# ---- design 1 ----
`src/rtl/vga_timing_decoder_pkg.sv`:
```
// Shared types and default geometry for the VGA timing decoder.
package vga_timing_decoder_pkg;

    typedef enum logic [1:0] {
        SEARCH  = 2'd0,
        MEASURE = 2'd1,
        LOCKED  = 2'd2
    } lock_state_e;

    localparam int DEF_H_ACTIVE = 640;
    localparam int DEF_V_ACTIVE = 480;

endpackage

```
`src/rtl/vga_timing_decoder_edge_det.sv`:
```
// Falling-edge detector on an active-low sync/enable line; history idles high.
module vga_timing_decoder_edge_det (
    input  logic clk,
    input  logic rst_ni,
    input  logic sig,
    output logic fall
);
    logic prev;

    // NOTE: sequential state uses non-blocking assignments so every register samples pre-edge values.
    always_ff @(posedge clk or negedge rst_ni) begin
        if (!rst_ni) prev <= 1'b1;
        else         prev <= sig;
    end

    assign fall = prev & ~sig;

endmodule

```
`src/rtl/vga_timing_decoder.sv`:
```
// Recovers active-pixel coordinates, frame/line strobes and measured geometry from a
// VGA vs/hs/blank stream, and tracks lock against the expected active geometry.
module vga_timing_decoder
    import vga_timing_decoder_pkg::*;
#(
    parameter int H_ACTIVE    = DEF_H_ACTIVE,
    parameter int V_ACTIVE    = DEF_V_ACTIVE,
    parameter int CNT_W       = 12,
    parameter int LOCK_FRAMES = 2,
    parameter int PIXEL_DEPTH = 8
) (
    input  logic                   clk,
    input  logic                   rst_ni,
    input  logic                   vs_ni,
    input  logic                   hs_ni,
    input  logic                   blank_ni,
    input  logic [PIXEL_DEPTH-1:0] input_R,
    input  logic [PIXEL_DEPTH-1:0] input_G,
    input  logic [PIXEL_DEPTH-1:0] input_B,
    output logic                   de_o,
    output logic [CNT_W-1:0]       col_o,
    output logic [CNT_W-1:0]       row_o,
    output logic                   sof_o,
    output logic                   eol_o,
    output logic [PIXEL_DEPTH-1:0] output_R,
    output logic [PIXEL_DEPTH-1:0] output_G,
    output logic [PIXEL_DEPTH-1:0] output_B,
    output logic [CNT_W-1:0]       line_len_o,
    output logic [CNT_W-1:0]       frame_lines_o,
    output logic                   locked_o,
    output logic                   err_o
);
    localparam logic [CNT_W-1:0] CNT_MAX  = '1;
    localparam logic [CNT_W-1:0] H_EXP    = CNT_W'(H_ACTIVE);
    localparam logic [CNT_W-1:0] V_EXP    = CNT_W'(V_ACTIVE);
    localparam logic [3:0]       LOCK_TGT = 4'(LOCK_FRAMES);

    function automatic logic [CNT_W-1:0] sat_inc(input logic [CNT_W-1:0] v);
        return (v == CNT_MAX) ? v : v + 1'b1;
    endfunction

    logic vs_fall, hs_fall, blank_fall;

    vga_timing_decoder_edge_det u_vs_edge    (.clk(clk), .rst_ni(rst_ni), .sig(vs_ni),    .fall(vs_fall));
    vga_timing_decoder_edge_det u_hs_edge    (.clk(clk), .rst_ni(rst_ni), .sig(hs_ni),    .fall(hs_fall));
    vga_timing_decoder_edge_det u_blank_edge (.clk(clk), .rst_ni(rst_ni), .sig(blank_ni), .fall(blank_fall));

    lock_state_e      state, state_next;
    logic [3:0]       match_cnt, match_next;
    logic             err_next;
    logic [CNT_W-1:0] col_cnt, row_cnt;      // next column; completed active lines in frame
    logic             line_active, frame_ok, sof_pending;

    logic [CNT_W-1:0] col_base, row_base, frame_lines_now;
    logic             line_bad, frame_match;

    // A frame start also ends the current line, and it wins over a coincident line start.
    assign line_bad        = (hs_fall | vs_fall) & line_active & (col_cnt != H_EXP);
    assign frame_lines_now = line_active ? sat_inc(row_cnt) : row_cnt;
    assign frame_match     = frame_ok & ~line_bad & (frame_lines_now == V_EXP);
    assign col_base        = (vs_fall | hs_fall) ? '0 : col_cnt;
    assign row_base        = vs_fall ? '0 : ((hs_fall & line_active) ? sat_inc(row_cnt) : row_cnt);

    // NOTE: every signal written here gets a default first, so no path can infer a latch.
    always_comb begin
        state_next = state;
        match_next = match_cnt;
        err_next   = 1'b0;
        case (state)
            SEARCH: if (vs_fall) begin
                state_next = MEASURE;
                match_next = '0;
            end
            MEASURE: if (vs_fall) begin
                if (frame_match) begin
                    match_next = match_cnt + 4'd1;
                    if (match_cnt + 4'd1 >= LOCK_TGT) state_next = LOCKED;
                end else begin
                    match_next = '0;
                end
            end
            LOCKED: if ((hs_fall & line_bad) | (vs_fall & ~frame_match)) begin
                err_next   = 1'b1;
                state_next = SEARCH;
            end
            default: state_next = SEARCH;
        endcase
    end

    always_ff @(posedge clk or negedge rst_ni) begin
        if (!rst_ni) begin
            state     <= SEARCH;
            match_cnt <= '0;
            err_o     <= 1'b0;
        end else begin
            state     <= state_next;
            match_cnt <= match_next;
            err_o     <= err_next;
        end
    end

    assign locked_o = (state == LOCKED);

    always_ff @(posedge clk or negedge rst_ni) begin
        if (!rst_ni) begin
            de_o          <= 1'b0;
            col_o         <= '0;
            row_o         <= '0;
            sof_o         <= 1'b0;
            eol_o         <= 1'b0;
            output_R      <= '0;
            output_G      <= '0;
            output_B      <= '0;
            line_len_o    <= '0;
            frame_lines_o <= '0;
            col_cnt       <= '0;
            row_cnt       <= '0;
            line_active   <= 1'b0;
            frame_ok      <= 1'b1;
            sof_pending   <= 1'b0;
        end else begin
            de_o     <= blank_ni;
            output_R <= input_R;
            output_G <= input_G;
            output_B <= input_B;
            sof_o    <= blank_ni & (sof_pending | vs_fall);
            eol_o    <= blank_fall;
            row_cnt  <= row_base;

            // col_o/row_o hold through blanking so eol_o still shows the last pixel's column.
            if (blank_ni) begin
                col_o       <= col_base;
                row_o       <= row_base;
                col_cnt     <= sat_inc(col_base);
                line_active <= 1'b1;
            end else begin
                col_cnt     <= col_base;
                line_active <= line_active & ~(vs_fall | hs_fall);
            end

            if (blank_ni)     sof_pending <= 1'b0;
            else if (vs_fall) sof_pending <= 1'b1;

            if (vs_fall)       frame_ok <= 1'b1;
            else if (line_bad) frame_ok <= 1'b0;

            if (hs_fall & line_active) line_len_o    <= col_cnt;
            if (vs_fall)               frame_lines_o <= frame_lines_now;
        end
    end

endmodule
```
`config.mk`:
```
export PLATFORM = sky130hd
export DESIGN_NAME = vga_timing_decoder
export DESIGN_NICKNAME = d
export VERILOG_FILES = /design/src/rtl/vga_timing_decoder_pkg.sv /design/src/rtl/vga_timing_decoder_edge_det.sv /design/src/rtl/vga_timing_decoder.sv
export SDC_FILE = /design/constraint.sdc
export NUM_CORES = 1
export LEC_CHECK = 0
export CAP_MARGIN = 25
export CORE_ASPECT_RATIO = 1.5
export CORE_MARGIN = 4
export CORE_UTILIZATION = 50
export CTS_CLUSTER_SIZE = 8
export DETAILED_ROUTE_END_ITERATION = 16
export GPL_TIMING_DRIVEN = 0
export PLACE_DENSITY = 0.88
export SETUP_SLACK_MARGIN = 0.05
export SYNTH_ARGS = -nofsm -noshare
export SYNTH_HDL_FRONTEND = slang
export SYNTH_SLANG_ARGS = --single-unit
```
`constraint.sdc`:
```
create_clock -name clk -period 3.6 [get_ports clk]
set_clock_uncertainty 0.05 [all_clocks]
set_input_delay 0.72 -clock clk [delete_from_list [all_inputs] [get_ports clk]]
set_output_delay 0.72 -clock clk [all_outputs]
set_load 0.005 [all_outputs]
```
# ---- design 2 ----
$ cat src/rtl/tff_count_ctrl.sv
// ---------------------------------------------------------------------------
// tff_count_ctrl
//
// Sequencing controller for a WIDTH-bit bank of T flip-flops. It drives the
// bank's toggle enables and synchronous clear, using the bank's Q outputs as
// feedback, so that the bank counts 0..limit once (one-shot timer) or
// repeatedly (periodic divider).
//
// Ports
//   clk      rising-edge clock
//   reset    synchronous, active-high reset
//   start    start request, honoured only in IDLE
//   stop     abort request, honoured in CLEAR and RUN
//   mode     0 = one-shot, 1 = periodic (latched with start)
//   limit    terminal count (latched with start)
//   q_in     current Q of the TFF bank
//   t_out    toggle enables to the bank's T inputs
//   clr_out  synchronous clear to the bank
//   busy     high in CLEAR and RUN
//   done     one-cycle pulse at one-shot completion
//   wrap     one-cycle pulse after each periodic terminal count
// ---------------------------------------------------------------------------
module tff_count_ctrl #(
  parameter int WIDTH = 8
) (
  input  logic             clk,
  input  logic             reset,
  input  logic             start,
  input  logic             stop,
  input  logic             mode,
  input  logic [WIDTH-1:0] limit,
  input  logic [WIDTH-1:0] q_in,
  output logic [WIDTH-1:0] t_out,
  output logic             clr_out,
  output logic             busy,
  output logic             done,
  output logic             wrap
);

  typedef enum logic [1:0] {
    IDLE  = 2'd0,
    CLEAR = 2'd1,
    RUN   = 2'd2,
    DONE  = 2'd3
  } state_t;

  state_t           state_r;
  state_t           state_next_s;
  logic [WIDTH-1:0] limit_r;
  logic             mode_r;
  logic             wrap_r;
  logic             wrap_next_s;
  logic             latch_s;
  logic [WIDTH-1:0] t_s;
  logic             clr_s;
  logic             match_s;

  // Toggle pattern that advances a T-flip-flop bank by one: bit i toggles
  // when every lower bit is 1 (bit 0 always toggles).
  function automatic logic [WIDTH-1:0] inc_toggles(input logic [WIDTH-1:0] q);
    logic [WIDTH-1:0] t;
    t[0] = 1'b1;
    for (int i = 1; i < WIDTH; i++) begin
      t[i] = t[i-1] & q[i-1];
    end
    return t;
  endfunction

  assign match_s = (q_in == limit_r);

  // Next-state and bank-control decode; in RUN, stop outranks match,
  // which outranks counting.
  always_comb begin
    state_next_s = state_r;
    t_s          = {WIDTH{1'b0}};
    clr_s        = 1'b0;
    wrap_next_s  = 1'b0;
    latch_s      = 1'b0;
    case (state_r)
      IDLE: begin
        if (start) begin
          latch_s      = 1'b1;
          state_next_s = CLEAR;
        end else begin
          state_next_s = IDLE;
        end
      end
      CLEAR: begin
        clr_s = 1'b1;
        if (stop) begin
          state_next_s = IDLE;
        end else begin
          state_next_s = RUN;
        end
      end
      RUN: begin
        if (stop) begin
          state_next_s = IDLE;
        end else if (match_s) begin
          if (mode_r) begin
            // Periodic: clear the bank back to 0 and flag the wrap, which
            // shows up in the cycle where the bank reads 0 again.
            clr_s        = 1'b1;
            wrap_next_s  = 1'b1;
            state_next_s = RUN;
          end else begin
            state_next_s = DONE;
          end
        end else begin
          t_s          = inc_toggles(q_in);
          state_next_s = RUN;
        end
      end
      DONE: begin
        state_next_s = IDLE;
      end
      default: begin
        state_next_s = IDLE;
      end
    endcase
  end

  // State, latched operating parameters and wrap pulse register.
  always_ff @(posedge clk) begin
    if (reset) begin
      state_r <= IDLE;
      limit_r <= {WIDTH{1'b0}};
      mode_r  <= 1'b0;
      wrap_r  <= 1'b0;
    end else begin
      state_r <= state_next_s;
      wrap_r  <= wrap_next_s;
      if (latch_s) begin
        limit_r <= limit;
        mode_r  <= mode;
      end else begin
        limit_r <= limit_r;
        mode_r  <= mode_r;
      end
    end
  end

  // Outputs are forced low while reset is asserted so the bank is never
  // disturbed during reset, whatever state the register held before it.
  assign t_out   = reset ? {WIDTH{1'b0}} : t_s;
  assign clr_out = reset ? 1'b0 : clr_s;
  assign busy    = reset ? 1'b0 : ((state_r == CLEAR) || (state_r == RUN));
  assign done    = reset ? 1'b0 : (state_r == DONE);
  assign wrap    = reset ? 1'b0 : wrap_r;

endmodule

$ cat config.mk
export PLATFORM = sky130hd
export DESIGN_NAME = tff_count_ctrl
export DESIGN_NICKNAME = d
export VERILOG_FILES = /design/src/rtl/tff_count_ctrl.sv
export SDC_FILE = /design/constraint.sdc
export NUM_CORES = 1
export LEC_CHECK = 0
export CAP_MARGIN = 0
export CORE_MARGIN = 2
export CORE_UTILIZATION = 45
export DETAILED_ROUTE_END_ITERATION = 8
export DONT_BUFFER_PORTS = 1
export MAX_ROUTING_LAYER = met4
export PLACE_DENSITY = 0.65
export SYNTH_ARGS = -nofsm -noshare
export SYNTH_HDL_FRONTEND = slang
export SYNTH_SLANG_ARGS = --single-unit
$ cat constraint.sdc
create_clock -name clk -period 3.25 [get_ports clk]
set_input_delay 0.975 -clock clk [delete_from_list [all_inputs] [get_ports clk]]
set_output_delay 0.975 -clock clk [all_outputs]
set_load 0.01 [all_outputs]
design_2/clocks.png
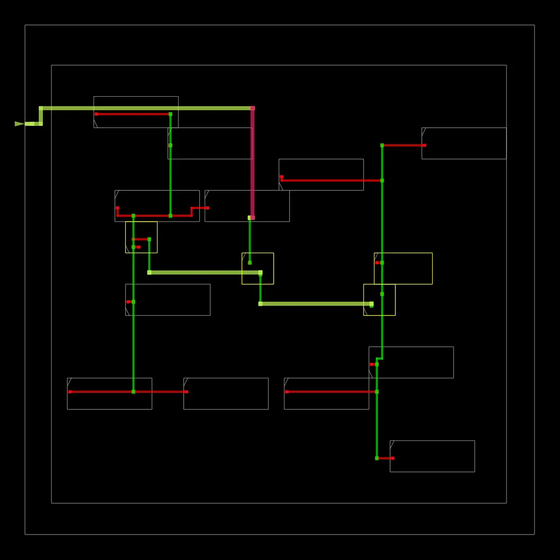
clock-net power: 116 uW
Seq cells: 12
# clock sinks: 12
worst-skew pair later-pin latency: 0.27 ns

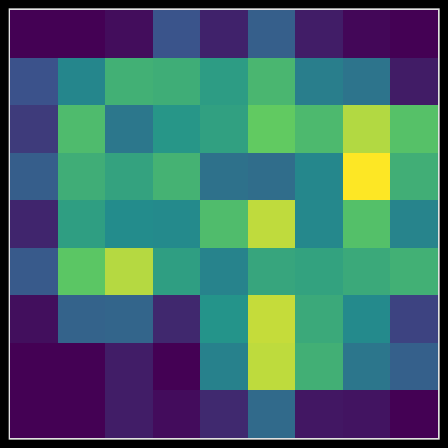
design_2/metal_density.png
9 x 9 tiles, from dark purple (low) to yellow (high), scaled to the fullest tile. Values are wire area over tile area, all layers added.
densest ninth of the die: east
mean over tiles: 0.13
tiles over half the peak: 40%
nearly empty tiles: 12%
emptiest ninth of the die: south-west
fullest tile: 0.33

==> GITHUB_STEP_SUMMARY, design 2 <==
### Flow metrics

| Metric | Value |
|---|---|
| Drt initial violations | `1` |
| Crit path kind | `input port to output port` |
| Status | `completed` |
| WP data required | `between 2 and 2.5 ns` |
| Mapped Area | `between 700 and 800 um2` |
| Setup crit end | `clr_out` |
| Least-Margin Pin Slew | `0.400 ns` |
| Worst hold endpoint | `limit_r[2]` |
| Ys cells | `88` |
| Distinct lib cells used | `23` |
| Critical Path Slowest Stage Cell | `nor4_1` |
| Nets | `115` |
| DP Area | `733 um2` |
| Reg2reg path depth | `5` |
| Max VDD drop | `0.224 mV` |
| Setup bufs post-CTS | `0` |
-- design 2: layout make-up --
cell class,instances,area [um2]
Sequential cell,12,240
Multi-Input combinational cell,69,462
Inverter,3,11.3
Clock buffer,4,36.3
Fill cell,160,737
Tap cell,16,20.0
-- design 2: cells by family (layout without fill, tap and decap cells) --
| logic type | after synthesis | in the layout |
|---|---|---|
| compound gates | 11 | 11 |
| buf+inv | 7 | 7 |
| fa+ha+maj | 5 | 5 |
| flops | 12 | 12 |
| xor+xnor | 8 | 8 |
| simple gates | 45 | 45 |
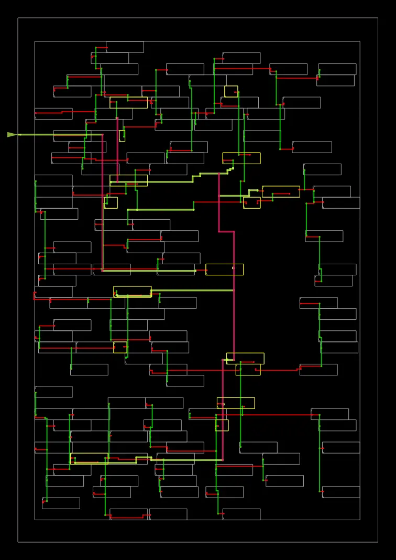
design_1/clocks.png
Seq cells: 112
# clock sinks: 112
clock buffers: 10
worst-skew pair later-pin latency: 0.36 ns
CTS Buf Count: 9

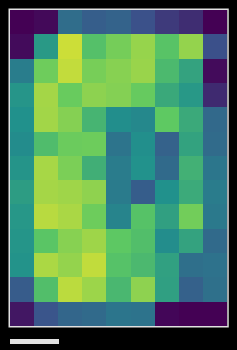
design_1/cell_density.png
Bar = 20 um. 9 x 13 tiles, from dark purple (low) to yellow (high), 0 to 100% covered.
nearly empty tiles: 4.3%
tiles over 75% full: 30%
fullest tile: 92%
emptiest ninth of the die: south-east
mean over tiles: 55%
Final Core Density: 0.682
fp util: 0.517
Core Footprint: 9310 um2

==> GITHUB_STEP_SUMMARY, design 1 <==
### Flow metrics

| Metric | Value |
|---|---|
| YS warnings | `0` |
| Commonest flop | `dfrtp_1` |
| Most frequent cell after synthesis | `dfrtp_1` |
| Max VDD drop | `0.434 mV` |
| Logic Gate Count | `294` |
| Worst r2r src | `row_cnt[0]` |
| Initial antenna violation count | `0` |
| Clk pwr share | `0.372` |
| Switch share | `0.257` |
| WP depth | `12` |
| Pwr/cell area | `416 nW/um2` |
| Yosys adder share | `0.0104` |
| GRT met3 Usage | `0.0682` |
| R2r endpoint | `match_cnt[3]` |
| Status | `completed` |
-- design 1: registers in the layout, indices dropped and copies added, names as in the netlist, 2 cells and up --
name           flops
row_cnt           12
match_cnt          4
output_G           8
frame_lines_o     12
row_o             12
line_len_o        12
col_cnt           12
output_B           8
output_R           8
state              2
col_o             12
-- design 1: routing by layer --
layer | part of all wire | wire, um | vias up
li1 | - | - | 1819
met1 | 0.36 | 4560 | 1909
met2 | 0.54 | 6720 | 142
met3 | 0.070 | 874 | 29
met4 | 0.029 | 364 | 0
met5 | 0 | 0 | -

## Gallery

Routed metal, one colour a layer.
Only two layers are drawn.
shot_01.png
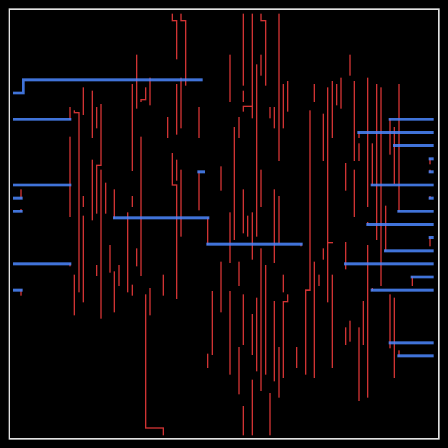
shot_02.png
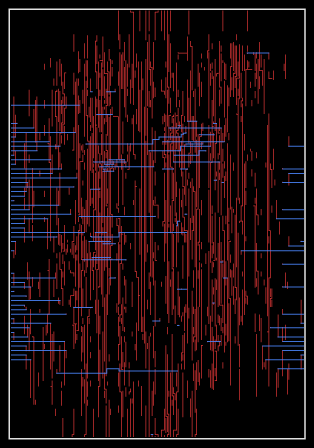
| from | picture |
|---|---|
| design 1 | shot_02.png |
| design 2 | shot_01.png |
- most wire: shot_02.png


# ---- design 3 ----
--- src/rtl/module_debounce_gray_pkg.sv ---
// rtl/module_debounce_gray_pkg.sv - shared state encodings and timing constants for the Gray debouncer
package module_debounce_gray_pkg;

    // Two-state debouncer: idle on a committed code, or timing a candidate code
    typedef enum logic {
        ESTABLE  = 1'b0,
        CONTANDO = 1'b1
    } estado_t;

    // 10 ms of stability at a 27 MHz system clock
    localparam int DEBOUNCE_CYCLES_27MHZ = 270000;

endpackage

--- src/rtl/module_debounce_gray_sincronizador.sv ---
// rtl/module_debounce_gray_sincronizador.sv - two-flop synchronizer for the raw switch bus
module module_sincronizador #(
    parameter int WIDTH = 4
) (
    input  logic             clk_i,
    input  logic             rst_i,
    input  logic [WIDTH-1:0] dato_asinc,
    output logic [WIDTH-1:0] sync_q
);

    logic [WIDTH-1:0] meta_q;

    // First flop may go metastable; only the second flop is visible downstream
    always_ff @(posedge clk_i) begin
        if (!rst_i) begin
            meta_q <= '0;
            sync_q <= '0;
        end else begin
            meta_q <= dato_asinc;
            sync_q <= meta_q;
        end
    end

endmodule

--- src/rtl/module_debounce_gray.sv ---
// rtl/module_debounce_gray.sv - debounces a Gray-coded switch bus and flags multi-bit jumps
module module_debounce_gray
    import module_debounce_gray_pkg::*;
#(
    parameter int WIDTH           = 4,
    parameter int DEBOUNCE_CYCLES = DEBOUNCE_CYCLES_27MHZ
) (
    input  logic             clk_i,
    input  logic             rst_i,
    input  logic [WIDTH-1:0] codigo_gray_i,
    output logic [WIDTH-1:0] codigo_gray_o,
    output logic             cambio_o,
    output logic             salto_o,
    output logic             estable_o
);

    // Counter only ever reaches DEBOUNCE_CYCLES-1, so it can never wrap
    localparam int CNT_RAW = $clog2(DEBOUNCE_CYCLES + 1);
    localparam int CNT_W   = (CNT_RAW < 1) ? 1 : CNT_RAW;
    localparam logic [CNT_W-1:0] CNT_MAX = CNT_W'(DEBOUNCE_CYCLES - 1);

    logic [WIDTH-1:0] sync_q;

    estado_t          estado_q,    estado_d;
    logic [WIDTH-1:0] candidato_q, candidato_d;
    logic [CNT_W-1:0] cuenta_q,    cuenta_d;
    logic [WIDTH-1:0] codigo_q,    codigo_d;
    logic             cambio_q,    cambio_d;
    logic             salto_q,     salto_d;

    logic [WIDTH-1:0] diff;
    logic             multi_bit;

    module_sincronizador #(
        .WIDTH (WIDTH)
    ) u_sincronizador (
        .clk_i      (clk_i),
        .rst_i      (rst_i),
        .dato_asinc (codigo_gray_i),
        .sync_q     (sync_q)
    );

    // More than one bit differs iff clearing the lowest set bit leaves something set
    always_comb begin
        diff      = candidato_q ^ codigo_q;
        multi_bit = |(diff & (diff - WIDTH'(1)));
    end

    // Next-state logic: track a candidate until it has been stable long enough
    always_comb begin
        estado_d    = estado_q;
        candidato_d = candidato_q;
        cuenta_d    = cuenta_q;
        codigo_d    = codigo_q;
        cambio_d    = 1'b0;
        salto_d     = 1'b0;
        case (estado_q)
            ESTABLE: begin
                if (sync_q != codigo_q) begin
                    candidato_d = sync_q;
                    cuenta_d    = '0;
                    estado_d    = CONTANDO;
                end
            end
            CONTANDO: begin
                if (sync_q == codigo_q) begin
                    // Input returned to the committed code: it was a glitch
                    estado_d = ESTABLE;
                end else if (sync_q != candidato_q) begin
                    // Bounced to yet another code: restart the stability window
                    candidato_d = sync_q;
                    cuenta_d    = '0;
                end else if (cuenta_q == CNT_MAX) begin
                    codigo_d = candidato_q;
                    estado_d = ESTABLE;
                    cambio_d = 1'b1;
                    salto_d  = multi_bit;
                end else begin
                    cuenta_d = cuenta_q + CNT_W'(1);
                end
            end
            default: estado_d = ESTABLE;
        endcase
    end

    // State and output registers; strobes are registered alongside the commit
    always_ff @(posedge clk_i) begin
        if (!rst_i) begin
            estado_q    <= ESTABLE;
            candidato_q <= '0;
            cuenta_q    <= '0;
            codigo_q    <= '0;
            cambio_q    <= 1'b0;
            salto_q     <= 1'b0;
        end else begin
            estado_q    <= estado_d;
            candidato_q <= candidato_d;
            cuenta_q    <= cuenta_d;
            codigo_q    <= codigo_d;
            cambio_q    <= cambio_d;
            salto_q     <= salto_d;
        end
    end

    assign codigo_gray_o = codigo_q;
    assign cambio_o      = cambio_q;
    assign salto_o       = salto_q;
    assign estable_o     = (estado_q == ESTABLE);

endmodule

--- config.mk ---
export PLATFORM = sky130hd
export DESIGN_NAME = module_debounce_gray
export DESIGN_NICKNAME = d
export VERILOG_FILES = /design/src/rtl/module_debounce_gray_pkg.sv /design/src/rtl/module_debounce_gray_sincronizador.sv /design/src/rtl/module_debounce_gray.sv
export SDC_FILE = /design/constraint.sdc
export NUM_CORES = 1
export LEC_CHECK = 0
export CORE_UTILIZATION = 51
export DETAILED_ROUTE_END_ITERATION = 12
export PLACE_DENSITY = 0.82
export RECOVER_POWER = 100
export SLEW_MARGIN = 10
export SYNTH_ARGS = -nofsm -noshare
export SYNTH_HDL_FRONTEND = slang
export SYNTH_HIERARCHICAL = 1
export SYNTH_SLANG_ARGS = --single-unit
--- constraint.sdc ---
create_clock -name clk_i -period 1.6 [get_ports clk_i]
set_input_delay 0.24 -clock clk_i [delete_from_list [all_inputs] [get_ports clk_i]]
set_output_delay 0.24 -clock clk_i [all_outputs]
set_load 0.05 [all_outputs]
# ---- design 4 ----
[src/rtl/fft_pkg.sv]
// fft_pkg: constants shared by the FFT stages and the saturating N+1 -> N narrowing helper.
package fft_pkg;
    localparam int DEF_DATA_FFT_SIZE = 16;
    localparam TYPE_FORVARD = "forvard";
    localparam TYPE_INVERSE = "inverse";
    localparam SCALE_HALF   = "half";
    localparam SCALE_NONE   = "none";

    // An N+1 bit sum overflows N bits exactly when its top two bits differ.
    function automatic logic signed [DEF_DATA_FFT_SIZE-1:0] sat_add(
        input logic signed [DEF_DATA_FFT_SIZE:0] s
    );
        return (s[DEF_DATA_FFT_SIZE] != s[DEF_DATA_FFT_SIZE-1])
            ? {s[DEF_DATA_FFT_SIZE], {(DEF_DATA_FFT_SIZE-1){~s[DEF_DATA_FFT_SIZE]}}}
            : s[DEF_DATA_FFT_SIZE-1:0];
    endfunction
endpackage

[src/rtl/fft_align_fifo.sv]
// fft_align_fifo: synchronous FIFO that holds x0 while its partner passes through the twiddle multiplier.
module fft_align_fifo #(
    parameter int W = 32,
    parameter int L = 3
) (
    input  logic         i_clk,
    input  logic         i_rst_n,
    input  logic         i_push,
    input  logic         i_pop,
    input  logic [W-1:0] i_data,
    output logic [W-1:0] o_data,
    output logic [L:0]   o_level,
    output logic         o_full,
    output logic         o_empty
);
    logic [W-1:0] r_mem [2**L];
    logic [L:0]   r_wr;
    logic [L:0]   r_rd;

    always_ff @(posedge i_clk) begin
        if (!i_rst_n) begin
            r_wr <= '0;
            r_rd <= '0;
        end else begin
            if (i_push) r_wr <= r_wr + 1'b1;
            if (i_pop) r_rd <= r_rd + 1'b1;
        end
    end

    always_ff @(posedge i_clk) begin
        if (i_push) r_mem[r_wr[L-1:0]] <= i_data;
    end

    // Extra pointer MSB separates full (MSBs differ) from empty (pointers equal).
    assign o_empty = (r_wr == r_rd);
    assign o_full  = (r_wr[L] != r_rd[L]) && (r_wr[L-1:0] == r_rd[L-1:0]);
    assign o_level = r_wr - r_rd;
    assign o_data  = r_mem[r_rd[L-1:0]];
endmodule

[src/rtl/fft_butterfly_combine.sv]
// fft_butterfly_combine: radix-2 butterfly back end forming A = x0 + W*x1 and B = x0 - W*x1.
module fft_butterfly_combine
    import fft_pkg::*;
#(
    parameter int DATA_FFT_SIZE   = DEF_DATA_FFT_SIZE,
    parameter int FIFO_DEPTH_LOG2 = 3,
    parameter     TYPE            = TYPE_FORVARD,
    parameter     SCALE           = SCALE_HALF
) (
    input  logic                              i_clk,
    input  logic                              i_rst_n,
    input  logic                              i_en,
    input  logic                              i_x0_valid,
    input  logic signed [DATA_FFT_SIZE-1:0]   i_x0_i,
    input  logic signed [DATA_FFT_SIZE-1:0]   i_x0_q,
    input  logic                              i_tw_valid,
    input  logic signed [DATA_FFT_SIZE-1:0]   i_tw_minus_i,
    input  logic signed [DATA_FFT_SIZE-1:0]   i_tw_minus_q,
    input  logic signed [DATA_FFT_SIZE-1:0]   i_tw_plus_i,
    input  logic signed [DATA_FFT_SIZE-1:0]   i_tw_plus_q,
    output logic                              o_out_valid,
    output logic signed [DATA_FFT_SIZE-1:0]   o_out_a_i,
    output logic signed [DATA_FFT_SIZE-1:0]   o_out_a_q,
    output logic signed [DATA_FFT_SIZE-1:0]   o_out_b_i,
    output logic signed [DATA_FFT_SIZE-1:0]   o_out_b_q,
    output logic [FIFO_DEPTH_LOG2:0]          o_fifo_level,
    output logic                              o_err_overflow,
    output logic                              o_err_underflow
);
    localparam int N    = DATA_FFT_SIZE;
    localparam bit INV  = (TYPE == TYPE_INVERSE);
    localparam bit HALF = (SCALE == SCALE_HALF);

    logic                 w_pop, w_push, w_drop, w_full, w_empty;
    logic [2*N-1:0]       w_rd;
    logic signed [N-1:0]  w_x0_i, w_x0_q, w_w_i, w_w_q;
    logic signed [N:0]    w_sa_i, w_sa_q, w_sb_i, w_sb_q;
    logic signed [N-1:0]  w_a_i, w_a_q, w_b_i, w_b_q;
    logic                 r_valid, r_ovf, r_ufl;
    logic signed [N-1:0]  r_a_i, r_a_q, r_b_i, r_b_q;

    // Pop looks at pre-push occupancy, so a same-cycle push never feeds an empty-FIFO pop.
    assign w_pop  = i_en & i_tw_valid & ~w_empty;
    assign w_push = i_en & i_x0_valid & (~w_full | w_pop);
    assign w_drop = i_en & i_x0_valid & w_full & ~w_pop;

    fft_align_fifo #(.W(2*N), .L(FIFO_DEPTH_LOG2)) u_fifo (
        .i_clk   (i_clk),
        .i_rst_n (i_rst_n),
        .i_push  (w_push),
        .i_pop   (w_pop),
        .i_data  ({i_x0_i, i_x0_q}),
        .o_data  (w_rd),
        .o_level (o_fifo_level),
        .o_full  (w_full),
        .o_empty (w_empty)
    );

    assign {w_x0_i, w_x0_q} = w_rd;
    assign w_w_i  = INV ? i_tw_plus_i : i_tw_minus_i;
    assign w_w_q  = INV ? i_tw_plus_q : i_tw_minus_q;
    assign w_sa_i = {w_x0_i[N-1], w_x0_i} + {w_w_i[N-1], w_w_i};
    assign w_sa_q = {w_x0_q[N-1], w_x0_q} + {w_w_q[N-1], w_w_q};
    assign w_sb_i = {w_x0_i[N-1], w_x0_i} - {w_w_i[N-1], w_w_i};
    assign w_sb_q = {w_x0_q[N-1], w_x0_q} - {w_w_q[N-1], w_w_q};
    assign w_a_i  = HALF ? w_sa_i[N:1] : sat_add(w_sa_i);
    assign w_a_q  = HALF ? w_sa_q[N:1] : sat_add(w_sa_q);
    assign w_b_i  = HALF ? w_sb_i[N:1] : sat_add(w_sb_i);
    assign w_b_q  = HALF ? w_sb_q[N:1] : sat_add(w_sb_q);

    always_ff @(posedge i_clk) begin
        if (!i_rst_n) begin
            r_valid <= 1'b0;
            r_a_i   <= '0;
            r_a_q   <= '0;
            r_b_i   <= '0;
            r_b_q   <= '0;
            r_ovf   <= 1'b0;
            r_ufl   <= 1'b0;
        end else begin
            r_valid <= w_pop;
            if (w_pop) begin
                r_a_i <= w_a_i;
                r_a_q <= w_a_q;
                r_b_i <= w_b_i;
                r_b_q <= w_b_q;
            end
            if (w_drop) r_ovf <= 1'b1;
            if (i_en & i_tw_valid & w_empty) r_ufl <= 1'b1;
        end
    end

    assign o_out_valid     = r_valid;
    assign o_out_a_i       = r_a_i;
    assign o_out_a_q       = r_a_q;
    assign o_out_b_i       = r_b_i;
    assign o_out_b_q       = r_b_q;
    assign o_err_overflow  = r_ovf;
    assign o_err_underflow = r_ufl;
endmodule

[config.mk]
export PLATFORM = sky130hd
export DESIGN_NAME = fft_butterfly_combine
export DESIGN_NICKNAME = d
export VERILOG_FILES = /design/src/rtl/fft_pkg.sv /design/src/rtl/fft_align_fifo.sv /design/src/rtl/fft_butterfly_combine.sv
export SDC_FILE = /design/constraint.sdc
export NUM_CORES = 1
export LEC_CHECK = 0
export CORE_UTILIZATION = 50
export CTS_BUF_LIST = sky130_fd_sc_hd__clkbuf_4 sky130_fd_sc_hd__clkbuf_8 sky130_fd_sc_hd__clkbuf_16
export CTS_CLUSTER_SIZE = 24
export DETAILED_ROUTE_END_ITERATION = 8
export PLACE_DENSITY_LB_ADDON = 0.15
export SYNTH_ARGS = -nofsm -noshare
export SYNTH_HDL_FRONTEND = slang
export SYNTH_HIERARCHICAL = 1
export SYNTH_SLANG_ARGS = --single-unit
[constraint.sdc]
create_clock -name i_clk -period 5.5 [get_ports i_clk]
set_input_delay 1.375 -clock i_clk [delete_from_list [all_inputs] [get_ports i_clk]]
set_output_delay 1.375 -clock i_clk [all_outputs]
set_load 0.05 [all_outputs]
# ---- design 5 ----
File: config.mk
export PLATFORM = sky130hd
export DESIGN_NAME = chunked_add_sequencer_flat
export DESIGN_NICKNAME = d
export VERILOG_FILES = /design/src/rtl/chunk_add_pkg.sv /design/src/rtl/chunked_add_sequencer_if.sv /design/src/rtl/chunk_adder.sv /design/src/rtl/chunked_add_sequencer.sv /design/src/flat_wrapper.sv
export SDC_FILE = /design/constraint.sdc
export NUM_CORES = 1
export LEC_CHECK = 0
export CAP_MARGIN = 5
export CORE_MARGIN = 4
export CORE_UTILIZATION = 50
export CTS_CLUSTER_DIAMETER = 100
export DETAILED_ROUTE_END_ITERATION = 7
export MAX_ROUTING_LAYER = met4
export PLACE_DENSITY = 0.78
export SLEW_MARGIN = 20
export SYNTH_ARGS = -nofsm -noshare
export SYNTH_HDL_FRONTEND = slang
export SYNTH_SLANG_ARGS = --single-unit
File: constraint.sdc
create_clock -name clk -period 5.8 [get_ports clk]
set_input_delay 0.87 -clock clk [delete_from_list [all_inputs] [get_ports clk]]
set_output_delay 0.87 -clock clk [all_outputs]
set_load 0.03 [all_outputs]
File: src/rtl/chunk_add_pkg.sv
// Shared definitions for the chunked adder sequencer: FSM state encoding,
// default widths and helpers deriving the chunk count and counter width.
package chunk_add_pkg;

   localparam int DEF_DATA_W  = 12;
   localparam int DEF_CHUNK_W = 3;

   typedef enum logic [1:0] {
      IDLE = 2'd0,
      RUN  = 2'd1,
      DONE = 2'd2
   } state_e;

   // Number of chunks the operands are split into.
   function automatic int calc_nchunk(input int data_w, input int chunk_w);
      return data_w / chunk_w;
   endfunction

   // Width of the chunk index counter; never narrower than one bit.
   function automatic int calc_cnt_w(input int data_w, input int chunk_w);
      int n;
      n = $clog2(data_w / chunk_w);
      return (n < 1) ? 1 : n;
   endfunction

endpackage

File: src/rtl/chunked_add_sequencer_if.sv
// Operand/result handshake bundle for chunked_add_sequencer.
// Handshake rule for both channels: a transfer happens on the rising edge
// where valid and ready are both high; valid may not depend on ready.
// The sub signal exists only when CHUNK_ADD_SUB_EN is defined.
interface chunked_add_sequencer_if #(
   parameter int DATA_W = chunk_add_pkg::DEF_DATA_W
);
   logic              in_valid;
   logic              in_ready;
   logic [DATA_W-1:0] a;
   logic [DATA_W-1:0] b;
`ifdef CHUNK_ADD_SUB_EN
   logic              sub;
`endif
   logic              out_valid;
   logic              out_ready;
   logic [DATA_W-1:0] sum;
   logic              carry_out;
   logic              busy;

`ifdef CHUNK_ADD_SUB_EN
   modport master (
      output in_valid, a, b, sub, out_ready,
      input  in_ready, out_valid, sum, carry_out, busy
   );
   modport slave (
      input  in_valid, a, b, sub, out_ready,
      output in_ready, out_valid, sum, carry_out, busy
   );
`else
   modport master (
      output in_valid, a, b, out_ready,
      input  in_ready, out_valid, sum, carry_out, busy
   );
   modport slave (
      input  in_valid, a, b, out_ready,
      output in_ready, out_valid, sum, carry_out, busy
   );
`endif

endinterface

File: src/rtl/chunk_adder.sv
// Purely combinational CHUNK_W-bit ripple-carry adder built from a chain
// of full adders; the sequencer time-shares one instance across chunks.
module chunk_adder
   import chunk_add_pkg::*;
#(
   parameter int CHUNK_W = DEF_CHUNK_W
) (
   input  logic [CHUNK_W-1:0] x,
   input  logic [CHUNK_W-1:0] y,
   input  logic               cin,
   output logic [CHUNK_W-1:0] s,
   output logic               cout
);

   logic c;

   // Ripple the carry through one full adder per bit, LSB first.
   always_comb begin
      s = '0;
      c = cin;
      for (int i = 0; i < CHUNK_W; i++) begin
         s[i] = x[i] ^ y[i] ^ c;
         c    = (x[i] & y[i]) | (c & (x[i] ^ y[i]));
      end
      cout = c;
   end

endmodule

File: src/rtl/chunked_add_sequencer.sv
// Multi-cycle adder: adds two DATA_W-bit operands one CHUNK_W-bit chunk per
// cycle through a single shared ripple adder, carrying between chunks in a
// register. Optional subtract mode is enabled by defining CHUNK_ADD_SUB_EN.
module chunked_add_sequencer
   import chunk_add_pkg::*;
#(
   parameter int DATA_W  = DEF_DATA_W,
   parameter int CHUNK_W = DEF_CHUNK_W
) (
   input  logic                    clk,
   input  logic                    rst,
   chunked_add_sequencer_if.slave  bus,
   output state_e                  state_dbg
);

   localparam int NCHUNK = calc_nchunk(DATA_W, CHUNK_W);
   localparam int CNT_W  = calc_cnt_w(DATA_W, CHUNK_W);
   localparam logic [CNT_W-1:0] LAST = CNT_W'(NCHUNK - 1);

   if (DATA_W % CHUNK_W != 0) begin : g_bad_width
      $error("DATA_W must be an integer multiple of CHUNK_W");
   end
   if (NCHUNK < 2) begin : g_bad_nchunk
      $error("DATA_W/CHUNK_W must be at least 2");
   end

   state_e              state;
   state_e              state_nxt;
   logic [CNT_W-1:0]    cnt;
   logic [DATA_W-1:0]   a_q;
   logic [DATA_W-1:0]   b_q;
   logic                carry_q;
   logic [DATA_W-1:0]   sum_q;
   logic                cout_q;

   logic [DATA_W-1:0]   b_in;
   logic                cin_init;
   logic [CHUNK_W-1:0]  a_chunk;
   logic [CHUNK_W-1:0]  b_chunk;
   logic [CHUNK_W-1:0]  s_chunk;
   logic                c_chunk;

`ifdef CHUNK_ADD_SUB_EN
   // Subtraction as a + ~b + 1: invert b at acceptance and seed the carry.
   assign b_in     = bus.sub ? ~bus.b : bus.b;
   assign cin_init = bus.sub;
`else
   assign b_in     = bus.b;
   assign cin_init = 1'b0;
`endif

   assign a_chunk = a_q[int'(cnt)*CHUNK_W +: CHUNK_W];
   assign b_chunk = b_q[int'(cnt)*CHUNK_W +: CHUNK_W];

   chunk_adder #(.CHUNK_W(CHUNK_W)) u_chunk_adder (
      .x    (a_chunk),
      .y    (b_chunk),
      .cin  (carry_q),
      .s    (s_chunk),
      .cout (c_chunk)
   );

   // State register; reset wins over any handshake in the same cycle.
   always_ff @(posedge clk) begin
      if (rst) state <= IDLE;
      else     state <= state_nxt;
   end

   // Next-state: accept in IDLE, step through chunks in RUN, retire in DONE.
   always_comb begin
      state_nxt = state;
      case (state)
         IDLE:    if (bus.in_valid)    state_nxt = RUN;
         RUN:     if (cnt == LAST)     state_nxt = DONE;
         DONE:    if (bus.out_ready)   state_nxt = IDLE;
         default:                      state_nxt = IDLE;
      endcase
   end

   // Handshake and status outputs decoded from the current state.
   always_comb begin
      bus.in_ready  = 1'b0;
      bus.out_valid = 1'b0;
      bus.busy      = 1'b0;
      case (state)
         IDLE:    bus.in_ready  = 1'b1;
         RUN:     bus.busy      = 1'b1;
         DONE: begin
            bus.out_valid = 1'b1;
            bus.busy      = 1'b1;
         end
         default: bus.in_ready  = 1'b0;
      endcase
   end

   // Datapath: latch operands on accept, then write one chunk per RUN cycle.
   always_ff @(posedge clk) begin
      if (rst) begin
         cnt     <= '0;
         a_q     <= '0;
         b_q     <= '0;
         carry_q <= 1'b0;
         sum_q   <= '0;
         cout_q  <= 1'b0;
      end else begin
         case (state)
            IDLE: begin
               if (bus.in_valid) begin
                  a_q     <= bus.a;
                  b_q     <= b_in;
                  carry_q <= cin_init;
                  sum_q   <= '0;
                  cout_q  <= 1'b0;
                  cnt     <= '0;
               end
            end
            RUN: begin
               sum_q[int'(cnt)*CHUNK_W +: CHUNK_W] <= s_chunk;
               carry_q <= c_chunk;
               if (cnt == LAST) begin
                  cout_q <= c_chunk;
                  cnt    <= '0;
               end else begin
                  cnt    <= cnt + 1'b1;
               end
            end
            default: begin
            end
         endcase
      end
   end

   assign bus.sum       = sum_q;
   assign bus.carry_out = cout_q;
   assign state_dbg     = state;

endmodule

File: src/flat_wrapper.sv
// flat-port wrapper written by rule: the top's interface ports become plain ports
module chunked_add_sequencer_flat import chunk_add_pkg::*;
#(
   parameter int DATA_W  = DEF_DATA_W,
   parameter int CHUNK_W = DEF_CHUNK_W
)
  (clk, rst, state_dbg, bus_in_valid, bus_a, bus_b, bus_out_ready, bus_in_ready, bus_out_valid, bus_sum, bus_carry_out, bus_busy);
  chunked_add_sequencer_if #(.DATA_W(DATA_W)) bus_i ();
  input  logic clk;
  input  logic rst;
  output state_e state_dbg;
  input wire logic [$bits(bus_i.in_valid)-1:0] bus_in_valid;
  input wire logic [$bits(bus_i.a)-1:0] bus_a;
  input wire logic [$bits(bus_i.b)-1:0] bus_b;
  input wire logic [$bits(bus_i.out_ready)-1:0] bus_out_ready;
  output wire logic [$bits(bus_i.in_ready)-1:0] bus_in_ready;
  output wire logic [$bits(bus_i.out_valid)-1:0] bus_out_valid;
  output wire logic [$bits(bus_i.sum)-1:0] bus_sum;
  output wire logic [$bits(bus_i.carry_out)-1:0] bus_carry_out;
  output wire logic [$bits(bus_i.busy)-1:0] bus_busy;
  assign bus_i.in_valid = bus_in_valid;
  assign bus_i.a = bus_a;
  assign bus_i.b = bus_b;
  assign bus_i.out_ready = bus_out_ready;
  assign bus_in_ready = bus_i.in_ready;
  assign bus_out_valid = bus_i.out_valid;
  assign bus_sum = bus_i.sum;
  assign bus_carry_out = bus_i.carry_out;
  assign bus_busy = bus_i.busy;
  chunked_add_sequencer #(.DATA_W(DATA_W), .CHUNK_W(CHUNK_W)) u_core (.clk(clk), .rst(rst), .bus(bus_i), .state_dbg(state_dbg));
endmodule
design_5/cell_density.png
Bar = 20 um. 7 x 7 tiles, from dark purple (low) to yellow (high), 0 to 100% covered.
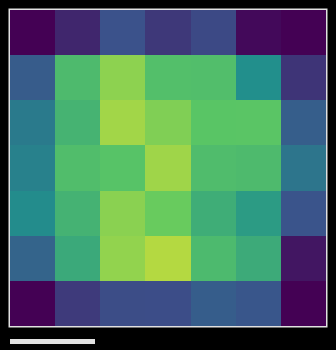
densest ninth of the die: centre
nearly empty tiles: 8.2%
fullest tile: 89%
tiles over 75% full: 16%
emptiest ninth of the die: north-east
fp util: 0.534
Final Core Density: 0.643
Core Footprint: 4140 um2

==> GITHUB_STEP_SUMMARY, design 5 <==
### Flow metrics

| Metric | Value |
|---|---|
| Yosys xor share | `0` |
| Final tally of setup violations | `0` |
| Global Route met1 Usage | `0.217` |
| Setup WS post-layout | `2.63 ns` |
| Status | `completed` |
| DR DRC count | `0` |
| Seq cells | `42` |
| Ports | `46` |
| Worst hold endpoint | `u_core.a_q[1]` |
| Source of the worst hold timing path | `u_core.a_q[1]` |
| CTS Buffer Depth | `2` |
| Internal | `436 uW` |
| Dominant comb cell | `simple AND/OR/NAND/NOR gates` |
| GRT busiest layer | `met2` |
| First-pass DRT Iterations | `4` |
| Simple-gate portion of the synthesized area | `0.240` |
| Final hold violations | `0` |
| Ys async rst share | `0` |
| CTS Buf Count | `5` |
| YS warnings | `0` |
| WP data required | `6.03 ns` |
| Yosys adder share | `0.0667` |
| Register area | `841 um2` |
-- design 5: layer usage --
layer | share of wire | vias up | routed length (um)
met3 | 0.051 | 6 | 234
li1 | - | 919 | -
met2 | 0.50 | 56 | 2320
met5 | 0 | - | 0
met4 | 0.012 | 0 | 55
met1 | 0.43 | 858 | 2010
-- design 5: worst max-delay path, cell delays in order, from the launching register on --
cell and delay (ns):
dfxtp_1 0.78, mux4_2 0.61, fa_1 0.40, inv_1 0.08
fa_1 0.18, fa_1 0.48, nor4b_1 0.36, nand4_1 0.13
o21ai_1 0.08
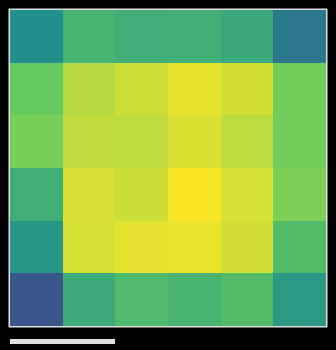
design_3/cell_density.png
Bar = 20 um. 6 x 6 tiles, from dark purple (low) to yellow (high), 0 to 100% covered.
emptiest ninth of the die: south-west
densest ninth of the die: centre
tiles over 75% full: 58%
fullest tile: 99%

==> GITHUB_STEP_SUMMARY, design 3 <==
### Flow metrics

| Metric | Value |
|---|---|
| Max VDD drop | `0.626 mV` |
| Synthesized area per cell | `8.65 um2` |
| Crit path capture type | `flop` |
| Final tally of setup violations | `29` |
| YS chip area | `1720 um2` |
| Root Driver | `clkbuf_4` |
| Power, Total | `1.88 mW` |
| Setup WS post-layout | `-0.368 ns` |
| Repair and plain buffers | `75` |
| DR WL/cell | `24.1 um` |
| Failing checks | `negative setup slack` |
| RSZ-0062 raised after global routing | `true` |
| Logic pwr share | `0.193` |
| Tap cells | `44` |
| Total gr overflow | `0` |
| Status | `finished, violations left` |
| Fraction of layout cells with a size suffix above 1 | `0.500` |
| Critical Path Slowest Stage Cell | `dfxtp_2` |
| Worst-skew pair later-pin latency | `between 0.3 and 0.4 ns` |
| Final Core Density | `0.902` |
| Slew HR | `0.599` |
| Setup bufs post-CTS | `1` |
| R2r endpoint | `codigo_gray_o[3]` |
==> design 3: per-layer routing <==
| layer | routed length [um] | up-vias |
|---|---|---|
| met5 | 0 | - |
| met4 | 634 | 0 |
| met3 | 894 | 100 |
| met2 | 3570 | 225 |
| met1 | 2660 | 973 |
| li1 | - | 879 |
==> design 3: cells by family after synthesis <==
group,synth area share
simple gates,0.302
fa+ha+maj,0.0131
flops,0.442
buf+inv,0.0211
compound gates,0.118
xor+xnor,0.0865
mux,0.0174
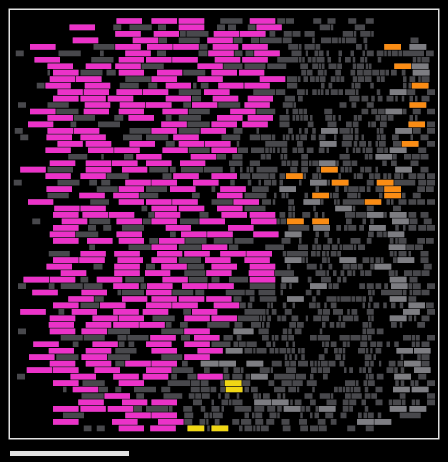
design_4/flops_by_reg.png
Bar = 50 um. Other sequential cells in the stronger grey, the rest of the logic in the fainter grey.
legend:
  o_out_b_i:
    colour: orange
    placed_flops: 16
  u_fifo/r_wr:
    colour: yellow
    placed_flops: 4
    where: south
  u_fifo/r_mem:
    colour: magenta
    placed_flops: 256
not coloured: 58
register area: 9250 um2
Final Core Density: 0.610

==> GITHUB_STEP_SUMMARY, design 4 <==
### Flow metrics

| Metric | Value |
|---|---|
| Fraction of layout cells with a size suffix above 1 | `0.127` |
| Area Growth Syn to Fin | `18.9%` |
| Clk pwr share | `0.401` |
| CP startpoint | `u_fifo/r_wr[2]` |
| Seq cells | `334` |
| Initial antenna violation count | `3` |
| # clock sinks | `334` |
| Clk pin slew, worst setup/hold paths | `0.06 ns` |
| Source of the worst hold timing path | `o_out_b_q[11]` |
| Status | `completed` |
| YS chip area | `roughly 16,000 um2` |
| Chip area | `32,400 um2` |
| H-tree depth | `2` |
| Lkg Pwr | `6.58 nW` |
| Slew HR | `0.441` |
| Root Driver | `clkbuf_16` |
| Dpl ws | `1.23 ns` |
[design 4: final timing paths]
| check | end | slack, ns | cells past startpoint |
|---|---|---|---|
| worst min register to register | o_out_b_q[11] | 0.45 | 2 |
| worst min-delay path | o_out_b_q[11] | 0.45 | 2 |
| worst max register to register | o_out_a_q[15] | 1.44 | 9 |
| worst max-delay path | o_fifo_level[3] | 1.36 | 5 |
[design 4: per-layer routing]
metal  part of all wire  GRT usage  vias up
li1                   -          -     4725
met1               0.46      0.321     4987
met2               0.46      0.356      305
met3              0.061     0.0430       52
met4              0.018     0.0540        4
met5            0.00072          0        -

==> gallery <==
Signal metal coverage by tile.
picture 1
15 x 15 tiles, from dark purple (low) to yellow (high), scaled to the fullest tile. Values are wire area over tile area, all layers added.
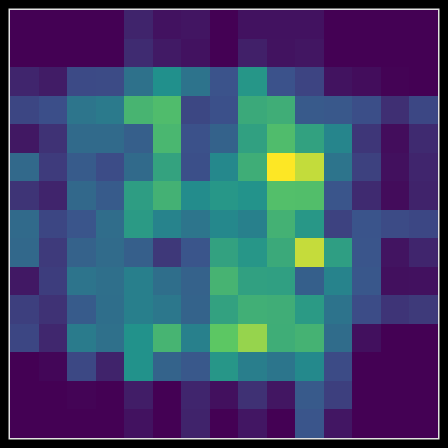
picture 2
12 x 12 tiles, from dark purple (low) to yellow (high), scaled to the fullest tile. Values are wire area over tile area, all layers added.
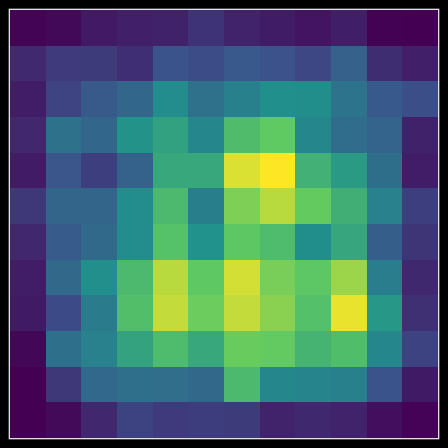
picture 3
36 x 36 tiles, from dark purple (low) to yellow (high), scaled to the fullest tile. Values are wire area over tile area, all layers added.
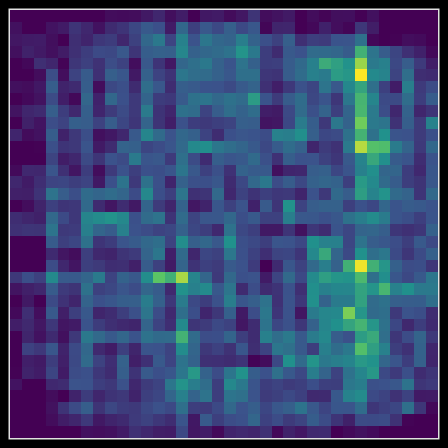
Picture 3 is design 4.
Picture 1 is design 5.
Picture 2 is design 3.

Key to picture 2:
fullest tile: 1.0
mean over tiles: 0.39
nearly empty tiles: 4.9%


# ---- design 6 ----
design_6/clocks.png
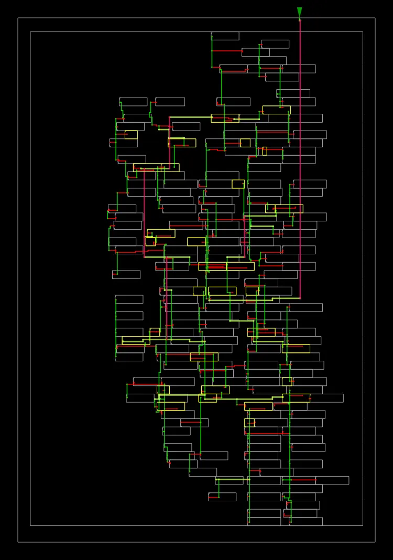

--- src/rtl/pc_gen.sv ---
// pc_gen: program counter generator with redirect priority, fetch handshake and return-address stack
// Ports:
//   clk_i, rst_ni             clock (rising edge), asynchronous active-low reset
//   fetch_valid_o/ready_i     fetch handshake; addr_o is the current PC
//   step_half_i               accepted instruction is compressed (+2, C_EXT=1 only)
//   trap_i/mtvec_i            trap redirect and target
//   mret_i/mepc_i             trap-return redirect and target
//   jalr_i/alu_i              register-indirect redirect and target
//   branch_i/imm_i            PC-relative redirect and offset
//   ras_push_i/ras_pop_i      call / predicted return
//   ras_count_o               valid RAS entries
//   ras_underflow_o           one-cycle pulse after a pop on an empty RAS
module pc_gen #(
  parameter int XLEN = 32,
  parameter logic [XLEN-1:0] RESET_VALUE = XLEN'(32'h8000_0000),
  parameter int RAS_DEPTH = 4,
  parameter int C_EXT = 1
) (
  input  logic                         clk_i,
  input  logic                         rst_ni,
  output logic                         fetch_valid_o,
  input  logic                         fetch_ready_i,
  output logic [XLEN-1:0]              addr_o,
  input  logic                         step_half_i,
  input  logic                         trap_i,
  input  logic [XLEN-1:0]              mtvec_i,
  input  logic                         mret_i,
  input  logic [XLEN-1:0]              mepc_i,
  input  logic                         jalr_i,
  input  logic [XLEN-1:0]              alu_i,
  input  logic                         branch_i,
  input  logic [XLEN-1:0]              imm_i,
  input  logic                         ras_push_i,
  input  logic                         ras_pop_i,
  output logic [$clog2(RAS_DEPTH):0]   ras_count_o,
  output logic                         ras_underflow_o
);
  localparam int PW = $clog2(RAS_DEPTH);
  localparam int CW = PW + 1;
  localparam logic [XLEN-1:0] MASK = (C_EXT != 0) ? ~XLEN'(1) : ~XLEN'(3);
  typedef enum logic [1:0] {BOOT, RUN, BUBBLE} state_t;
  state_t state, state_nxt;
  logic [XLEN-1:0] pc, pc_nxt, link, top, tgt;
  logic [XLEN-1:0] ras [RAS_DEPTH];
  logic [PW-1:0] ptr, ptr_nxt, ptr_top;
  logic [CW-1:0] cnt, cnt_nxt;
  logic fire, redir, push_w, wr_top, uf, uf_nxt;
  assign fetch_valid_o   = state == RUN;
  assign fire            = fetch_valid_o & fetch_ready_i;
  assign redir           = (state != BOOT) & (trap_i | mret_i | jalr_i | branch_i);
  assign link            = pc + ((C_EXT != 0 && step_half_i) ? XLEN'(2) : XLEN'(4));
  // ptr is the next free slot; the top of stack sits just below it
  assign ptr_top         = ptr - PW'(1);
  assign top             = ras[ptr_top];
  assign tgt             = (trap_i ? mtvec_i : mret_i ? mepc_i : jalr_i ? alu_i : pc + imm_i) & MASK;
  assign addr_o          = pc;
  assign ras_count_o     = cnt;
  assign ras_underflow_o = uf;
  always_comb begin
    state_nxt = state;
    pc_nxt    = pc;
    ptr_nxt   = ptr;
    cnt_nxt   = cnt;
    uf_nxt    = 1'b0;
    push_w    = 1'b0;
    wr_top    = 1'b0;
    if (state == BOOT) state_nxt = RUN;
    else if (redir) begin
      pc_nxt    = tgt;
      state_nxt = BUBBLE;
    end else if (state == BUBBLE) state_nxt = RUN;
    else if (fire) begin
      if (ras_pop_i && cnt != '0) begin
        pc_nxt    = top & MASK;
        state_nxt = BUBBLE;
        wr_top    = ras_push_i;
        if (!ras_push_i) begin
          ptr_nxt = ptr_top;
          cnt_nxt = cnt - CW'(1);
        end
      end else begin
        pc_nxt = link;
        uf_nxt = ras_pop_i;
        // when full, ptr already addresses the oldest entry, so a push overwrites it
        if (ras_push_i) begin
          push_w  = 1'b1;
          ptr_nxt = ptr + PW'(1);
          cnt_nxt = (cnt != CW'(RAS_DEPTH)) ? cnt + CW'(1) : cnt;
        end
      end
    end
  end
  always_ff @(posedge clk_i or negedge rst_ni) begin
    if (!rst_ni) begin
      state <= BOOT;
      pc    <= RESET_VALUE & MASK;
      ptr   <= '0;
      cnt   <= '0;
      uf    <= 1'b0;
    end else begin
      state <= state_nxt;
      pc    <= pc_nxt;
      ptr   <= ptr_nxt;
      cnt   <= cnt_nxt;
      uf    <= uf_nxt;
    end
  end
  // stack contents survive reset; only pointer and count are cleared
  always_ff @(posedge clk_i) begin
    if (push_w) ras[ptr] <= link;
    else if (wr_top) ras[ptr_top] <= link;
  end
endmodule

--- config.mk ---
export PLATFORM = sky130hd
export DESIGN_NAME = pc_gen
export DESIGN_NICKNAME = d
export VERILOG_FILES = /design/src/rtl/pc_gen.sv
export SDC_FILE = /design/constraint.sdc
export NUM_CORES = 1
export LEC_CHECK = 0
export CORE_ASPECT_RATIO = 1.5
export CORE_MARGIN = 4
export CORE_UTILIZATION = 55
export DETAILED_ROUTE_END_ITERATION = 10
export PLACE_DENSITY = 0.86
export SLEW_MARGIN = 20
export SYNTH_ARGS = -nofsm -noshare
export SYNTH_HDL_FRONTEND = slang
export SYNTH_SLANG_ARGS = --single-unit
--- constraint.sdc ---
create_clock -name clk_i -period 7.84 [get_ports clk_i]
set_input_delay 1.568 -clock clk_i [delete_from_list [all_inputs] [get_ports clk_i]]
set_output_delay 1.568 -clock clk_i [all_outputs]
set_load 0.01 [all_outputs]
# ---- design 7 ----
$ cat config.mk
export PLATFORM = sky130hd
export DESIGN_NAME = sipo_shift_reg
export DESIGN_NICKNAME = d
export VERILOG_FILES = /design/src/rtl/sipo_shift_reg.sv
export SDC_FILE = /design/constraint.sdc
export NUM_CORES = 1
export LEC_CHECK = 0
export CAP_MARGIN = 20
export CORE_MARGIN = 8
export CORE_UTILIZATION = 52
export DETAILED_ROUTE_END_ITERATION = 10
export PLACE_DENSITY = 0.82
export SETUP_SLACK_MARGIN = 0.05
export SLEW_MARGIN = 25
export SYNTH_ARGS = -nofsm -noshare
export SYNTH_HDL_FRONTEND = slang
export SYNTH_SLANG_ARGS = --single-unit
$ cat constraint.sdc
create_clock -name clk_i -period 2.4 [get_ports clk_i]
set_clock_uncertainty 0.1 [all_clocks]
set_input_delay 0.48 -clock clk_i [delete_from_list [all_inputs] [get_ports clk_i]]
set_output_delay 0.48 -clock clk_i [all_outputs]
set_load 0.02 [all_outputs]
$ cat src/rtl/sipo_shift_reg.sv
// sipo_shift_reg: serial-in/parallel-out shift register with a built-in tick
// prescaler. Samples d_i once per prescaler tick, assembles WIDTH-bit words,
// and publishes each finished word on data_o with a one-cycle valid_o strobe.
// Optional feature macro: SERIAL_OUT_EN adds q_o, the oldest shift stage.
module sipo_shift_reg #(
    parameter int unsigned WIDTH     = 8,
    parameter int unsigned DIV       = 4,
    parameter int unsigned MSB_FIRST = 1
) (
    input  logic             clk_i,
    input  logic             rst_i,
    input  logic             d_i,
    input  logic             en_i,
    input  logic             clr_i,
    output logic [WIDTH-1:0] shreg_o,
    output logic [WIDTH-1:0] data_o,
    output logic             valid_o,
    output logic             tick_o
`ifdef SERIAL_OUT_EN
    ,
    output logic             q_o
`endif
);

    localparam int unsigned CW = (DIV > 1) ? $clog2(DIV) : 1;
    localparam int unsigned BW = $clog2(WIDTH + 1);

    typedef enum logic {
        IDLE  = 1'b0,
        SHIFT = 1'b1
    } state_t;

    state_t           state;
    logic [CW-1:0]    cnt;
    logic [CW-1:0]    cnt_nxt;
    logic             tick_q;
    logic [BW-1:0]    bitcnt;
    logic [WIDTH-1:0] shreg;
    logic [WIDTH-1:0] shifted;
    logic             shift_en;
    logic             last_bit;

    // Prescaler next count: wraps at DIV-1.
    always_comb begin
        cnt_nxt = cnt + 1'b1;
        if (cnt == CW'(DIV - 1)) begin
            cnt_nxt = '0;
        end
    end

    // Free-running prescaler. The tick is registered so it is high exactly
    // while cnt==DIV-1, and stays low during reset even for DIV=1.
    always_ff @(posedge clk_i or negedge rst_i) begin
        if (!rst_i) begin
            cnt    <= '0;
            tick_q <= 1'b0;
        end else if (clr_i) begin
            cnt    <= '0;
            tick_q <= (DIV == 1);
        end else begin
            cnt    <= cnt_nxt;
            tick_q <= (cnt_nxt == CW'(DIV - 1));
        end
    end

    // Next shift-register value, direction set by MSB_FIRST.
    always_comb begin
        shifted = '0;
        if (MSB_FIRST != 0) begin
            shifted = {shreg[WIDTH-2:0], d_i};
        end else begin
            shifted = {d_i, shreg[WIDTH-1:1]};
        end
    end

    assign shift_en = tick_q & en_i & ~clr_i;
    assign last_bit = (bitcnt == BW'(WIDTH - 1));

    // Word assembly FSM: shifts on enabled ticks, publishes on the last bit.
    always_ff @(posedge clk_i or negedge rst_i) begin
        if (!rst_i) begin
            state   <= IDLE;
            shreg   <= '0;
            bitcnt  <= '0;
            data_o  <= '0;
            valid_o <= 1'b0;
        end else begin
            valid_o <= 1'b0;
            if (clr_i) begin
                shreg  <= '0;
                bitcnt <= '0;
                state  <= IDLE;
            end else if (shift_en) begin
                shreg <= shifted;
                case (state)
                    IDLE: begin
                        bitcnt <= BW'(1);
                        state  <= SHIFT;
                    end
                    SHIFT: begin
                        if (last_bit) begin
                            data_o  <= shifted;
                            valid_o <= 1'b1;
                            bitcnt  <= '0;
                            state   <= IDLE;
                        end else begin
                            bitcnt <= bitcnt + 1'b1;
                        end
                    end
                    default: begin
                        bitcnt <= '0;
                        state  <= IDLE;
                    end
                endcase
            end
        end
    end

    assign shreg_o = shreg;
    assign tick_o  = tick_q;

`ifdef SERIAL_OUT_EN
    assign q_o = (MSB_FIRST != 0) ? shreg[WIDTH-1] : shreg[0];
`endif

endmodule

# ---- design 8 ----
[src/rtl/zip_memsched_pkg.sv]
// Shared types and constants for the ZipCPU load/store issue scheduler.
package zip_memsched_pkg;

    typedef enum logic [2:0] {
        IDLE,
        RD,
        WR,
        TERMINAL,
        FLUSH
    } state_e;

    localparam int         OP_WR_BIT   = 0;
    localparam logic [2:0] SPECIAL_REG = 3'h7;

    typedef struct packed {
        logic [2:0]  op;
        logic [31:0] addr;
        logic [31:0] data;
        logic [4:0]  oreg;
        logic [4:0]  areg;
        logic        lock;
    } mreq_t;

    // A read that loads PC/CC, or overwrites its own base register, must end its string.
    function automatic logic is_terminal_read(input mreq_t r);
        return !r.op[OP_WR_BIT] && ((r.oreg[3:1] == SPECIAL_REG) || (r.oreg == r.areg));
    endfunction

endpackage

[src/rtl/zip_memsched_slot.sv]
// One-entry pending request register: ready/valid on the input, taken by the strobe, dropped on discard.
module zip_memsched_slot
    import zip_memsched_pkg::*;
(
    input  logic  clk_i,
    input  logic  rst_ni,
    input  logic  enable_i,
    input  logic  in_valid_i,
    output logic  in_ready_o,
    input  mreq_t in_req_i,
    input  logic  take_i,
    input  logic  discard_i,
    output logic  out_valid_o,
    output mreq_t out_req_o
);

    logic  full_q, full_d;
    mreq_t req_q, req_d;

    assign in_ready_o  = enable_i && (!full_q || take_i);
    assign out_valid_o = full_q;
    assign out_req_o   = req_q;

    always_comb begin
        full_d = full_q;
        req_d  = req_q;
        if (take_i)
            full_d = 1'b0;
        if (in_valid_i && in_ready_o) begin
            full_d = 1'b1;
            req_d  = in_req_i;
        end
        // Discard beats a same-cycle accept: nothing survives an error.
        if (discard_i)
            full_d = 1'b0;
    end

    always_ff @(posedge clk_i) begin
        if (!rst_ni) begin
            full_q <= 1'b0;
            req_q  <= '0;
        end else begin
            full_q <= full_d;
            req_q  <= req_d;
        end
    end

endmodule

[src/rtl/zip_memsched.sv]
// Issue scheduler between the ZipCPU load/store stage and the memory unit.
module zip_memsched
    import zip_memsched_pkg::*;
#(
    parameter int   OPT_MAXDEPTH   = 4,
    parameter int   LGDEPTH        = 4,
    parameter logic IMPLEMENT_LOCK = 1'b0
) (
    input  logic               i_clk,
    input  logic               i_reset_n,
    input  logic               i_req,
    output logic               o_req_ready,
    input  logic [2:0]         i_op,
    input  logic [31:0]        i_addr,
    input  logic [31:0]        i_data,
    input  logic [4:0]         i_oreg,
    input  logic [4:0]         i_areg,
    input  logic               i_lock,
    input  logic               i_clear_cache,
    output logic               o_stb,
    output logic [2:0]         o_op,
    output logic [31:0]        o_addr,
    output logic [31:0]        o_data,
    output logic [4:0]         o_oreg,
    output logic               o_lock,
    output logic               o_clear_cache,
    input  logic               i_pipe_stalled,
    input  logic               i_busy,
    input  logic               i_rdbusy,
    input  logic               i_valid,
    input  logic               i_done,
    input  logic               i_err,
    input  logic [4:0]         i_wreg,
    output logic [LGDEPTH-1:0] o_outstanding,
    output logic               o_read_cycle,
    output logic               o_pending_err
);

    localparam logic [LGDEPTH-1:0] MAXD    = LGDEPTH'(OPT_MAXDEPTH);
    localparam logic [LGDEPTH-1:0] CNT_MAX = '1;

    state_e             state_q, state_d;
    logic [LGDEPTH-1:0] cnt_q, cnt_d;
    logic               read_cycle_q, read_cycle_d;
    logic [4:0]         base_q, base_d;
    logic               gie_q, gie_d;
    logic               lock_q, lock_d;
    logic               clr_done_q;
    logic               run_q;

    mreq_t in_req, slot_req;
    logic  slot_full, slot_wr, term, issue_ok;

    // Return data and read-busy are consumed downstream; issue decisions only need busy/done/err.
    logic unused_status;
    assign unused_status = ^{i_rdbusy, i_valid, i_wreg};

    assign in_req = '{op: i_op, addr: i_addr, data: i_data, oreg: i_oreg,
                      areg: i_areg, lock: IMPLEMENT_LOCK & i_lock};

    zip_memsched_slot u_slot (
        .clk_i       (i_clk),
        .rst_ni      (i_reset_n),
        .enable_i    (run_q),
        .in_valid_i  (i_req),
        .in_ready_o  (o_req_ready),
        .in_req_i    (in_req),
        .take_i      (o_stb),
        .discard_i   (i_err),
        .out_valid_o (slot_full),
        .out_req_o   (slot_req)
    );

    assign slot_wr = slot_req.op[OP_WR_BIT];
    assign term    = is_terminal_read(slot_req);

    always_comb begin
        issue_ok = (cnt_q < MAXD) && (state_q != TERMINAL) && !i_clear_cache;
        // While the unit is busy the new request must continue the current string.
        if (i_busy) begin
            if (slot_wr == read_cycle_q)
                issue_ok = 1'b0;
            if (slot_req.oreg[4] != gie_q)
                issue_ok = 1'b0;
            if (!slot_wr && (slot_req.areg != base_q))
                issue_ok = 1'b0;
            if (IMPLEMENT_LOCK && slot_req.lock && !lock_q)
                issue_ok = 1'b0;
        end
    end

    assign o_stb = slot_full && issue_ok && !i_pipe_stalled && !i_err && (state_q != FLUSH);

    assign o_clear_cache = run_q && i_clear_cache && !clr_done_q
                        && (cnt_q == '0) && !i_busy && !o_stb;

    assign o_op          = slot_req.op;
    assign o_addr        = slot_req.addr;
    assign o_data        = slot_req.data;
    assign o_oreg        = slot_req.oreg;
    assign o_lock        = IMPLEMENT_LOCK && (o_stb ? slot_req.lock : (lock_q && i_busy));
    assign o_outstanding = cnt_q;
    assign o_read_cycle  = read_cycle_q;
    assign o_pending_err = (state_q == FLUSH);

    always_comb begin
        cnt_d = cnt_q;
        if (i_err)
            cnt_d = '0;
        else if (o_stb && !i_done && (cnt_q != CNT_MAX))
            cnt_d = cnt_q + 1'b1;
        else if (i_done && !o_stb && (cnt_q != '0))
            cnt_d = cnt_q - 1'b1;
    end

    always_comb begin
        lock_d = o_stb ? slot_req.lock : (lock_q && i_busy);
        if (i_err)
            lock_d = 1'b0;
    end

    always_comb begin
        state_d      = state_q;
        read_cycle_d = read_cycle_q;
        base_d       = base_q;
        gie_d        = gie_q;
        case (state_q)
            IDLE, RD, WR: begin
                if (o_stb) begin
                    // A strobe with the unit idle starts a new string.
                    if ((state_q == IDLE) || !i_busy) begin
                        base_d = slot_req.areg;
                        gie_d  = slot_req.oreg[4];
                    end
                    read_cycle_d = !slot_wr;
                    if (slot_wr)
                        state_d = WR;
                    else if (term)
                        state_d = TERMINAL;
                    else
                        state_d = RD;
                end else if ((state_q != IDLE) && (cnt_q == '0) && !i_busy) begin
                    state_d = IDLE;
                end
            end
            TERMINAL: if ((cnt_q == '0) && !i_busy) state_d = IDLE;
            FLUSH:    if (!i_busy) state_d = IDLE;
            default:  state_d = IDLE;
        endcase
        if (i_err)
            state_d = FLUSH;
        if (o_clear_cache || (state_d == IDLE))
            read_cycle_d = 1'b0;
    end

    always_ff @(posedge i_clk) begin
        if (!i_reset_n) begin
            state_q      <= IDLE;
            cnt_q        <= '0;
            read_cycle_q <= 1'b0;
            base_q       <= '0;
            gie_q        <= 1'b0;
            lock_q       <= 1'b0;
            clr_done_q   <= 1'b0;
            run_q        <= 1'b0;
        end else begin
            state_q      <= state_d;
            cnt_q        <= cnt_d;
            read_cycle_q <= read_cycle_d;
            base_q       <= base_d;
            gie_q        <= gie_d;
            lock_q       <= lock_d;
            clr_done_q   <= i_clear_cache && (clr_done_q || o_clear_cache);
            run_q        <= 1'b1;
        end
    end

    always_ff @(posedge i_clk) begin
        if (i_reset_n && !i_err) begin
            assert (!(o_stb && !i_done && (cnt_q == CNT_MAX)));
            assert (!(i_done && !o_stb && (cnt_q == '0)));
        end
    end

endmodule
[config.mk]
export PLATFORM = sky130hd
export DESIGN_NAME = zip_memsched
export DESIGN_NICKNAME = d
export VERILOG_FILES = /design/src/rtl/zip_memsched_pkg.sv /design/src/rtl/zip_memsched_slot.sv /design/src/rtl/zip_memsched.sv
export SDC_FILE = /design/constraint.sdc
export NUM_CORES = 1
export LEC_CHECK = 0
export CAP_MARGIN = 30
export CELL_PAD_IN_SITES_DETAIL_PLACEMENT = 1
export CELL_PAD_IN_SITES_GLOBAL_PLACEMENT = 1
export CORE_UTILIZATION = 34
export CTS_CLUSTER_DIAMETER = 100
export CTS_CLUSTER_SIZE = 8
export DETAILED_ROUTE_END_ITERATION = 12
export PLACE_DENSITY_LB_ADDON = 0.1
export SKIP_LAST_GASP = 1
export SLEW_MARGIN = 15
export SYNTH_ARGS = -nofsm -noshare
export SYNTH_HDL_FRONTEND = slang
export SYNTH_HIERARCHICAL = 1
export SYNTH_SLANG_ARGS = --single-unit
[constraint.sdc]
create_clock -name i_clk -period 6.9 [get_ports i_clk]
set_input_delay 1.725 -clock i_clk [delete_from_list [all_inputs] [get_ports i_clk]]
set_output_delay 1.725 -clock i_clk [all_outputs]
set_load 0.05 [all_outputs]
# ---- design 9 ----
**src/rtl/sys_pkg.sv**
```systemverilog
// Sizing shared by the A/B operand buffer, the input FIFO and the array edge logic.
package sys_pkg;

    localparam int AB_DW         = 16;
    localparam int AB_FIFO_DEPTH = 8;
    localparam int AB_FF_MARGIN  = 2;
    localparam int AB_FIFO_AW    = $clog2(AB_FIFO_DEPTH);

    typedef logic [AB_DW-1:0] ab_word_t;

endpackage

```
**src/rtl/fifo_ctl.sv**
```systemverilog
// Pointer, occupancy and flag control for the A/B input FIFO.
module fifo_ctl
    import sys_pkg::*;
#(
    parameter int DEPTH     = AB_FIFO_DEPTH,
    parameter int AW        = AB_FIFO_AW,
    parameter int FF_MARGIN = AB_FF_MARGIN
) (
    input  logic          clk,
    input  logic          rst_n,
    input  logic          start,
    input  logic          we,
    input  logic          rd,
    output logic          wr_ok,
    output logic          pop_ok,
    output logic [AW-1:0] wptr,
    output logic [AW-1:0] rptr,
    output logic [AW:0]   count,
    output logic          ff,
    output logic          empty,
    output logic          ovf
);

    localparam logic [AW:0] FULL_CNT = (AW+1)'(DEPTH);
    localparam logic [AW:0] FF_THR   = (AW+1)'(DEPTH - FF_MARGIN);

    assign empty  = (count == '0);
    assign ff     = (count >= FF_THR);

    // start masks both strobes so a clear cycle never touches storage or pointers.
    assign pop_ok = rd & ~start & ~empty;
    assign wr_ok  = we & ~start & ((count < FULL_CNT) | pop_ok);

    always_ff @(posedge clk or negedge rst_n) begin
        if (!rst_n) begin
            wptr  <= '0;
            rptr  <= '0;
            count <= '0;
            ovf   <= 1'b0;
        end else if (start) begin
            wptr  <= '0;
            rptr  <= '0;
            count <= '0;
            ovf   <= 1'b0;
        end else begin
            if (wr_ok)
                wptr <= wptr + AW'(1);
            if (pop_ok)
                rptr <= rptr + AW'(1);
            unique case ({wr_ok, pop_ok})
                2'b10:   count <= count + (AW+1)'(1);
                2'b01:   count <= count - (AW+1)'(1);
                default: count <= count;
            endcase
            if (we && !wr_ok)
                ovf <= 1'b1;
        end
    end

endmodule

```
**src/rtl/ab_infifo.sv**
```systemverilog
// Elastic FIFO between the A/B operand buffer and the systolic array edge.
module ab_infifo
    import sys_pkg::*;
#(
    parameter int DW        = AB_DW,
    parameter int DEPTH     = AB_FIFO_DEPTH,
    parameter int AW        = $clog2(DEPTH),
    parameter int FF_MARGIN = AB_FF_MARGIN
) (
    input  logic          clk,
    input  logic          rst_n,
    input  logic          start,
    input  logic          we,
    input  logic [DW-1:0] ab_in,
    output logic          ff,
    input  logic          rd,
    output logic [DW-1:0] dout,
    output logic          dvalid,
    output logic          empty,
    output logic [AW:0]   count,
    output logic          ovf
);

    logic          wr_ok;
    logic          pop_ok;
    logic [AW-1:0] wptr;
    logic [AW-1:0] rptr;
    logic [DW-1:0] mem [DEPTH];

    fifo_ctl #(
        .DEPTH     (DEPTH),
        .AW        (AW),
        .FF_MARGIN (FF_MARGIN)
    ) u_ctl (
        .clk    (clk),
        .rst_n  (rst_n),
        .start  (start),
        .we     (we),
        .rd     (rd),
        .wr_ok  (wr_ok),
        .pop_ok (pop_ok),
        .wptr   (wptr),
        .rptr   (rptr),
        .count  (count),
        .ff     (ff),
        .empty  (empty),
        .ovf    (ovf)
    );

    // Storage carries no reset; a full-FIFO read+write reads the old entry via NBA ordering.
    always_ff @(posedge clk) begin
        if (wr_ok)
            mem[wptr] <= ab_in;
    end

    always_ff @(posedge clk or negedge rst_n) begin
        if (!rst_n) begin
            dout   <= '0;
            dvalid <= 1'b0;
        end else if (start) begin
            dvalid <= 1'b0;
        end else begin
            dvalid <= pop_ok;
            if (pop_ok)
                dout <= mem[rptr];
        end
    end

endmodule

```
**config.mk**
```make
export PLATFORM = sky130hd
export DESIGN_NAME = ab_infifo
export DESIGN_NICKNAME = d
export VERILOG_FILES = /design/src/rtl/sys_pkg.sv /design/src/rtl/fifo_ctl.sv /design/src/rtl/ab_infifo.sv
export SDC_FILE = /design/constraint.sdc
export NUM_CORES = 1
export LEC_CHECK = 0
export CORE_UTILIZATION = 30
export CTS_CLUSTER_DIAMETER = 40
export DETAILED_ROUTE_END_ITERATION = 6
export HOLD_SLACK_MARGIN = 0.06
export PLACE_DENSITY = 0.57
export RECOVER_POWER = 100
export SLEW_MARGIN = 0
export SYNTH_ARGS = -nofsm -noshare
export SYNTH_HDL_FRONTEND = slang
export SYNTH_HIERARCHICAL = 1
export SYNTH_SLANG_ARGS = --single-unit
```
**constraint.sdc**
```tcl
create_clock -name clk -period 6.5 [get_ports clk]
set_input_delay 0.65 -clock clk [delete_from_list [all_inputs] [get_ports clk]]
set_output_delay 0.65 -clock clk [all_outputs]
set_load 0.01 [all_outputs]
```
# ---- design 10 ----
<file path="src/rtl/fetch_unit_pkg.sv">
// Shared widths, the fetch packet layout and byte-order helper for the fetch path.
package fetch_unit_pkg;

    localparam int XLEN    = 32;
    localparam int IMEM_AW = 10;
    localparam int FETCH_W = 64;
    localparam int PKT_W   = 3 * XLEN;

    typedef struct packed {
        logic [XLEN-1:0] pc;
        logic [XLEN-1:0] inst0;
        logic [XLEN-1:0] inst1;
    } fetch_pkt_t;

    // Memory delivers the lowest address in the top byte; instructions are little-endian.
    function automatic logic [XLEN-1:0] swap_word(input logic [XLEN-1:0] w);
        return {w[7:0], w[15:8], w[23:16], w[31:24]};
    endfunction

endpackage

</file>
<file path="src/rtl/fetch_fifo.sv">
// Synchronous FIFO with flush and occupancy count; holds fetched packets for decode.
module fetch_fifo #(
    parameter int WIDTH = 96,
    parameter int DEPTH = 4
) (
    input  logic                     clock_i,
    input  logic                     reset_i,
    input  logic                     flush,
    input  logic                     push,
    input  logic                     pop,
    input  logic [WIDTH-1:0]         wr_data,
    output logic [WIDTH-1:0]         rd_data,
    output logic [$clog2(DEPTH):0]   count
);

    localparam int AW = $clog2(DEPTH);
    localparam int CW = AW + 1;

    logic [WIDTH-1:0] mem [DEPTH];
    logic [AW-1:0]    wr_ptr;
    logic [AW-1:0]    rd_ptr;
    logic             do_push;
    logic             do_pop;

    assign do_push = push && (count != CW'(DEPTH));
    assign do_pop  = pop && (count != '0);
    assign rd_data = mem[rd_ptr];

    always_ff @(posedge clock_i) begin
        if (do_push && !flush) begin
            mem[wr_ptr] <= wr_data;
        end
    end

    // Flush wins over any simultaneous push or pop.
    always_ff @(posedge clock_i or posedge reset_i) begin
        if (reset_i) begin
            wr_ptr <= '0;
            rd_ptr <= '0;
            count  <= '0;
        end else if (flush) begin
            wr_ptr <= '0;
            rd_ptr <= '0;
            count  <= '0;
        end else begin
            if (do_push) begin
                wr_ptr <= wr_ptr + 1'b1;
            end
            if (do_pop) begin
                rd_ptr <= rd_ptr + 1'b1;
            end
            case ({do_push, do_pop})
                2'b10:   count <= count + 1'b1;
                2'b01:   count <= count - 1'b1;
                default: count <= count;
            endcase
        end
    end

endmodule

</file>
<file path="src/rtl/fetch_unit.sv">
// Instruction fetch: issues 8-byte reads, queues two-instruction packets for decode.
module fetch_unit
    import fetch_unit_pkg::*;
#(
    parameter logic [XLEN-1:0] RESET_PC = 32'h0000_0000,
    parameter int              DEPTH    = 4
) (
    input  logic               clock_i,
    input  logic               reset_i,
    output logic [IMEM_AW-1:0] imem_addr_o,
    output logic               imem_stall_o,
    input  logic [FETCH_W-1:0] imem_data_i,
    input  logic               redirect_i,
    input  logic [XLEN-1:0]    redirect_pc_i,
    output logic               valid_o,
    input  logic               ready_i,
    output logic [XLEN-1:0]    pc_o,
    output logic [XLEN-1:0]    inst0_o,
    output logic [XLEN-1:0]    inst1_o
);

    localparam int CW = $clog2(DEPTH) + 1;

    logic [XLEN-1:0] pc;
    logic [XLEN-1:0] inflight_pc;
    logic            inflight;
    logic [CW-1:0]   count;
    logic [CW:0]     occupancy;
    logic            issue;
    logic            push;
    logic            pop;
    fetch_pkt_t      resp_pkt;
    fetch_pkt_t      head_pkt;

    // In-flight reads reserve a queue slot so a push can never find the queue full.
    assign occupancy    = {1'b0, count} + {{CW{1'b0}}, inflight};
    assign issue        = !reset_i && !redirect_i && (occupancy < (CW+1)'(DEPTH));
    assign imem_stall_o = !issue;
    assign imem_addr_o  = pc[IMEM_AW-1:0];

    assign push = inflight && !redirect_i;
    assign pop  = valid_o && ready_i && !redirect_i;

    always_ff @(posedge clock_i or posedge reset_i) begin
        if (reset_i) begin
            pc          <= RESET_PC;
            inflight    <= 1'b0;
            inflight_pc <= '0;
        end else if (redirect_i) begin
            pc       <= redirect_pc_i;
            inflight <= 1'b0;
        end else if (issue) begin
            inflight    <= 1'b1;
            inflight_pc <= pc;
            pc          <= pc + 32'd8;
        end else begin
            inflight <= 1'b0;
        end
    end

    always_comb begin
        resp_pkt       = '0;
        resp_pkt.pc    = inflight_pc;
        resp_pkt.inst0 = swap_word(imem_data_i[63:32]);
        resp_pkt.inst1 = swap_word(imem_data_i[31:0]);
    end

    fetch_fifo #(
        .WIDTH (PKT_W),
        .DEPTH (DEPTH)
    ) u_fifo (
        .clock_i (clock_i),
        .reset_i (reset_i),
        .flush   (redirect_i),
        .push    (push),
        .pop     (pop),
        .wr_data (resp_pkt),
        .rd_data (head_pkt),
        .count   (count)
    );

    assign valid_o = (count != '0);
    assign pc_o    = valid_o ? head_pkt.pc    : '0;
    assign inst0_o = valid_o ? head_pkt.inst0 : '0;
    assign inst1_o = valid_o ? head_pkt.inst1 : '0;

endmodule

</file>
<file path="config.mk">
export PLATFORM = sky130hd
export DESIGN_NAME = fetch_unit
export DESIGN_NICKNAME = d
export VERILOG_FILES = /design/src/rtl/fetch_unit_pkg.sv /design/src/rtl/fetch_fifo.sv /design/src/rtl/fetch_unit.sv
export SDC_FILE = /design/constraint.sdc
export NUM_CORES = 1
export LEC_CHECK = 0
export ABC_AREA = 1
export CORE_ASPECT_RATIO = 1.1
export CORE_MARGIN = 5
export CORE_UTILIZATION = 50
export CTS_CLUSTER_SIZE = 12
export DETAILED_ROUTE_END_ITERATION = 8
export HOLD_SLACK_MARGIN = 0.1
export PLACE_DENSITY = 0.69
export SYNTH_ARGS = -nofsm -noshare
export SYNTH_HDL_FRONTEND = slang
export SYNTH_HIERARCHICAL = 1
export SYNTH_SLANG_ARGS = --single-unit
</file>
<file path="constraint.sdc">
create_clock -name clock_i -period 5.9 [get_ports clock_i]
set_input_delay 1.77 -clock clock_i [delete_from_list [all_inputs] [get_ports clock_i]]
set_output_delay 1.77 -clock clock_i [all_outputs]
set_load 0.02 [all_outputs]
</file>

==> notes/layouts.md <==
Pictures saved along the way, in no particular order.

Routed metal, one colour a layer.
Only two layers are drawn.
image #1
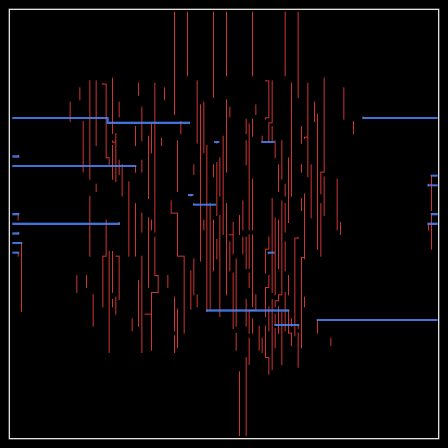
image #2
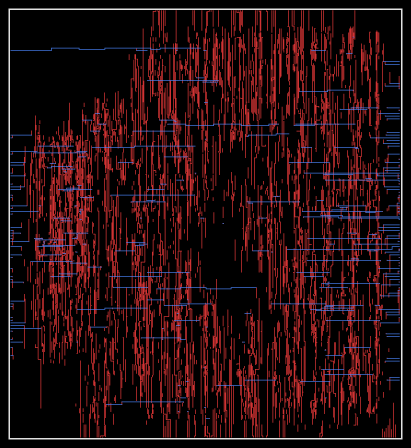
image #3
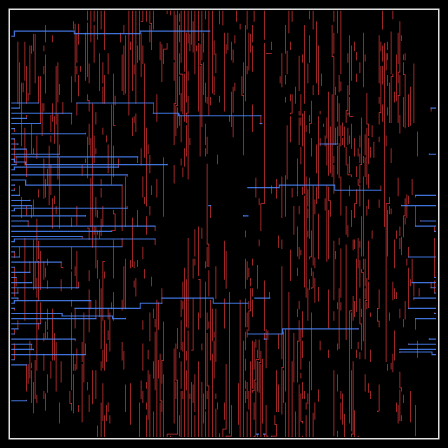
image #4
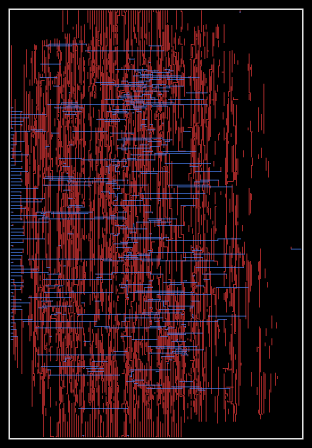
image #5
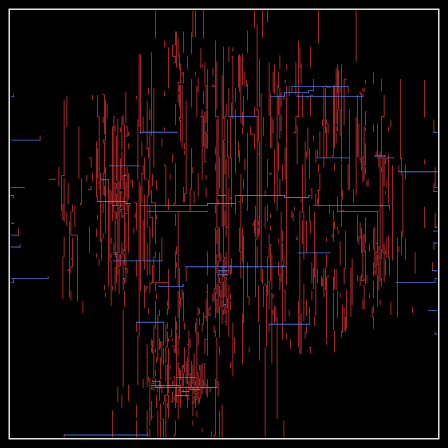
- most wire: image #2
- least wire: image #1
For design 8, see image #3.
For design 7, see image #1.
For design 6, see image #4.
For design 9, see image #5.
For design 10, see image #2.

design_10/metal_density.png
20 x 21 tiles, from dark purple (low) to yellow (high), scaled to the fullest tile. Values are wire area over tile area, all layers added.
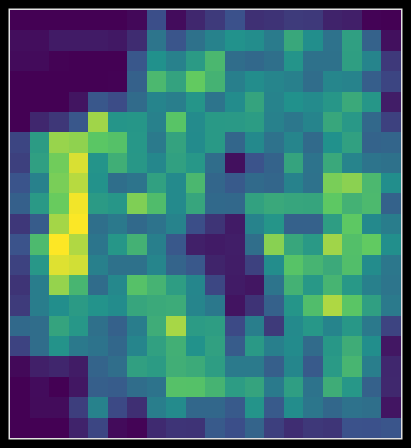
emptiest ninth of the die: north-west
tiles over half the peak: 34%
fullest tile: 0.41

==> GITHUB_STEP_SUMMARY, design 10 <==
### Flow metrics

| Metric | Value |
|---|---|
| Fmax | `0.189 GHz` |
| Met2 wire length | `20,000 um` |
| Max reg flops | `384` |
| Logic pwr share | `0.063` |
| Top cells, area | `edfxtp_1 61%, dfrtp_1 9.5%, nor2_1 7.4%` |
| Biggest register | `u_fifo/mem` |
| YS chip area | `roughly 19,000 um2` |
| Setup crit end | `inst1_o[29]` |
| Ys async rst share | `0.158` |
| Status | `completed` |
| Drt initial violations | `928` |
| Ys cells | `1,639` |
| Yosys reg bits | `456` |
| Final Core Density | `0.609` |
| CTS Buffer Depth | `3` |
| DP Area | `between 20,000 and 25,000 um2` |
| Number of logged tool warnings | `33` |
| Setup WS post-layout | `~0.6 ns` |
| DR DRC count | `0` |
| Fp util | `0.507` |
| Worst hold slack | `0.515 ns` |
| Post-Synthesis Cells | `1,639` |
| Simple-gate portion of the synthesized area | `0.126` |
| Max VDD drop | `0.169 mV` |
| DR WL/cell | `18.0 um` |
-- design 10: cells in the mapped netlist (14+ instances only) --
| master | instances |
|---|---|
| inv_1 | 145 |
| o22ai_1 | 96 |
| buf_6 | 14 |
| nand3_1 | 46 |
| edfxtp_1 | 384 |
| buf_2 | 37 |
| nor2_1 | 373 |
| nand2_1 | 121 |
| dfrtp_1 | 72 |
| o21ai_0 | 133 |
| clkbuf_1 | 30 |
| o21ai_1 | 88 |
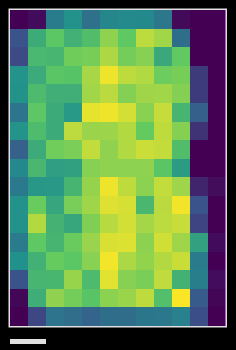
design_6/cell_density.png
Bar = 20 um. 12 x 17 tiles, from dark purple (low) to yellow (high), 0 to 100% covered.
nearly empty tiles: 11%
tiles over 75% full: 44%
fullest tile: 100%
densest ninth of the die: centre
Final Core Density: 0.698
fp util: 0.558
Core Footprint: 17,900 um2

Notes on design_6/clocks.png above:
# clock sinks: 163
clock skew: 0.0115 ns
worst-skew pair later-pin latency: 0.43 ns

==> GITHUB_STEP_SUMMARY, design 6 <==
### Flow metrics

| Metric | Value |
|---|---|
| Status | `completed` |
| Psw | `between 1 and 1.5 mW` |
| YS chip area | `10,000 um2` |
| Dominant comb cell | `AND-OR/OR-AND gates` |
| Source of the worst hold timing path | `ras_count_o[0]` |
| Largest net degree at the start of global routing | `63` |
| Hpwl dp | `21,300 um` |
| Worst reg-to-reg setup slack | `4.55 ns` |
| GRT Total Usage | `0.290` |
| Most frequent cell after synthesis | `edfxtp_1` |
| Total number of vias | `approximately 8,700` |
| Setup crit end | `addr_o[26]` |
| Top cells, area | `edfxtp_1 37%, dfrtp_1 9.5%, mux4_2 7.0%` |
| Worst hold slack | `0.635 ns` |
| Sequential share of the synthesized area | `0.469` |
| Mapped Area | `10,000 um2` |
| Yosys reg bits | `163` |
| Area Growth Syn to Fin | `25.0%` |
| Biggest consumer | `combinational cells` |
| WP buf/inv | `2` |
| Total gr overflow | `0` |
| Post-Synthesis Cells | `935` |
| Nets | `1,260` |
| M2 GR Usage | `0.494` |
| Max VDD drop | `0.158 mV` |
| Power, Total | `about 3.6 mW` |
| HP Class | `flop to flop` |
[design 6: cells in the final DEF, fill, tap and decap left out, drive strengths merged, types with 8 or more instances in the layout]
cell type / n
nand3: 42
o22ai: 17
nand4: 8
o211ai: 21
clkinv: 8
ha: 36
nor2: 70
a211oi: 11
xnor2: 35
mux4: 31
nand2: 93
o21ai: 41
xor2: 22
edfxtp: 124
a21oi: 76
inv: 23
a31oi: 12
nor3: 20
buf: 20
and3: 9
clkbuf: 17
a21o: 24
clkdlybuf4s50: 168
o221ai: 12
dfrtp: 38
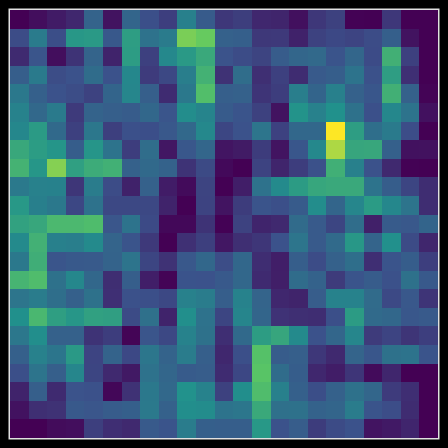
design_8/metal_density.png
23 x 23 tiles, from dark purple (low) to yellow (high), scaled to the fullest tile. Values are wire area over tile area, all layers added.
emptiest ninth of the die: centre
tiles over half the peak: 12%
nearly empty tiles: 5.1%
mean over tiles: 0.15
fullest tile: 0.49
densest ninth of the die: west
DR WL/cell: 14.7 um
final WL: 11,500 um
total number of vias: 3,693
GRT Total Usage: 0.185

==> GITHUB_STEP_SUMMARY, design 8 <==
### Flow metrics

| Metric | Value |
|---|---|
| GRT busiest layer | `met2` |
| HP Class | `flop to flop` |
| Least-Margin Pin Slew | `roughly 0.64 ns` |
| RSZ-0062 raised after global routing | `false` |
| Power, Total | `1.31 mW` |
| Logic area | `between 2000 and 2500 um2` |
| Clock-net power | `465 uW` |
| Status | `completed` |
| Non-Filler Instances | `782` |
| Area Growth Syn to Fin | `47.6%` |
| Met3 WL | `971 um` |
| Clk pin slew, worst setup/hold paths | `0.06 ns` |
| Worst reg-to-reg setup slack | `4.15 ns` |
| GRT met3 Usage | `0.0921` |
| H-tree depth | `3` |
| Hpwl dp | `8160 um` |
| Core Footprint | `about 12,000 um2` |
| Worst-skew pair later-pin latency | `0.34 ns` |
| Crit path kind | `input port to output port` |
| Post-Synthesis Cells | `462` |
| CTS tree | `done` |
| Fin crit share | `0.891` |
| Final Core Density | `0.516` |
| Commonest Layout Cell | `clkdlybuf4s50_1` |
| Largest net degree at the start of global routing | `101` |
| Biggest consumer | `sequential cells` |
| Metal-1 WL | `4370 um` |
| CTS Buffer Depth | `2` |
design 8: critical path: cells and delay by family:
kind                   cells  cell delay [ns]
and+or+nand+nor            6             1.39
buffers and inverters      2             1.31
design 8: state kept, by name (all words and copies together) (netlist names):
signal,cells
o_outstanding,4
u_slot/out_valid_o,1
base_q,5
run_q,1
o_read_cycle,1
u_slot/out_req_o,77
clr_done_q,1
gie_q,1
state_q,3
design 8: layout make-up:
class	count	share of cell area
Inverter	3	0.00181
Timing Repair Buffer	168	0.273
Clock inverter	3	0.00322
Clock buffer	12	0.0412
Tap cell	168	0.0338
Sequential cell	94	0.302
Multi-Input combinational cell	334	0.345
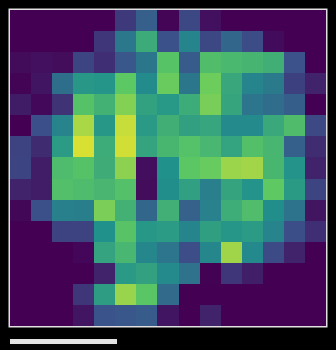
design_9/cell_density.png
Bar = 50 um. 15 x 15 tiles, from dark purple (low) to yellow (high), 0 to 100% covered.
densest ninth of the die: centre
nearly empty tiles: 25%
mean over tiles: 34%
emptiest ninth of the die: south-west
tiles over 75% full: 6.7%
fullest tile: 94%
Core Footprint: 20,400 um2
Final Core Density: 0.371
fp util: 0.309

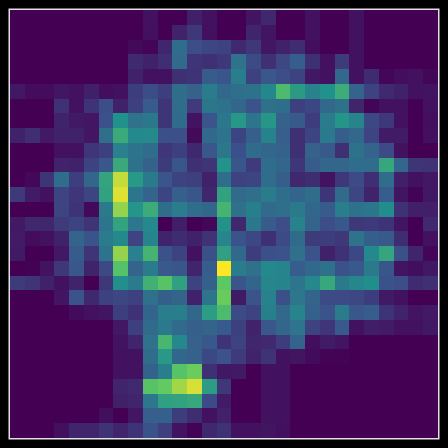
design_9/metal_density.png
29 x 29 tiles, from dark purple (low) to yellow (high), scaled to the fullest tile. Values are wire area over tile area, all layers added.
fullest tile: 0.55
densest ninth of the die: centre
nearly empty tiles: 30%
tiles over half the peak: 5.8%
mean over tiles: 0.096
total number of vias: 3,493
DR WL/cell: 18.5 um
final WL: 13,400 um

==> GITHUB_STEP_SUMMARY, design 9 <==
### Flow metrics

| Metric | Value |
|---|---|
| Repair and plain buffers | `approximately 56` |
| Slew Viols, Final | `63` |
| Logic inverters | `5` |
| Max VDD drop | `0.172 mV` |
| Psw | `643 uW` |
| Yosys xor share | `0.00694` |
| Worst reg-to-reg setup slack | `between 3 and 4 ns` |
| Total gr overflow | `0` |
| Worst hold endpoint | `dout[12]` |
| Post-Synthesis Cells | `388` |
| Arrival @ worst endpoint | `3.86 ns` |
| Root Driver | `clkbuf_16` |
| Commonest flop | `edfxtp_1` |
| Crit path max-delay family | `buffers and inverters` |
| Die width | `147 um` |
| Internal | `1.99 mW` |
| Max-cap violation count | `2` |
| CP max FO | `33` |
| Status | `finished, violations left` |
| Failing checks | `max-capacitance violations, max-slew violations` |
design 9: through the flow:
stage | utilization | worst slack (ns)
finish | 0.371 | 2.88
global route | 0.371 | 2.55
CTS | 0.374 | 3.65
detailed placement | 0.345 | 3.22
global placement | 0.345 | 3.34
floorplan | - | 3.67
design 9: how the worst max path moves through the flow:
stage,from,end,slack [ns],cells after the start
6_report,start,dout[15],2.88,7
2_1_floorplan,we,mem[0][0],3.67,5
3_3_place_gp,start,u_ctl/count[3],3.34,9
4_1_cts,u_ctl/count[3],empty,3.65,3
5_1_grt,start,dout[9],2.55,7
3_5_place_dp,we,mem[6][3],3.22,6
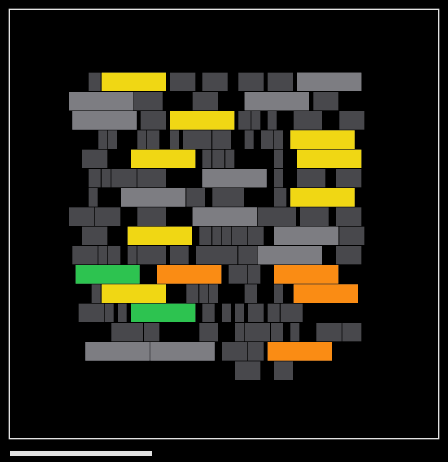
design_7/flops_by_reg.png
Bar = 20 um. Other sequential cells in the stronger grey, the rest of the logic in the fainter grey.
legend:
  data_o:
    colour: yellow
    placed_flops: 8
  bitcnt:
    colour: orange
    placed_flops: 4
  cnt:
    colour: green
    placed_flops: 2
not coloured: 11
Seq. pwr: 430 uW
Seq/total area: 0.475
register area: 626 um2

==> GITHUB_STEP_SUMMARY, design 7 <==
### Flow metrics

| Metric | Value |
|---|---|
| Status | `completed` |
| Seq cells | `25` |
| Post-CTS sizing | `0` |
| Most common logic cells in the final layout | `25 x dfrtp_1, 22 x clkdlybuf4s50_1, 21 x nand2_1, 10 x a21oi_1, 8 x mux2_2` |
| Fraction of layout cells with a size suffix above 1 | `0.137` |
| Logic Gate Count | `between 60 and 70` |
| Logic area | `about 380 um2` |
| Least-Margin Pin Slew | `0.455 ns` |
| Antenna Cells | `0` |
| Syn nets | `99` |
| Clk pin slew, worst setup/hold paths | `0.13 ns` |
| MUX share of area | `0.0876` |
| R2r endpoint | `data_o[1]` |
| Initial antenna violation count | `0` |
| Area leader share | `0.608` |
| Crit path kind | `flop to output port` |
| DR DRC count | `0` |
| CP max FO | `4` |
| Yosys xor share | `0` |
-- design 7: worst max path at each step --
stage	from	end	slack [ns]	cells past startpoint
after floorplan	bitcnt[0]	data_o[0]	0.74	4
after global placement	en_i	data_o[3]	0.30	4
after detailed placement	en_i	data_o[3]	0.25	4
after CTS	shreg_o[6]	shreg_o[6]	0.44	1
after global routing	shreg_o[1]	shreg_o[1]	0.39	1
final	shreg_o[6]	shreg_o[6]	0.46	1
-- design 7: metal layers --
layer	wire length [um]	global-route usage	vias to the layer above
li1	-	-	359
met1	948	0.171	370
met2	1010	0.198	22
met3	112	0.0360	6
met4	34	0.0731	0
met5	0	0	-

# ---- design 11 ----
design_11/wires.png
Only two layers are drawn.
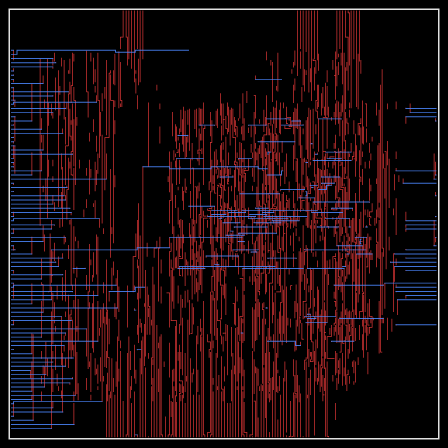

[src/rtl/arp_ipv4_mac_cam_pkg.sv]
// Shared types and constants for the ARP IPv4->MAC CAM insert/delete controller.
// Holds the FSM state enum, completion status codes and way geometry.
package arp_ipv4_mac_cam_pkg;

    localparam int WAYS     = 4;
    localparam int WAY_W    = 2;
    localparam int STATUS_W = 3;

    typedef enum logic [2:0] {
        S_IDLE,
        S_LOOKUP,
        S_WAIT,
        S_CHOOSE,
        S_WRITE,
        S_RESP
    } state_e;

    typedef logic [STATUS_W-1:0] status_t;

    localparam status_t STAT_NEW      = 3'd0;
    localparam status_t STAT_UPDATE   = 3'd1;
    localparam status_t STAT_EVICT    = 3'd2;
    localparam status_t STAT_DEL_OK   = 3'd3;
    localparam status_t STAT_DEL_MISS = 3'd4;
    localparam status_t STAT_TIMEOUT  = 3'd5;

    // Lowest-index clear bit; returns 0 when the vector is full (caller checks full separately).
    function automatic logic [WAY_W-1:0] lowest_free(input logic [WAYS-1:0] vec);
        lowest_free = '0;
        for (int i = WAYS - 1; i >= 0; i--) begin
            if (!vec[i]) lowest_free = WAY_W'(i);
        end
    endfunction

endpackage

[src/rtl/arp_ipv4_mac_cam_valid_table.sv]
// Per-set way-valid storage for the CAM, with lowest-free-way and set-full
// detection on a single combinational read port.
module arp_ipv4_mac_cam_valid_table
    import arp_ipv4_mac_cam_pkg::*;
#(
    parameter int SETS  = 16,
    parameter int SET_W = $clog2(SETS)
) (
    input  logic             clk_i,
    input  logic             rst_i,
    input  logic [SET_W-1:0] rd_set_i,
    output logic [WAY_W-1:0] free_way_o,
    output logic             full_o,
    input  logic             wr_en_i,
    input  logic [SET_W-1:0] wr_set_i,
    input  logic [WAY_W-1:0] wr_way_i,
    input  logic             wr_bit_i
);

    logic [WAYS-1:0] valid_q [SETS];
    logic [WAYS-1:0] rd_vec;

    always_ff @(posedge clk_i or posedge rst_i) begin
        if (rst_i) begin
            for (int s = 0; s < SETS; s++) valid_q[s] <= '0;
        end else if (wr_en_i) begin
            valid_q[wr_set_i][wr_way_i] <= wr_bit_i;
        end
    end

    assign rd_vec     = valid_q[rd_set_i];
    assign free_way_o = lowest_free(rd_vec);
    assign full_o     = &rd_vec;

endmodule

[src/rtl/arp_ipv4_mac_cam_insert_ctrl.sv]
// ARP CAM insert/delete controller: lookup the key, pick a way (update, free,
// or random evict), write the entry and report a completion status.
//
// state  | meaning
// IDLE   | ready for a request
// LOOKUP | issue one-cycle CAM lookup for captured key
// WAIT   | wait for lookup response, bounded by TIMEOUT
// CHOOSE | select way and status from hit/valid/Mod
// WRITE  | one-cycle CAM entry write, valid table update
// RESP   | one-cycle completion pulse
module arp_ipv4_mac_cam_insert_ctrl
    import arp_ipv4_mac_cam_pkg::*;
#(
    parameter int SETS    = 16,
    parameter int KEY_W   = 32,
    parameter int VAL_W   = 48,
    parameter int TIMEOUT = 64
) (
    input  logic                     Clk,
    input  logic                     Rst,
    input  logic                     ReqValid,
    output logic                     ReqReady,
    input  logic                     ReqOp,
    input  logic [KEY_W-1:0]         ReqKey,
    input  logic [VAL_W-1:0]         ReqValue,
    output logic                     LkpValid,
    output logic [KEY_W-1:0]         LkpKey,
    input  logic                     LkpRspValid,
    input  logic                     LkpHit,
    input  logic [WAY_W-1:0]         LkpWay,
    input  logic [WAY_W-1:0]         Mod,
    output logic                     WrEn,
    output logic [$clog2(SETS)-1:0]  WrSet,
    output logic [WAY_W-1:0]         WrWay,
    output logic [KEY_W-1:0]         WrKey,
    output logic [VAL_W-1:0]         WrValue,
    output logic                     WrValidBit,
    output logic                     RspValid,
    output logic [STATUS_W-1:0]      RspStatus,
    output logic [WAY_W-1:0]         RspWay
);

    localparam int SET_W = $clog2(SETS);
    localparam int CNT_W = $clog2(TIMEOUT + 1);

    state_e            state_q, state_d;
    logic              op_q, op_d;
    logic [KEY_W-1:0]  key_q, key_d;
    logic [VAL_W-1:0]  val_q, val_d;
    logic              hit_q, hit_d;
    logic [WAY_W-1:0]  lway_q, lway_d;
    logic [WAY_W-1:0]  way_q, way_d;
    status_t           status_q, status_d;
    logic [CNT_W-1:0]  cnt_q, cnt_d;

    logic [WAY_W-1:0]  free_way;
    logic              set_full;

    arp_ipv4_mac_cam_valid_table #(
        .SETS (SETS)
    ) u_valid_table (
        .clk_i      (Clk),
        .rst_i      (Rst),
        .rd_set_i   (key_q[SET_W-1:0]),
        .free_way_o (free_way),
        .full_o     (set_full),
        .wr_en_i    (WrEn),
        .wr_set_i   (key_q[SET_W-1:0]),
        .wr_way_i   (way_q),
        .wr_bit_i   (!op_q)
    );

    always_ff @(posedge Clk or posedge Rst) begin
        if (Rst) begin
            state_q  <= S_IDLE;
            op_q     <= 1'b0;
            key_q    <= '0;
            val_q    <= '0;
            hit_q    <= 1'b0;
            lway_q   <= '0;
            way_q    <= '0;
            status_q <= '0;
            cnt_q    <= '0;
        end else begin
            state_q  <= state_d;
            op_q     <= op_d;
            key_q    <= key_d;
            val_q    <= val_d;
            hit_q    <= hit_d;
            lway_q   <= lway_d;
            way_q    <= way_d;
            status_q <= status_d;
            cnt_q    <= cnt_d;
        end
    end

    always_comb begin
        state_d  = state_q;
        op_d     = op_q;
        key_d    = key_q;
        val_d    = val_q;
        hit_d    = hit_q;
        lway_d   = lway_q;
        way_d    = way_q;
        status_d = status_q;
        cnt_d    = cnt_q;
        LkpValid = 1'b0;
        WrEn     = 1'b0;
        RspValid = 1'b0;

        case (state_q)
            S_IDLE: begin
                if (ReqValid) begin
                    op_d    = ReqOp;
                    key_d   = ReqKey;
                    val_d   = ReqValue;
                    state_d = S_LOOKUP;
                end
            end
            S_LOOKUP: begin
                LkpValid = 1'b1;
                cnt_d    = CNT_W'(TIMEOUT - 1);
                state_d  = S_WAIT;
            end
            S_WAIT: begin
                if (LkpRspValid) begin
                    hit_d   = LkpHit;
                    lway_d  = LkpWay;
                    state_d = S_CHOOSE;
                end else if (cnt_q == '0) begin
                    status_d = STAT_TIMEOUT;
                    way_d    = '0;
                    state_d  = S_RESP;
                end else begin
                    cnt_d = cnt_q - 1'b1;
                end
            end
            S_CHOOSE: begin
                state_d = S_WRITE;
                if (!op_q) begin
                    // A hit updates in place even if that way's valid bit is clear.
                    if (hit_q) begin
                        way_d    = lway_q;
                        status_d = STAT_UPDATE;
                    end else if (!set_full) begin
                        way_d    = free_way;
                        status_d = STAT_NEW;
                    end else begin
                        way_d    = Mod;
                        status_d = STAT_EVICT;
                    end
                end else if (hit_q) begin
                    way_d    = lway_q;
                    status_d = STAT_DEL_OK;
                end else begin
                    way_d    = '0;
                    status_d = STAT_DEL_MISS;
                    state_d  = S_RESP;
                end
            end
            S_WRITE: begin
                WrEn    = 1'b1;
                state_d = S_RESP;
            end
            S_RESP: begin
                RspValid = 1'b1;
                state_d  = S_IDLE;
            end
            default: state_d = S_IDLE;
        endcase
    end

    assign ReqReady   = (state_q == S_IDLE) && !Rst;
    assign LkpKey     = key_q;
    assign WrSet      = key_q[SET_W-1:0];
    assign WrWay      = way_q;
    assign WrKey      = key_q;
    assign WrValue    = val_q;
    assign WrValidBit = WrEn && !op_q;
    assign RspStatus  = status_q;
    assign RspWay     = way_q;

endmodule
[config.mk]
export PLATFORM = sky130hd
export DESIGN_NAME = arp_ipv4_mac_cam_insert_ctrl
export DESIGN_NICKNAME = d
export VERILOG_FILES = /design/src/rtl/arp_ipv4_mac_cam_pkg.sv /design/src/rtl/arp_ipv4_mac_cam_valid_table.sv /design/src/rtl/arp_ipv4_mac_cam_insert_ctrl.sv
export SDC_FILE = /design/constraint.sdc
export NUM_CORES = 1
export LEC_CHECK = 0
export ABC_CLOCK_PERIOD_IN_PS = 16870
export CORE_MARGIN = 10
export CORE_UTILIZATION = 52
export DETAILED_ROUTE_END_ITERATION = 10
export PLACE_DENSITY = 0.87
export SLEW_MARGIN = 20
export SYNTH_ARGS = -nofsm -noshare
export SYNTH_HDL_FRONTEND = slang
export SYNTH_SLANG_ARGS = --single-unit
[constraint.sdc]
create_clock -name Clk -period 16.87 [get_ports Clk]
set_input_delay 5.061 -clock Clk [delete_from_list [all_inputs] [get_ports Clk]]
set_output_delay 5.061 -clock Clk [all_outputs]
set_load 0.02 [all_outputs]
# ---- design 12 ----
$ cat src/rtl/qam_pkg.sv
// Shared constants and the Gray-coded level map for the 16-QAM transmit path.
package qam_pkg;

    localparam int CARRIER_MSB = 31;
    localparam int CARRIER_LSB = 16;
    localparam int CARRIER_W   = CARRIER_MSB - CARRIER_LSB + 1;
    localparam int SUM_W       = 19;
    localparam int OUT_SHIFT   = 3;
    localparam int OUT_W       = 16;
    localparam int LVL_W       = 3;

    typedef enum logic [0:0] {
        ST_IDLE = 1'b0,
        ST_RUN  = 1'b1
    } mix_state_e;

    // Gray map shared by I and Q: 00 -> -3, 01 -> -1, 11 -> +1, 10 -> +3.
    function automatic logic signed [LVL_W-1:0] qam_level(input logic [1:0] bits);
        logic signed [LVL_W-1:0] lvl;
        case (bits)
            2'b00:   lvl = 3'sb101;
            2'b01:   lvl = 3'sb111;
            2'b11:   lvl = 3'sb001;
            2'b10:   lvl = 3'sb011;
            default: lvl = 3'sb000;
        endcase
        return lvl;
    endfunction

endpackage

$ cat src/rtl/qam16_mixer_if.sv
// Symbol handshake and modulated-sample output bundle of qam16_mixer.
interface qam16_mixer_if;

    logic        sym_valid;
    logic        sym_ready;
    logic [3:0]  sym_data;
    logic        out_valid;
    logic [15:0] out_data;

    modport master (
        output sym_valid,
        output sym_data,
        input  sym_ready,
        input  out_valid,
        input  out_data
    );

    modport slave (
        input  sym_valid,
        input  sym_data,
        output sym_ready,
        output out_valid,
        output out_data
    );

endinterface

$ cat src/rtl/qam_iq_mult.sv
// Three-stage I*cos - Q*sin pipeline, advanced by sample_en and its delayed copies.
// Optional QAM16_MIXER_ROUND_EN selects round-half-up instead of truncation at s3.
module qam_iq_mult
    import qam_pkg::*;
(
    input  logic                        clk,
    input  logic                        rst,
    input  logic                        en,
    input  logic signed [CARRIER_W-1:0] ci,
    input  logic signed [CARRIER_W-1:0] cq,
    input  logic signed [LVL_W-1:0]     li,
    input  logic signed [LVL_W-1:0]     lq,
    output logic                        out_valid,
    output logic signed [OUT_W-1:0]     out_data
);

    logic                        v1_r, v2_r, v3_r;
    logic signed [CARRIER_W-1:0] ci_r, cq_r;
    logic signed [LVL_W-1:0]     li_r, lq_r;
    logic signed [SUM_W-1:0]     pi_r, pq_r;
    logic signed [OUT_W-1:0]     out_r;

    logic signed [SUM_W-1:0]     ci_x_s, cq_x_s, li_x_s, lq_x_s;
    logic signed [SUM_W-1:0]     pi_s, pq_s, sum_s, rnd_s;

    // Sign-extended products, the difference and the output scaling.
    always_comb begin
        ci_x_s = {{(SUM_W - CARRIER_W){ci_r[CARRIER_W-1]}}, ci_r};
        cq_x_s = {{(SUM_W - CARRIER_W){cq_r[CARRIER_W-1]}}, cq_r};
        li_x_s = {{(SUM_W - LVL_W){li_r[LVL_W-1]}}, li_r};
        lq_x_s = {{(SUM_W - LVL_W){lq_r[LVL_W-1]}}, lq_r};
        pi_s   = ci_x_s * li_x_s;
        pq_s   = cq_x_s * lq_x_s;
        sum_s  = pi_r - pq_r;
`ifdef QAM16_MIXER_ROUND_EN
        rnd_s  = sum_s + 19'sd4;
`else
        rnd_s  = sum_s;
`endif
    end

    // Pipeline registers; each stage only loads when its valid copy is set.
    always_ff @(posedge clk or posedge rst) begin
        if (rst) begin
            v1_r  <= 1'b0;
            v2_r  <= 1'b0;
            v3_r  <= 1'b0;
            ci_r  <= '0;
            cq_r  <= '0;
            li_r  <= '0;
            lq_r  <= '0;
            pi_r  <= '0;
            pq_r  <= '0;
            out_r <= '0;
        end else begin
            v1_r <= en;
            v2_r <= v1_r;
            v3_r <= v2_r;
            if (en) begin
                ci_r <= ci;
                cq_r <= cq;
                li_r <= li;
                lq_r <= lq;
            end
            if (v1_r) begin
                pi_r <= pi_s;
                pq_r <= pq_s;
            end
            if (v2_r) begin
                out_r <= rnd_s[SUM_W-1:OUT_SHIFT];
            end
        end
    end

    assign out_valid = v3_r;
    assign out_data  = out_r;

endmodule

$ cat src/rtl/qam16_mixer.sv
// 16-QAM modulator: accepts symbols, holds each for SAMPLES_PER_SYM carrier samples.
// Build option QAM16_MIXER_ROUND_EN enables round-half-up output scaling.
module qam16_mixer
    import qam_pkg::*;
#(
    parameter int SAMPLES_PER_SYM = 64
)
(
    input  logic                clk,
    input  logic                rst,
    input  logic                sample_en,
    input  logic [31:0]         carrier_i,
    input  logic [31:0]         carrier_q,
    qam16_mixer_if.slave        sym_if,
    output logic                underrun
);

    localparam int CNT_W = $clog2(SAMPLES_PER_SYM);
    localparam logic [CNT_W-1:0] LAST_CNT = CNT_W'(SAMPLES_PER_SYM - 1);

    mix_state_e              state_r;
    logic [CNT_W-1:0]        cnt_r;
    logic signed [LVL_W-1:0] li_r, lq_r;
    logic                    underrun_r;
    logic                    sym_ready_s;
    logic                    xfer_s;
    logic                    out_valid_s;
    logic signed [OUT_W-1:0] out_data_s;
    logic                    unused_carrier_lsb_s;

    // Ready is combinational: open in IDLE, else only on the last sample of a period.
    always_comb begin
        sym_ready_s = 1'b0;
        case (state_r)
            ST_IDLE: sym_ready_s = 1'b1;
            ST_RUN:  sym_ready_s = sample_en && (cnt_r == LAST_CNT);
            default: sym_ready_s = 1'b0;
        endcase
        xfer_s = sym_if.sym_valid & sym_ready_s;
    end

    // Symbol FSM, sample counter, level registers and sticky underrun.
    always_ff @(posedge clk or posedge rst) begin
        if (rst) begin
            state_r    <= ST_IDLE;
            cnt_r      <= '0;
            li_r       <= 3'sb000;
            lq_r       <= 3'sb000;
            underrun_r <= 1'b0;
        end else begin
            case (state_r)
                ST_IDLE: begin
                    if (xfer_s) begin
                        li_r    <= qam_level(sym_if.sym_data[3:2]);
                        lq_r    <= qam_level(sym_if.sym_data[1:0]);
                        cnt_r   <= '0;
                        state_r <= ST_RUN;
                    end
                end
                ST_RUN: begin
                    if (sample_en) begin
                        if (cnt_r == LAST_CNT) begin
                            cnt_r <= '0;
                            if (xfer_s) begin
                                li_r <= qam_level(sym_if.sym_data[3:2]);
                                lq_r <= qam_level(sym_if.sym_data[1:0]);
                            end else begin
                                li_r       <= 3'sb000;
                                lq_r       <= 3'sb000;
                                underrun_r <= 1'b1;
                                state_r    <= ST_IDLE;
                            end
                        end else begin
                            cnt_r <= cnt_r + CNT_W'(1);
                        end
                    end
                end
                default: state_r <= ST_IDLE;
            endcase
        end
    end

    qam_iq_mult u_iq_mult (
        .clk       (clk),
        .rst       (rst),
        .en        (sample_en),
        .ci        (carrier_i[CARRIER_MSB:CARRIER_LSB]),
        .cq        (carrier_q[CARRIER_MSB:CARRIER_LSB]),
        .li        (li_r),
        .lq        (lq_r),
        .out_valid (out_valid_s),
        .out_data  (out_data_s)
    );

    assign unused_carrier_lsb_s = ^{carrier_i[CARRIER_LSB-1:0], carrier_q[CARRIER_LSB-1:0]};

    assign sym_if.sym_ready = sym_ready_s;
    assign sym_if.out_valid = out_valid_s;
    assign sym_if.out_data  = out_data_s;
    assign underrun         = underrun_r;

endmodule
$ cat src/flat_wrapper.sv
// flat-port wrapper written by rule: the top's interface ports become plain ports
module qam16_mixer_flat import qam_pkg::*;
#(
    parameter int SAMPLES_PER_SYM = 64
)
  (clk, rst, sample_en, carrier_i, carrier_q, underrun, sym_if_sym_valid, sym_if_sym_data, sym_if_sym_ready, sym_if_out_valid, sym_if_out_data);
  qam16_mixer_if sym_if_i ();
  input  logic clk;
  input  logic rst;
  input  logic sample_en;
  input  logic [31:0] carrier_i;
  input  logic [31:0] carrier_q;
  output logic underrun;
  input wire logic [$bits(sym_if_i.sym_valid)-1:0] sym_if_sym_valid;
  input wire logic [$bits(sym_if_i.sym_data)-1:0] sym_if_sym_data;
  output wire logic [$bits(sym_if_i.sym_ready)-1:0] sym_if_sym_ready;
  output wire logic [$bits(sym_if_i.out_valid)-1:0] sym_if_out_valid;
  output wire logic [$bits(sym_if_i.out_data)-1:0] sym_if_out_data;
  assign sym_if_i.sym_valid = sym_if_sym_valid;
  assign sym_if_i.sym_data = sym_if_sym_data;
  assign sym_if_sym_ready = sym_if_i.sym_ready;
  assign sym_if_out_valid = sym_if_i.out_valid;
  assign sym_if_out_data = sym_if_i.out_data;
  qam16_mixer #(.SAMPLES_PER_SYM(SAMPLES_PER_SYM)) u_core (.clk(clk), .rst(rst), .sample_en(sample_en), .carrier_i(carrier_i), .carrier_q(carrier_q), .sym_if(sym_if_i), .underrun(underrun));
endmodule
$ cat config.mk
export PLATFORM = sky130hd
export DESIGN_NAME = qam16_mixer_flat
export DESIGN_NICKNAME = d
export VERILOG_FILES = /design/src/rtl/qam_pkg.sv /design/src/rtl/qam16_mixer_if.sv /design/src/rtl/qam_iq_mult.sv /design/src/rtl/qam16_mixer.sv /design/src/flat_wrapper.sv
export SDC_FILE = /design/constraint.sdc
export NUM_CORES = 1
export LEC_CHECK = 0
export CAP_MARGIN = 20
export CORE_AREA = 10 10 152 154
export DETAILED_ROUTE_END_ITERATION = 10
export DIE_AREA = 0 0 162 164
export GPL_ROUTABILITY_DRIVEN = 0
export SLEW_MARGIN = 40
export SYNTH_ARGS = -nofsm -noshare
export SYNTH_HDL_FRONTEND = slang
export SYNTH_SLANG_ARGS = --single-unit
$ cat constraint.sdc
create_clock -name clk -period 8.05 [get_ports clk]
set_clock_uncertainty 0.1 [all_clocks]
set_input_delay 2.0125 -clock clk [delete_from_list [all_inputs] [get_ports clk]]
set_output_delay 2.0125 -clock clk [all_outputs]
set_load 0.03 [all_outputs]
design_12/cell_density.png
Bar = 50 um. 16 x 16 tiles, from dark purple (low) to yellow (high), 0 to 100% covered.
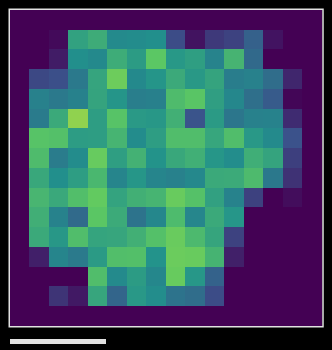
fullest tile: 83%
densest ninth of the die: centre
tiles over 75% full: 3.5%
Core Footprint: 20,000 um2
Final Core Density: 0.452
fp util: 0.396

==> GITHUB_STEP_SUMMARY, design 12 <==
### Flow metrics

| Metric | Value |
|---|---|
| Seq cells | `between 100 and 150` |
| Pwr/cell area | `309 nW/um2` |
| Crit path capture type | `output port` |
| MUX share of area | `0.0820` |
| Die Y | `164 um` |
| Fmax | `0.172 GHz` |
| Sequential share of the synthesized area | `0.338` |
| Mapped Area | `around 7900 um2` |
| # clock sinks | `107` |
| IO Port Bufs | `58` |
| Total number of vias | `roughly 5,700` |
| Source of the worst hold timing path | `u_core.underrun` |
| Clock-cell share of area | `0.0317` |
| WHS Path Cells | `1` |
| Max VDD drop | `0.140 mV` |
| Worst setup SP type | `input port` |
| DP Area | `8770 um2` |
| Logic inverters | `44` |
| YS chip area | `7930 um2` |
| Status | `completed` |
| Final WL | `between 15,000 and 20,000 um` |
==> design 12: layer usage <==
metal  part of all wire  routed length (um)  up-vias
met3              0.026                 428       11
met1               0.53                8560     2719
met4             0.0092                 149        0
met2               0.44                7100       64
met5                  0                   0        -
li1                   -                   -     2901
==> design 12: power by group through the flow <==
stage	Sequential, mW	Combinational, mW	Clock [mW]
detailed placement	0.835	1.54	0
global placement	0.831	1.53	0
finish	0.821	1.54	0.441
floorplan	0.872	1.10	0
global route	0.844	1.76	0.480
CTS	0.824	1.56	0.456
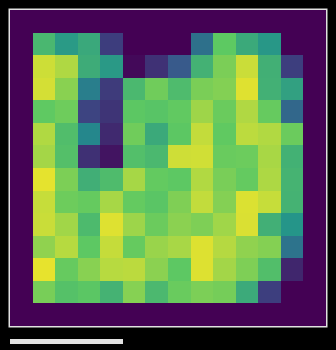
design_11/cell_density.png
Bar = 50 um. 14 x 14 tiles, from dark purple (low) to yellow (high), 0 to 100% covered.
mean over tiles: 50%
tiles over 75% full: 41%
fullest tile: 97%
nearly empty tiles: 29%
densest ninth of the die: centre

About design_11/wires.png:
legend:
  metal 2:
    colour: red
    wire_length: 10,800 um
  metal 3:
    colour: blue
    wire_length: 2,090 um

==> GITHUB_STEP_SUMMARY, design 11 <==
### Flow metrics

| Metric | Value |
|---|---|
| Seq/total area | `0.404` |
| Dpl ws | `5.33 ns` |
| Drt initial violations | `406` |
| Die Y | `140 um` |
| Arrival @ worst endpoint | `6.46 ns` |
| CP most frequent cell | `clkdlybuf4s50_1` |
| Logic pwr share | `0.483` |
| Yosys xor share | `0.00585` |
| Chip area | `19,600 um2` |
| Sequential share of power | `0.324` |
| Antenna Nets Post-Route | `0` |
| Final WL | `20,400 um` |
| WP data required | `11.81 ns` |
| Ports | `218` |
| Post-Synth AOI/OAI Area | `0.124` |
| Setup bufs post-CTS | `0` |
| Status | `completed` |
| Initial antenna violation count | `0` |
| Critical Path Slowest Stage Cell | `clkdlybuf4s50_1` |
| Crit path time final | `between 10 and 15 ns` |
| Reg2reg path depth | `5` |
| Vias per inst | `5.83` |
-- design 11: worst max-delay path by stage --
stage               startpoint  endpoint  slack (ns)  depth (start not counted)
floorplan                  Rst  ReqReady        6.12                          1
global placement           Rst  ReqReady        5.36                          3
detailed placement         Rst  ReqReady        5.33                          3
CTS                        Rst  ReqReady        5.32                          3
global route               Rst  ReqReady        5.30                          3
finish                     Rst  ReqReady        5.34                          3
-- design 11: registers in the layout (all words and copies together) (netlist names) --
signal	cells
u_valid_table.valid_q	64
WrValue	48
LkpKey	32
cnt_q	7
RspStatus	3
state_q	3
RspWay	2
lway_q	2
hit_q	1
op_q	1

==> layout pictures side by side <==
Signal metal coverage by tile.
panel A
32 x 33 tiles, from dark purple (low) to yellow (high), scaled to the fullest tile. Values are wire area over tile area, all layers added.
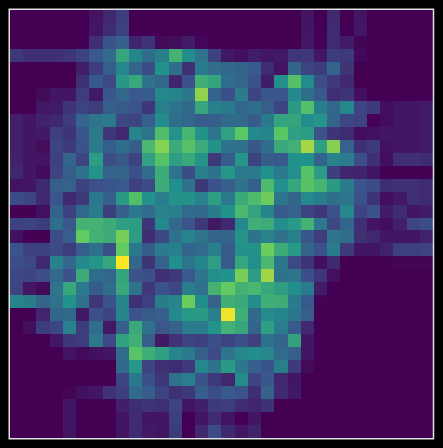
panel B
28 x 28 tiles, from dark purple (low) to yellow (high), scaled to the fullest tile. Values are wire area over tile area, all layers added.
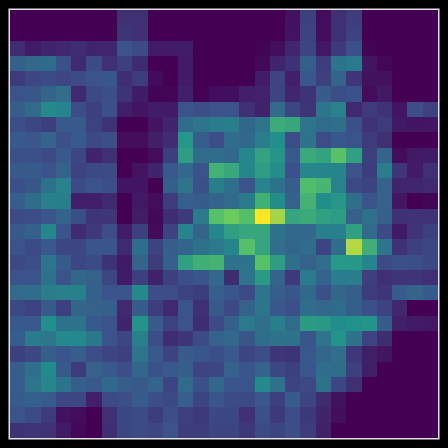
Design 11 is panel B.
Design 12 is panel A.



==> gallery <==
Clock routing.
(a)
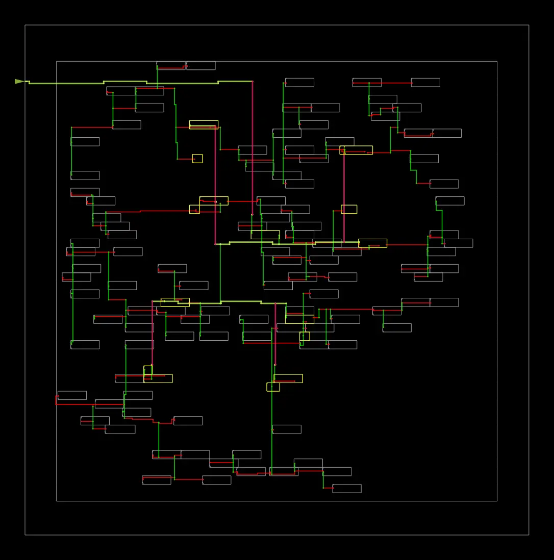
(b)
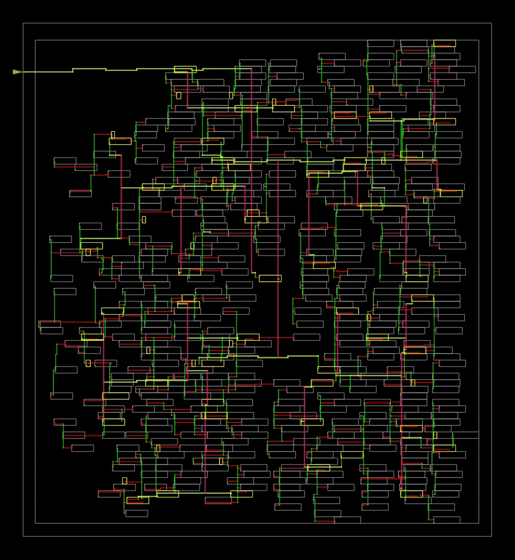
(c)
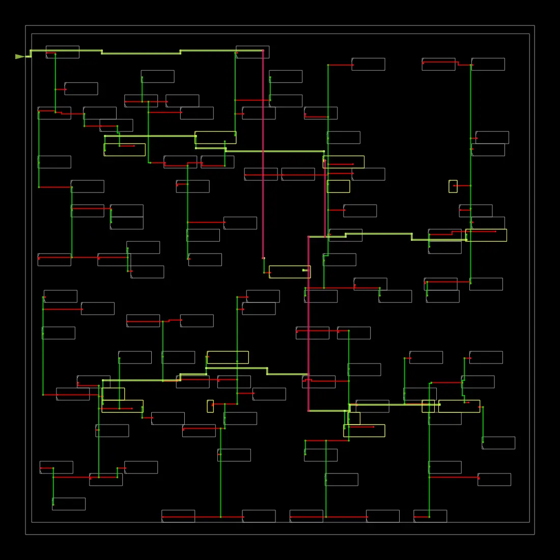
(d)
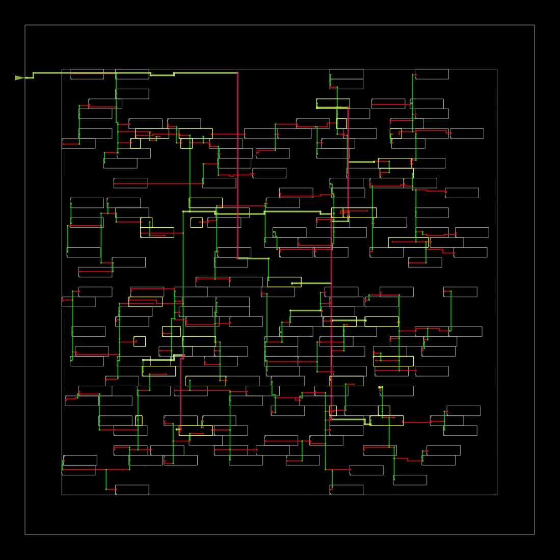
(e)
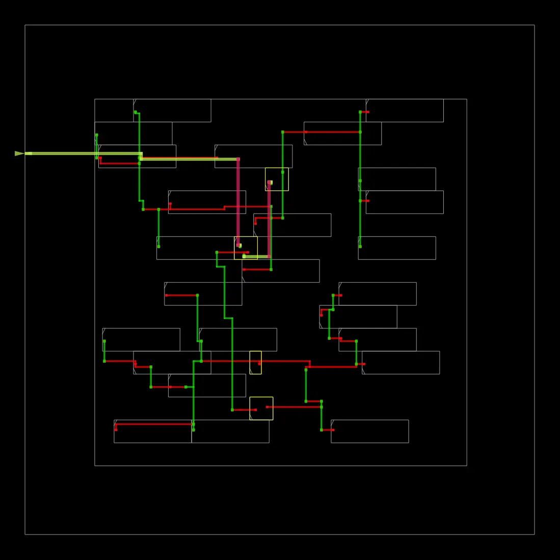
(f)
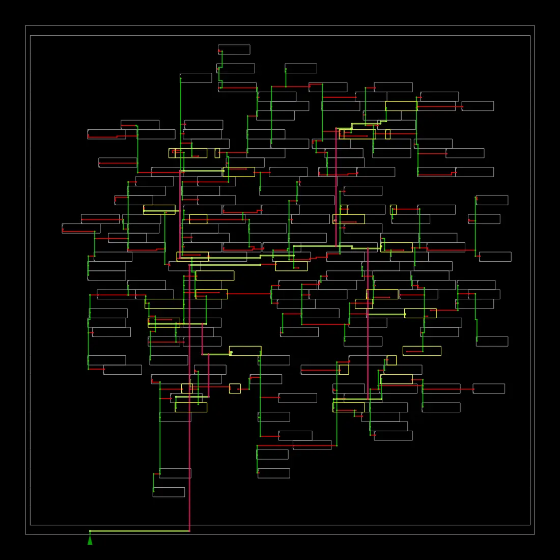
| from | picture |
|---|---|
| design 7 | (e) |
| design 9 | (f) |
| design 12 | (a) |
| design 11 | (d) |
| design 8 | (c) |
| design 10 | (b) |
The one with the fewest clock buffers is (e).


==> layout pictures side by side <==
Clock routing.
Plate I
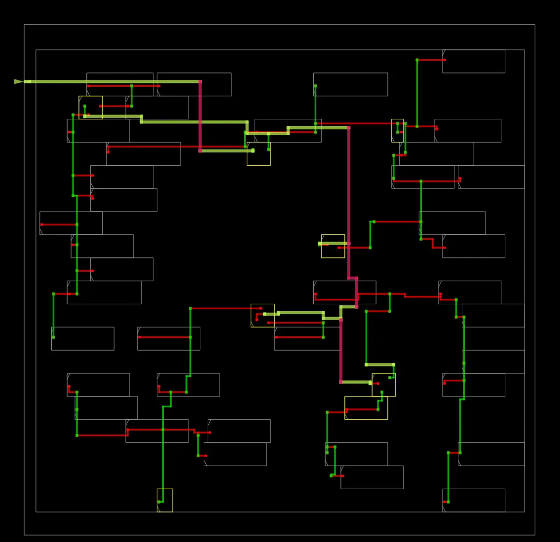
Plate II
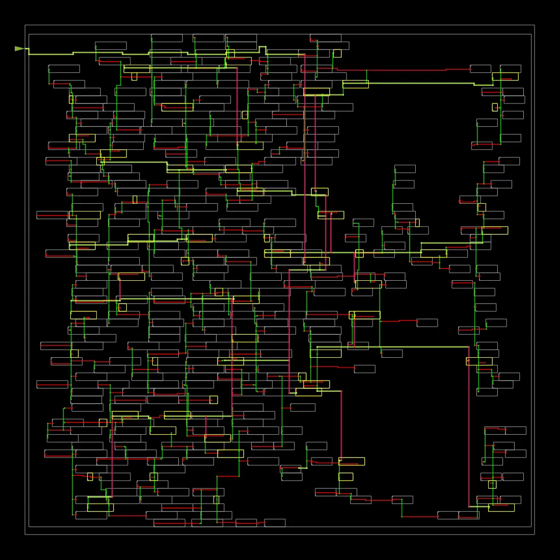
Plate III
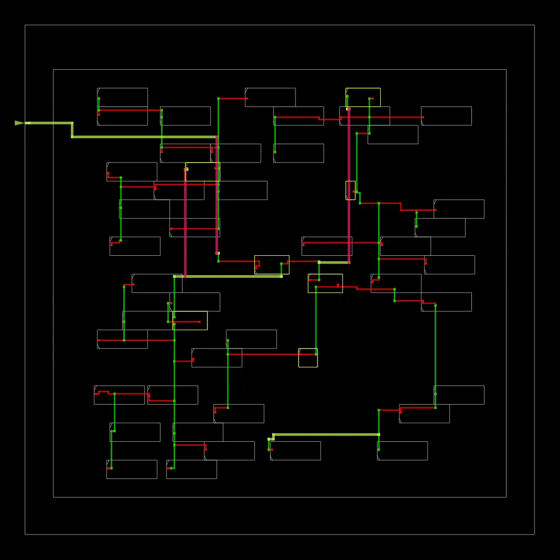
Plate II: design 4
Plate III: design 5
Plate I: design 3
Of these, most clock buffers: Plate II
Of these, most sequential cells: Plate II

Power figures rest on the tool's default switching activity, not on a simulated workload.
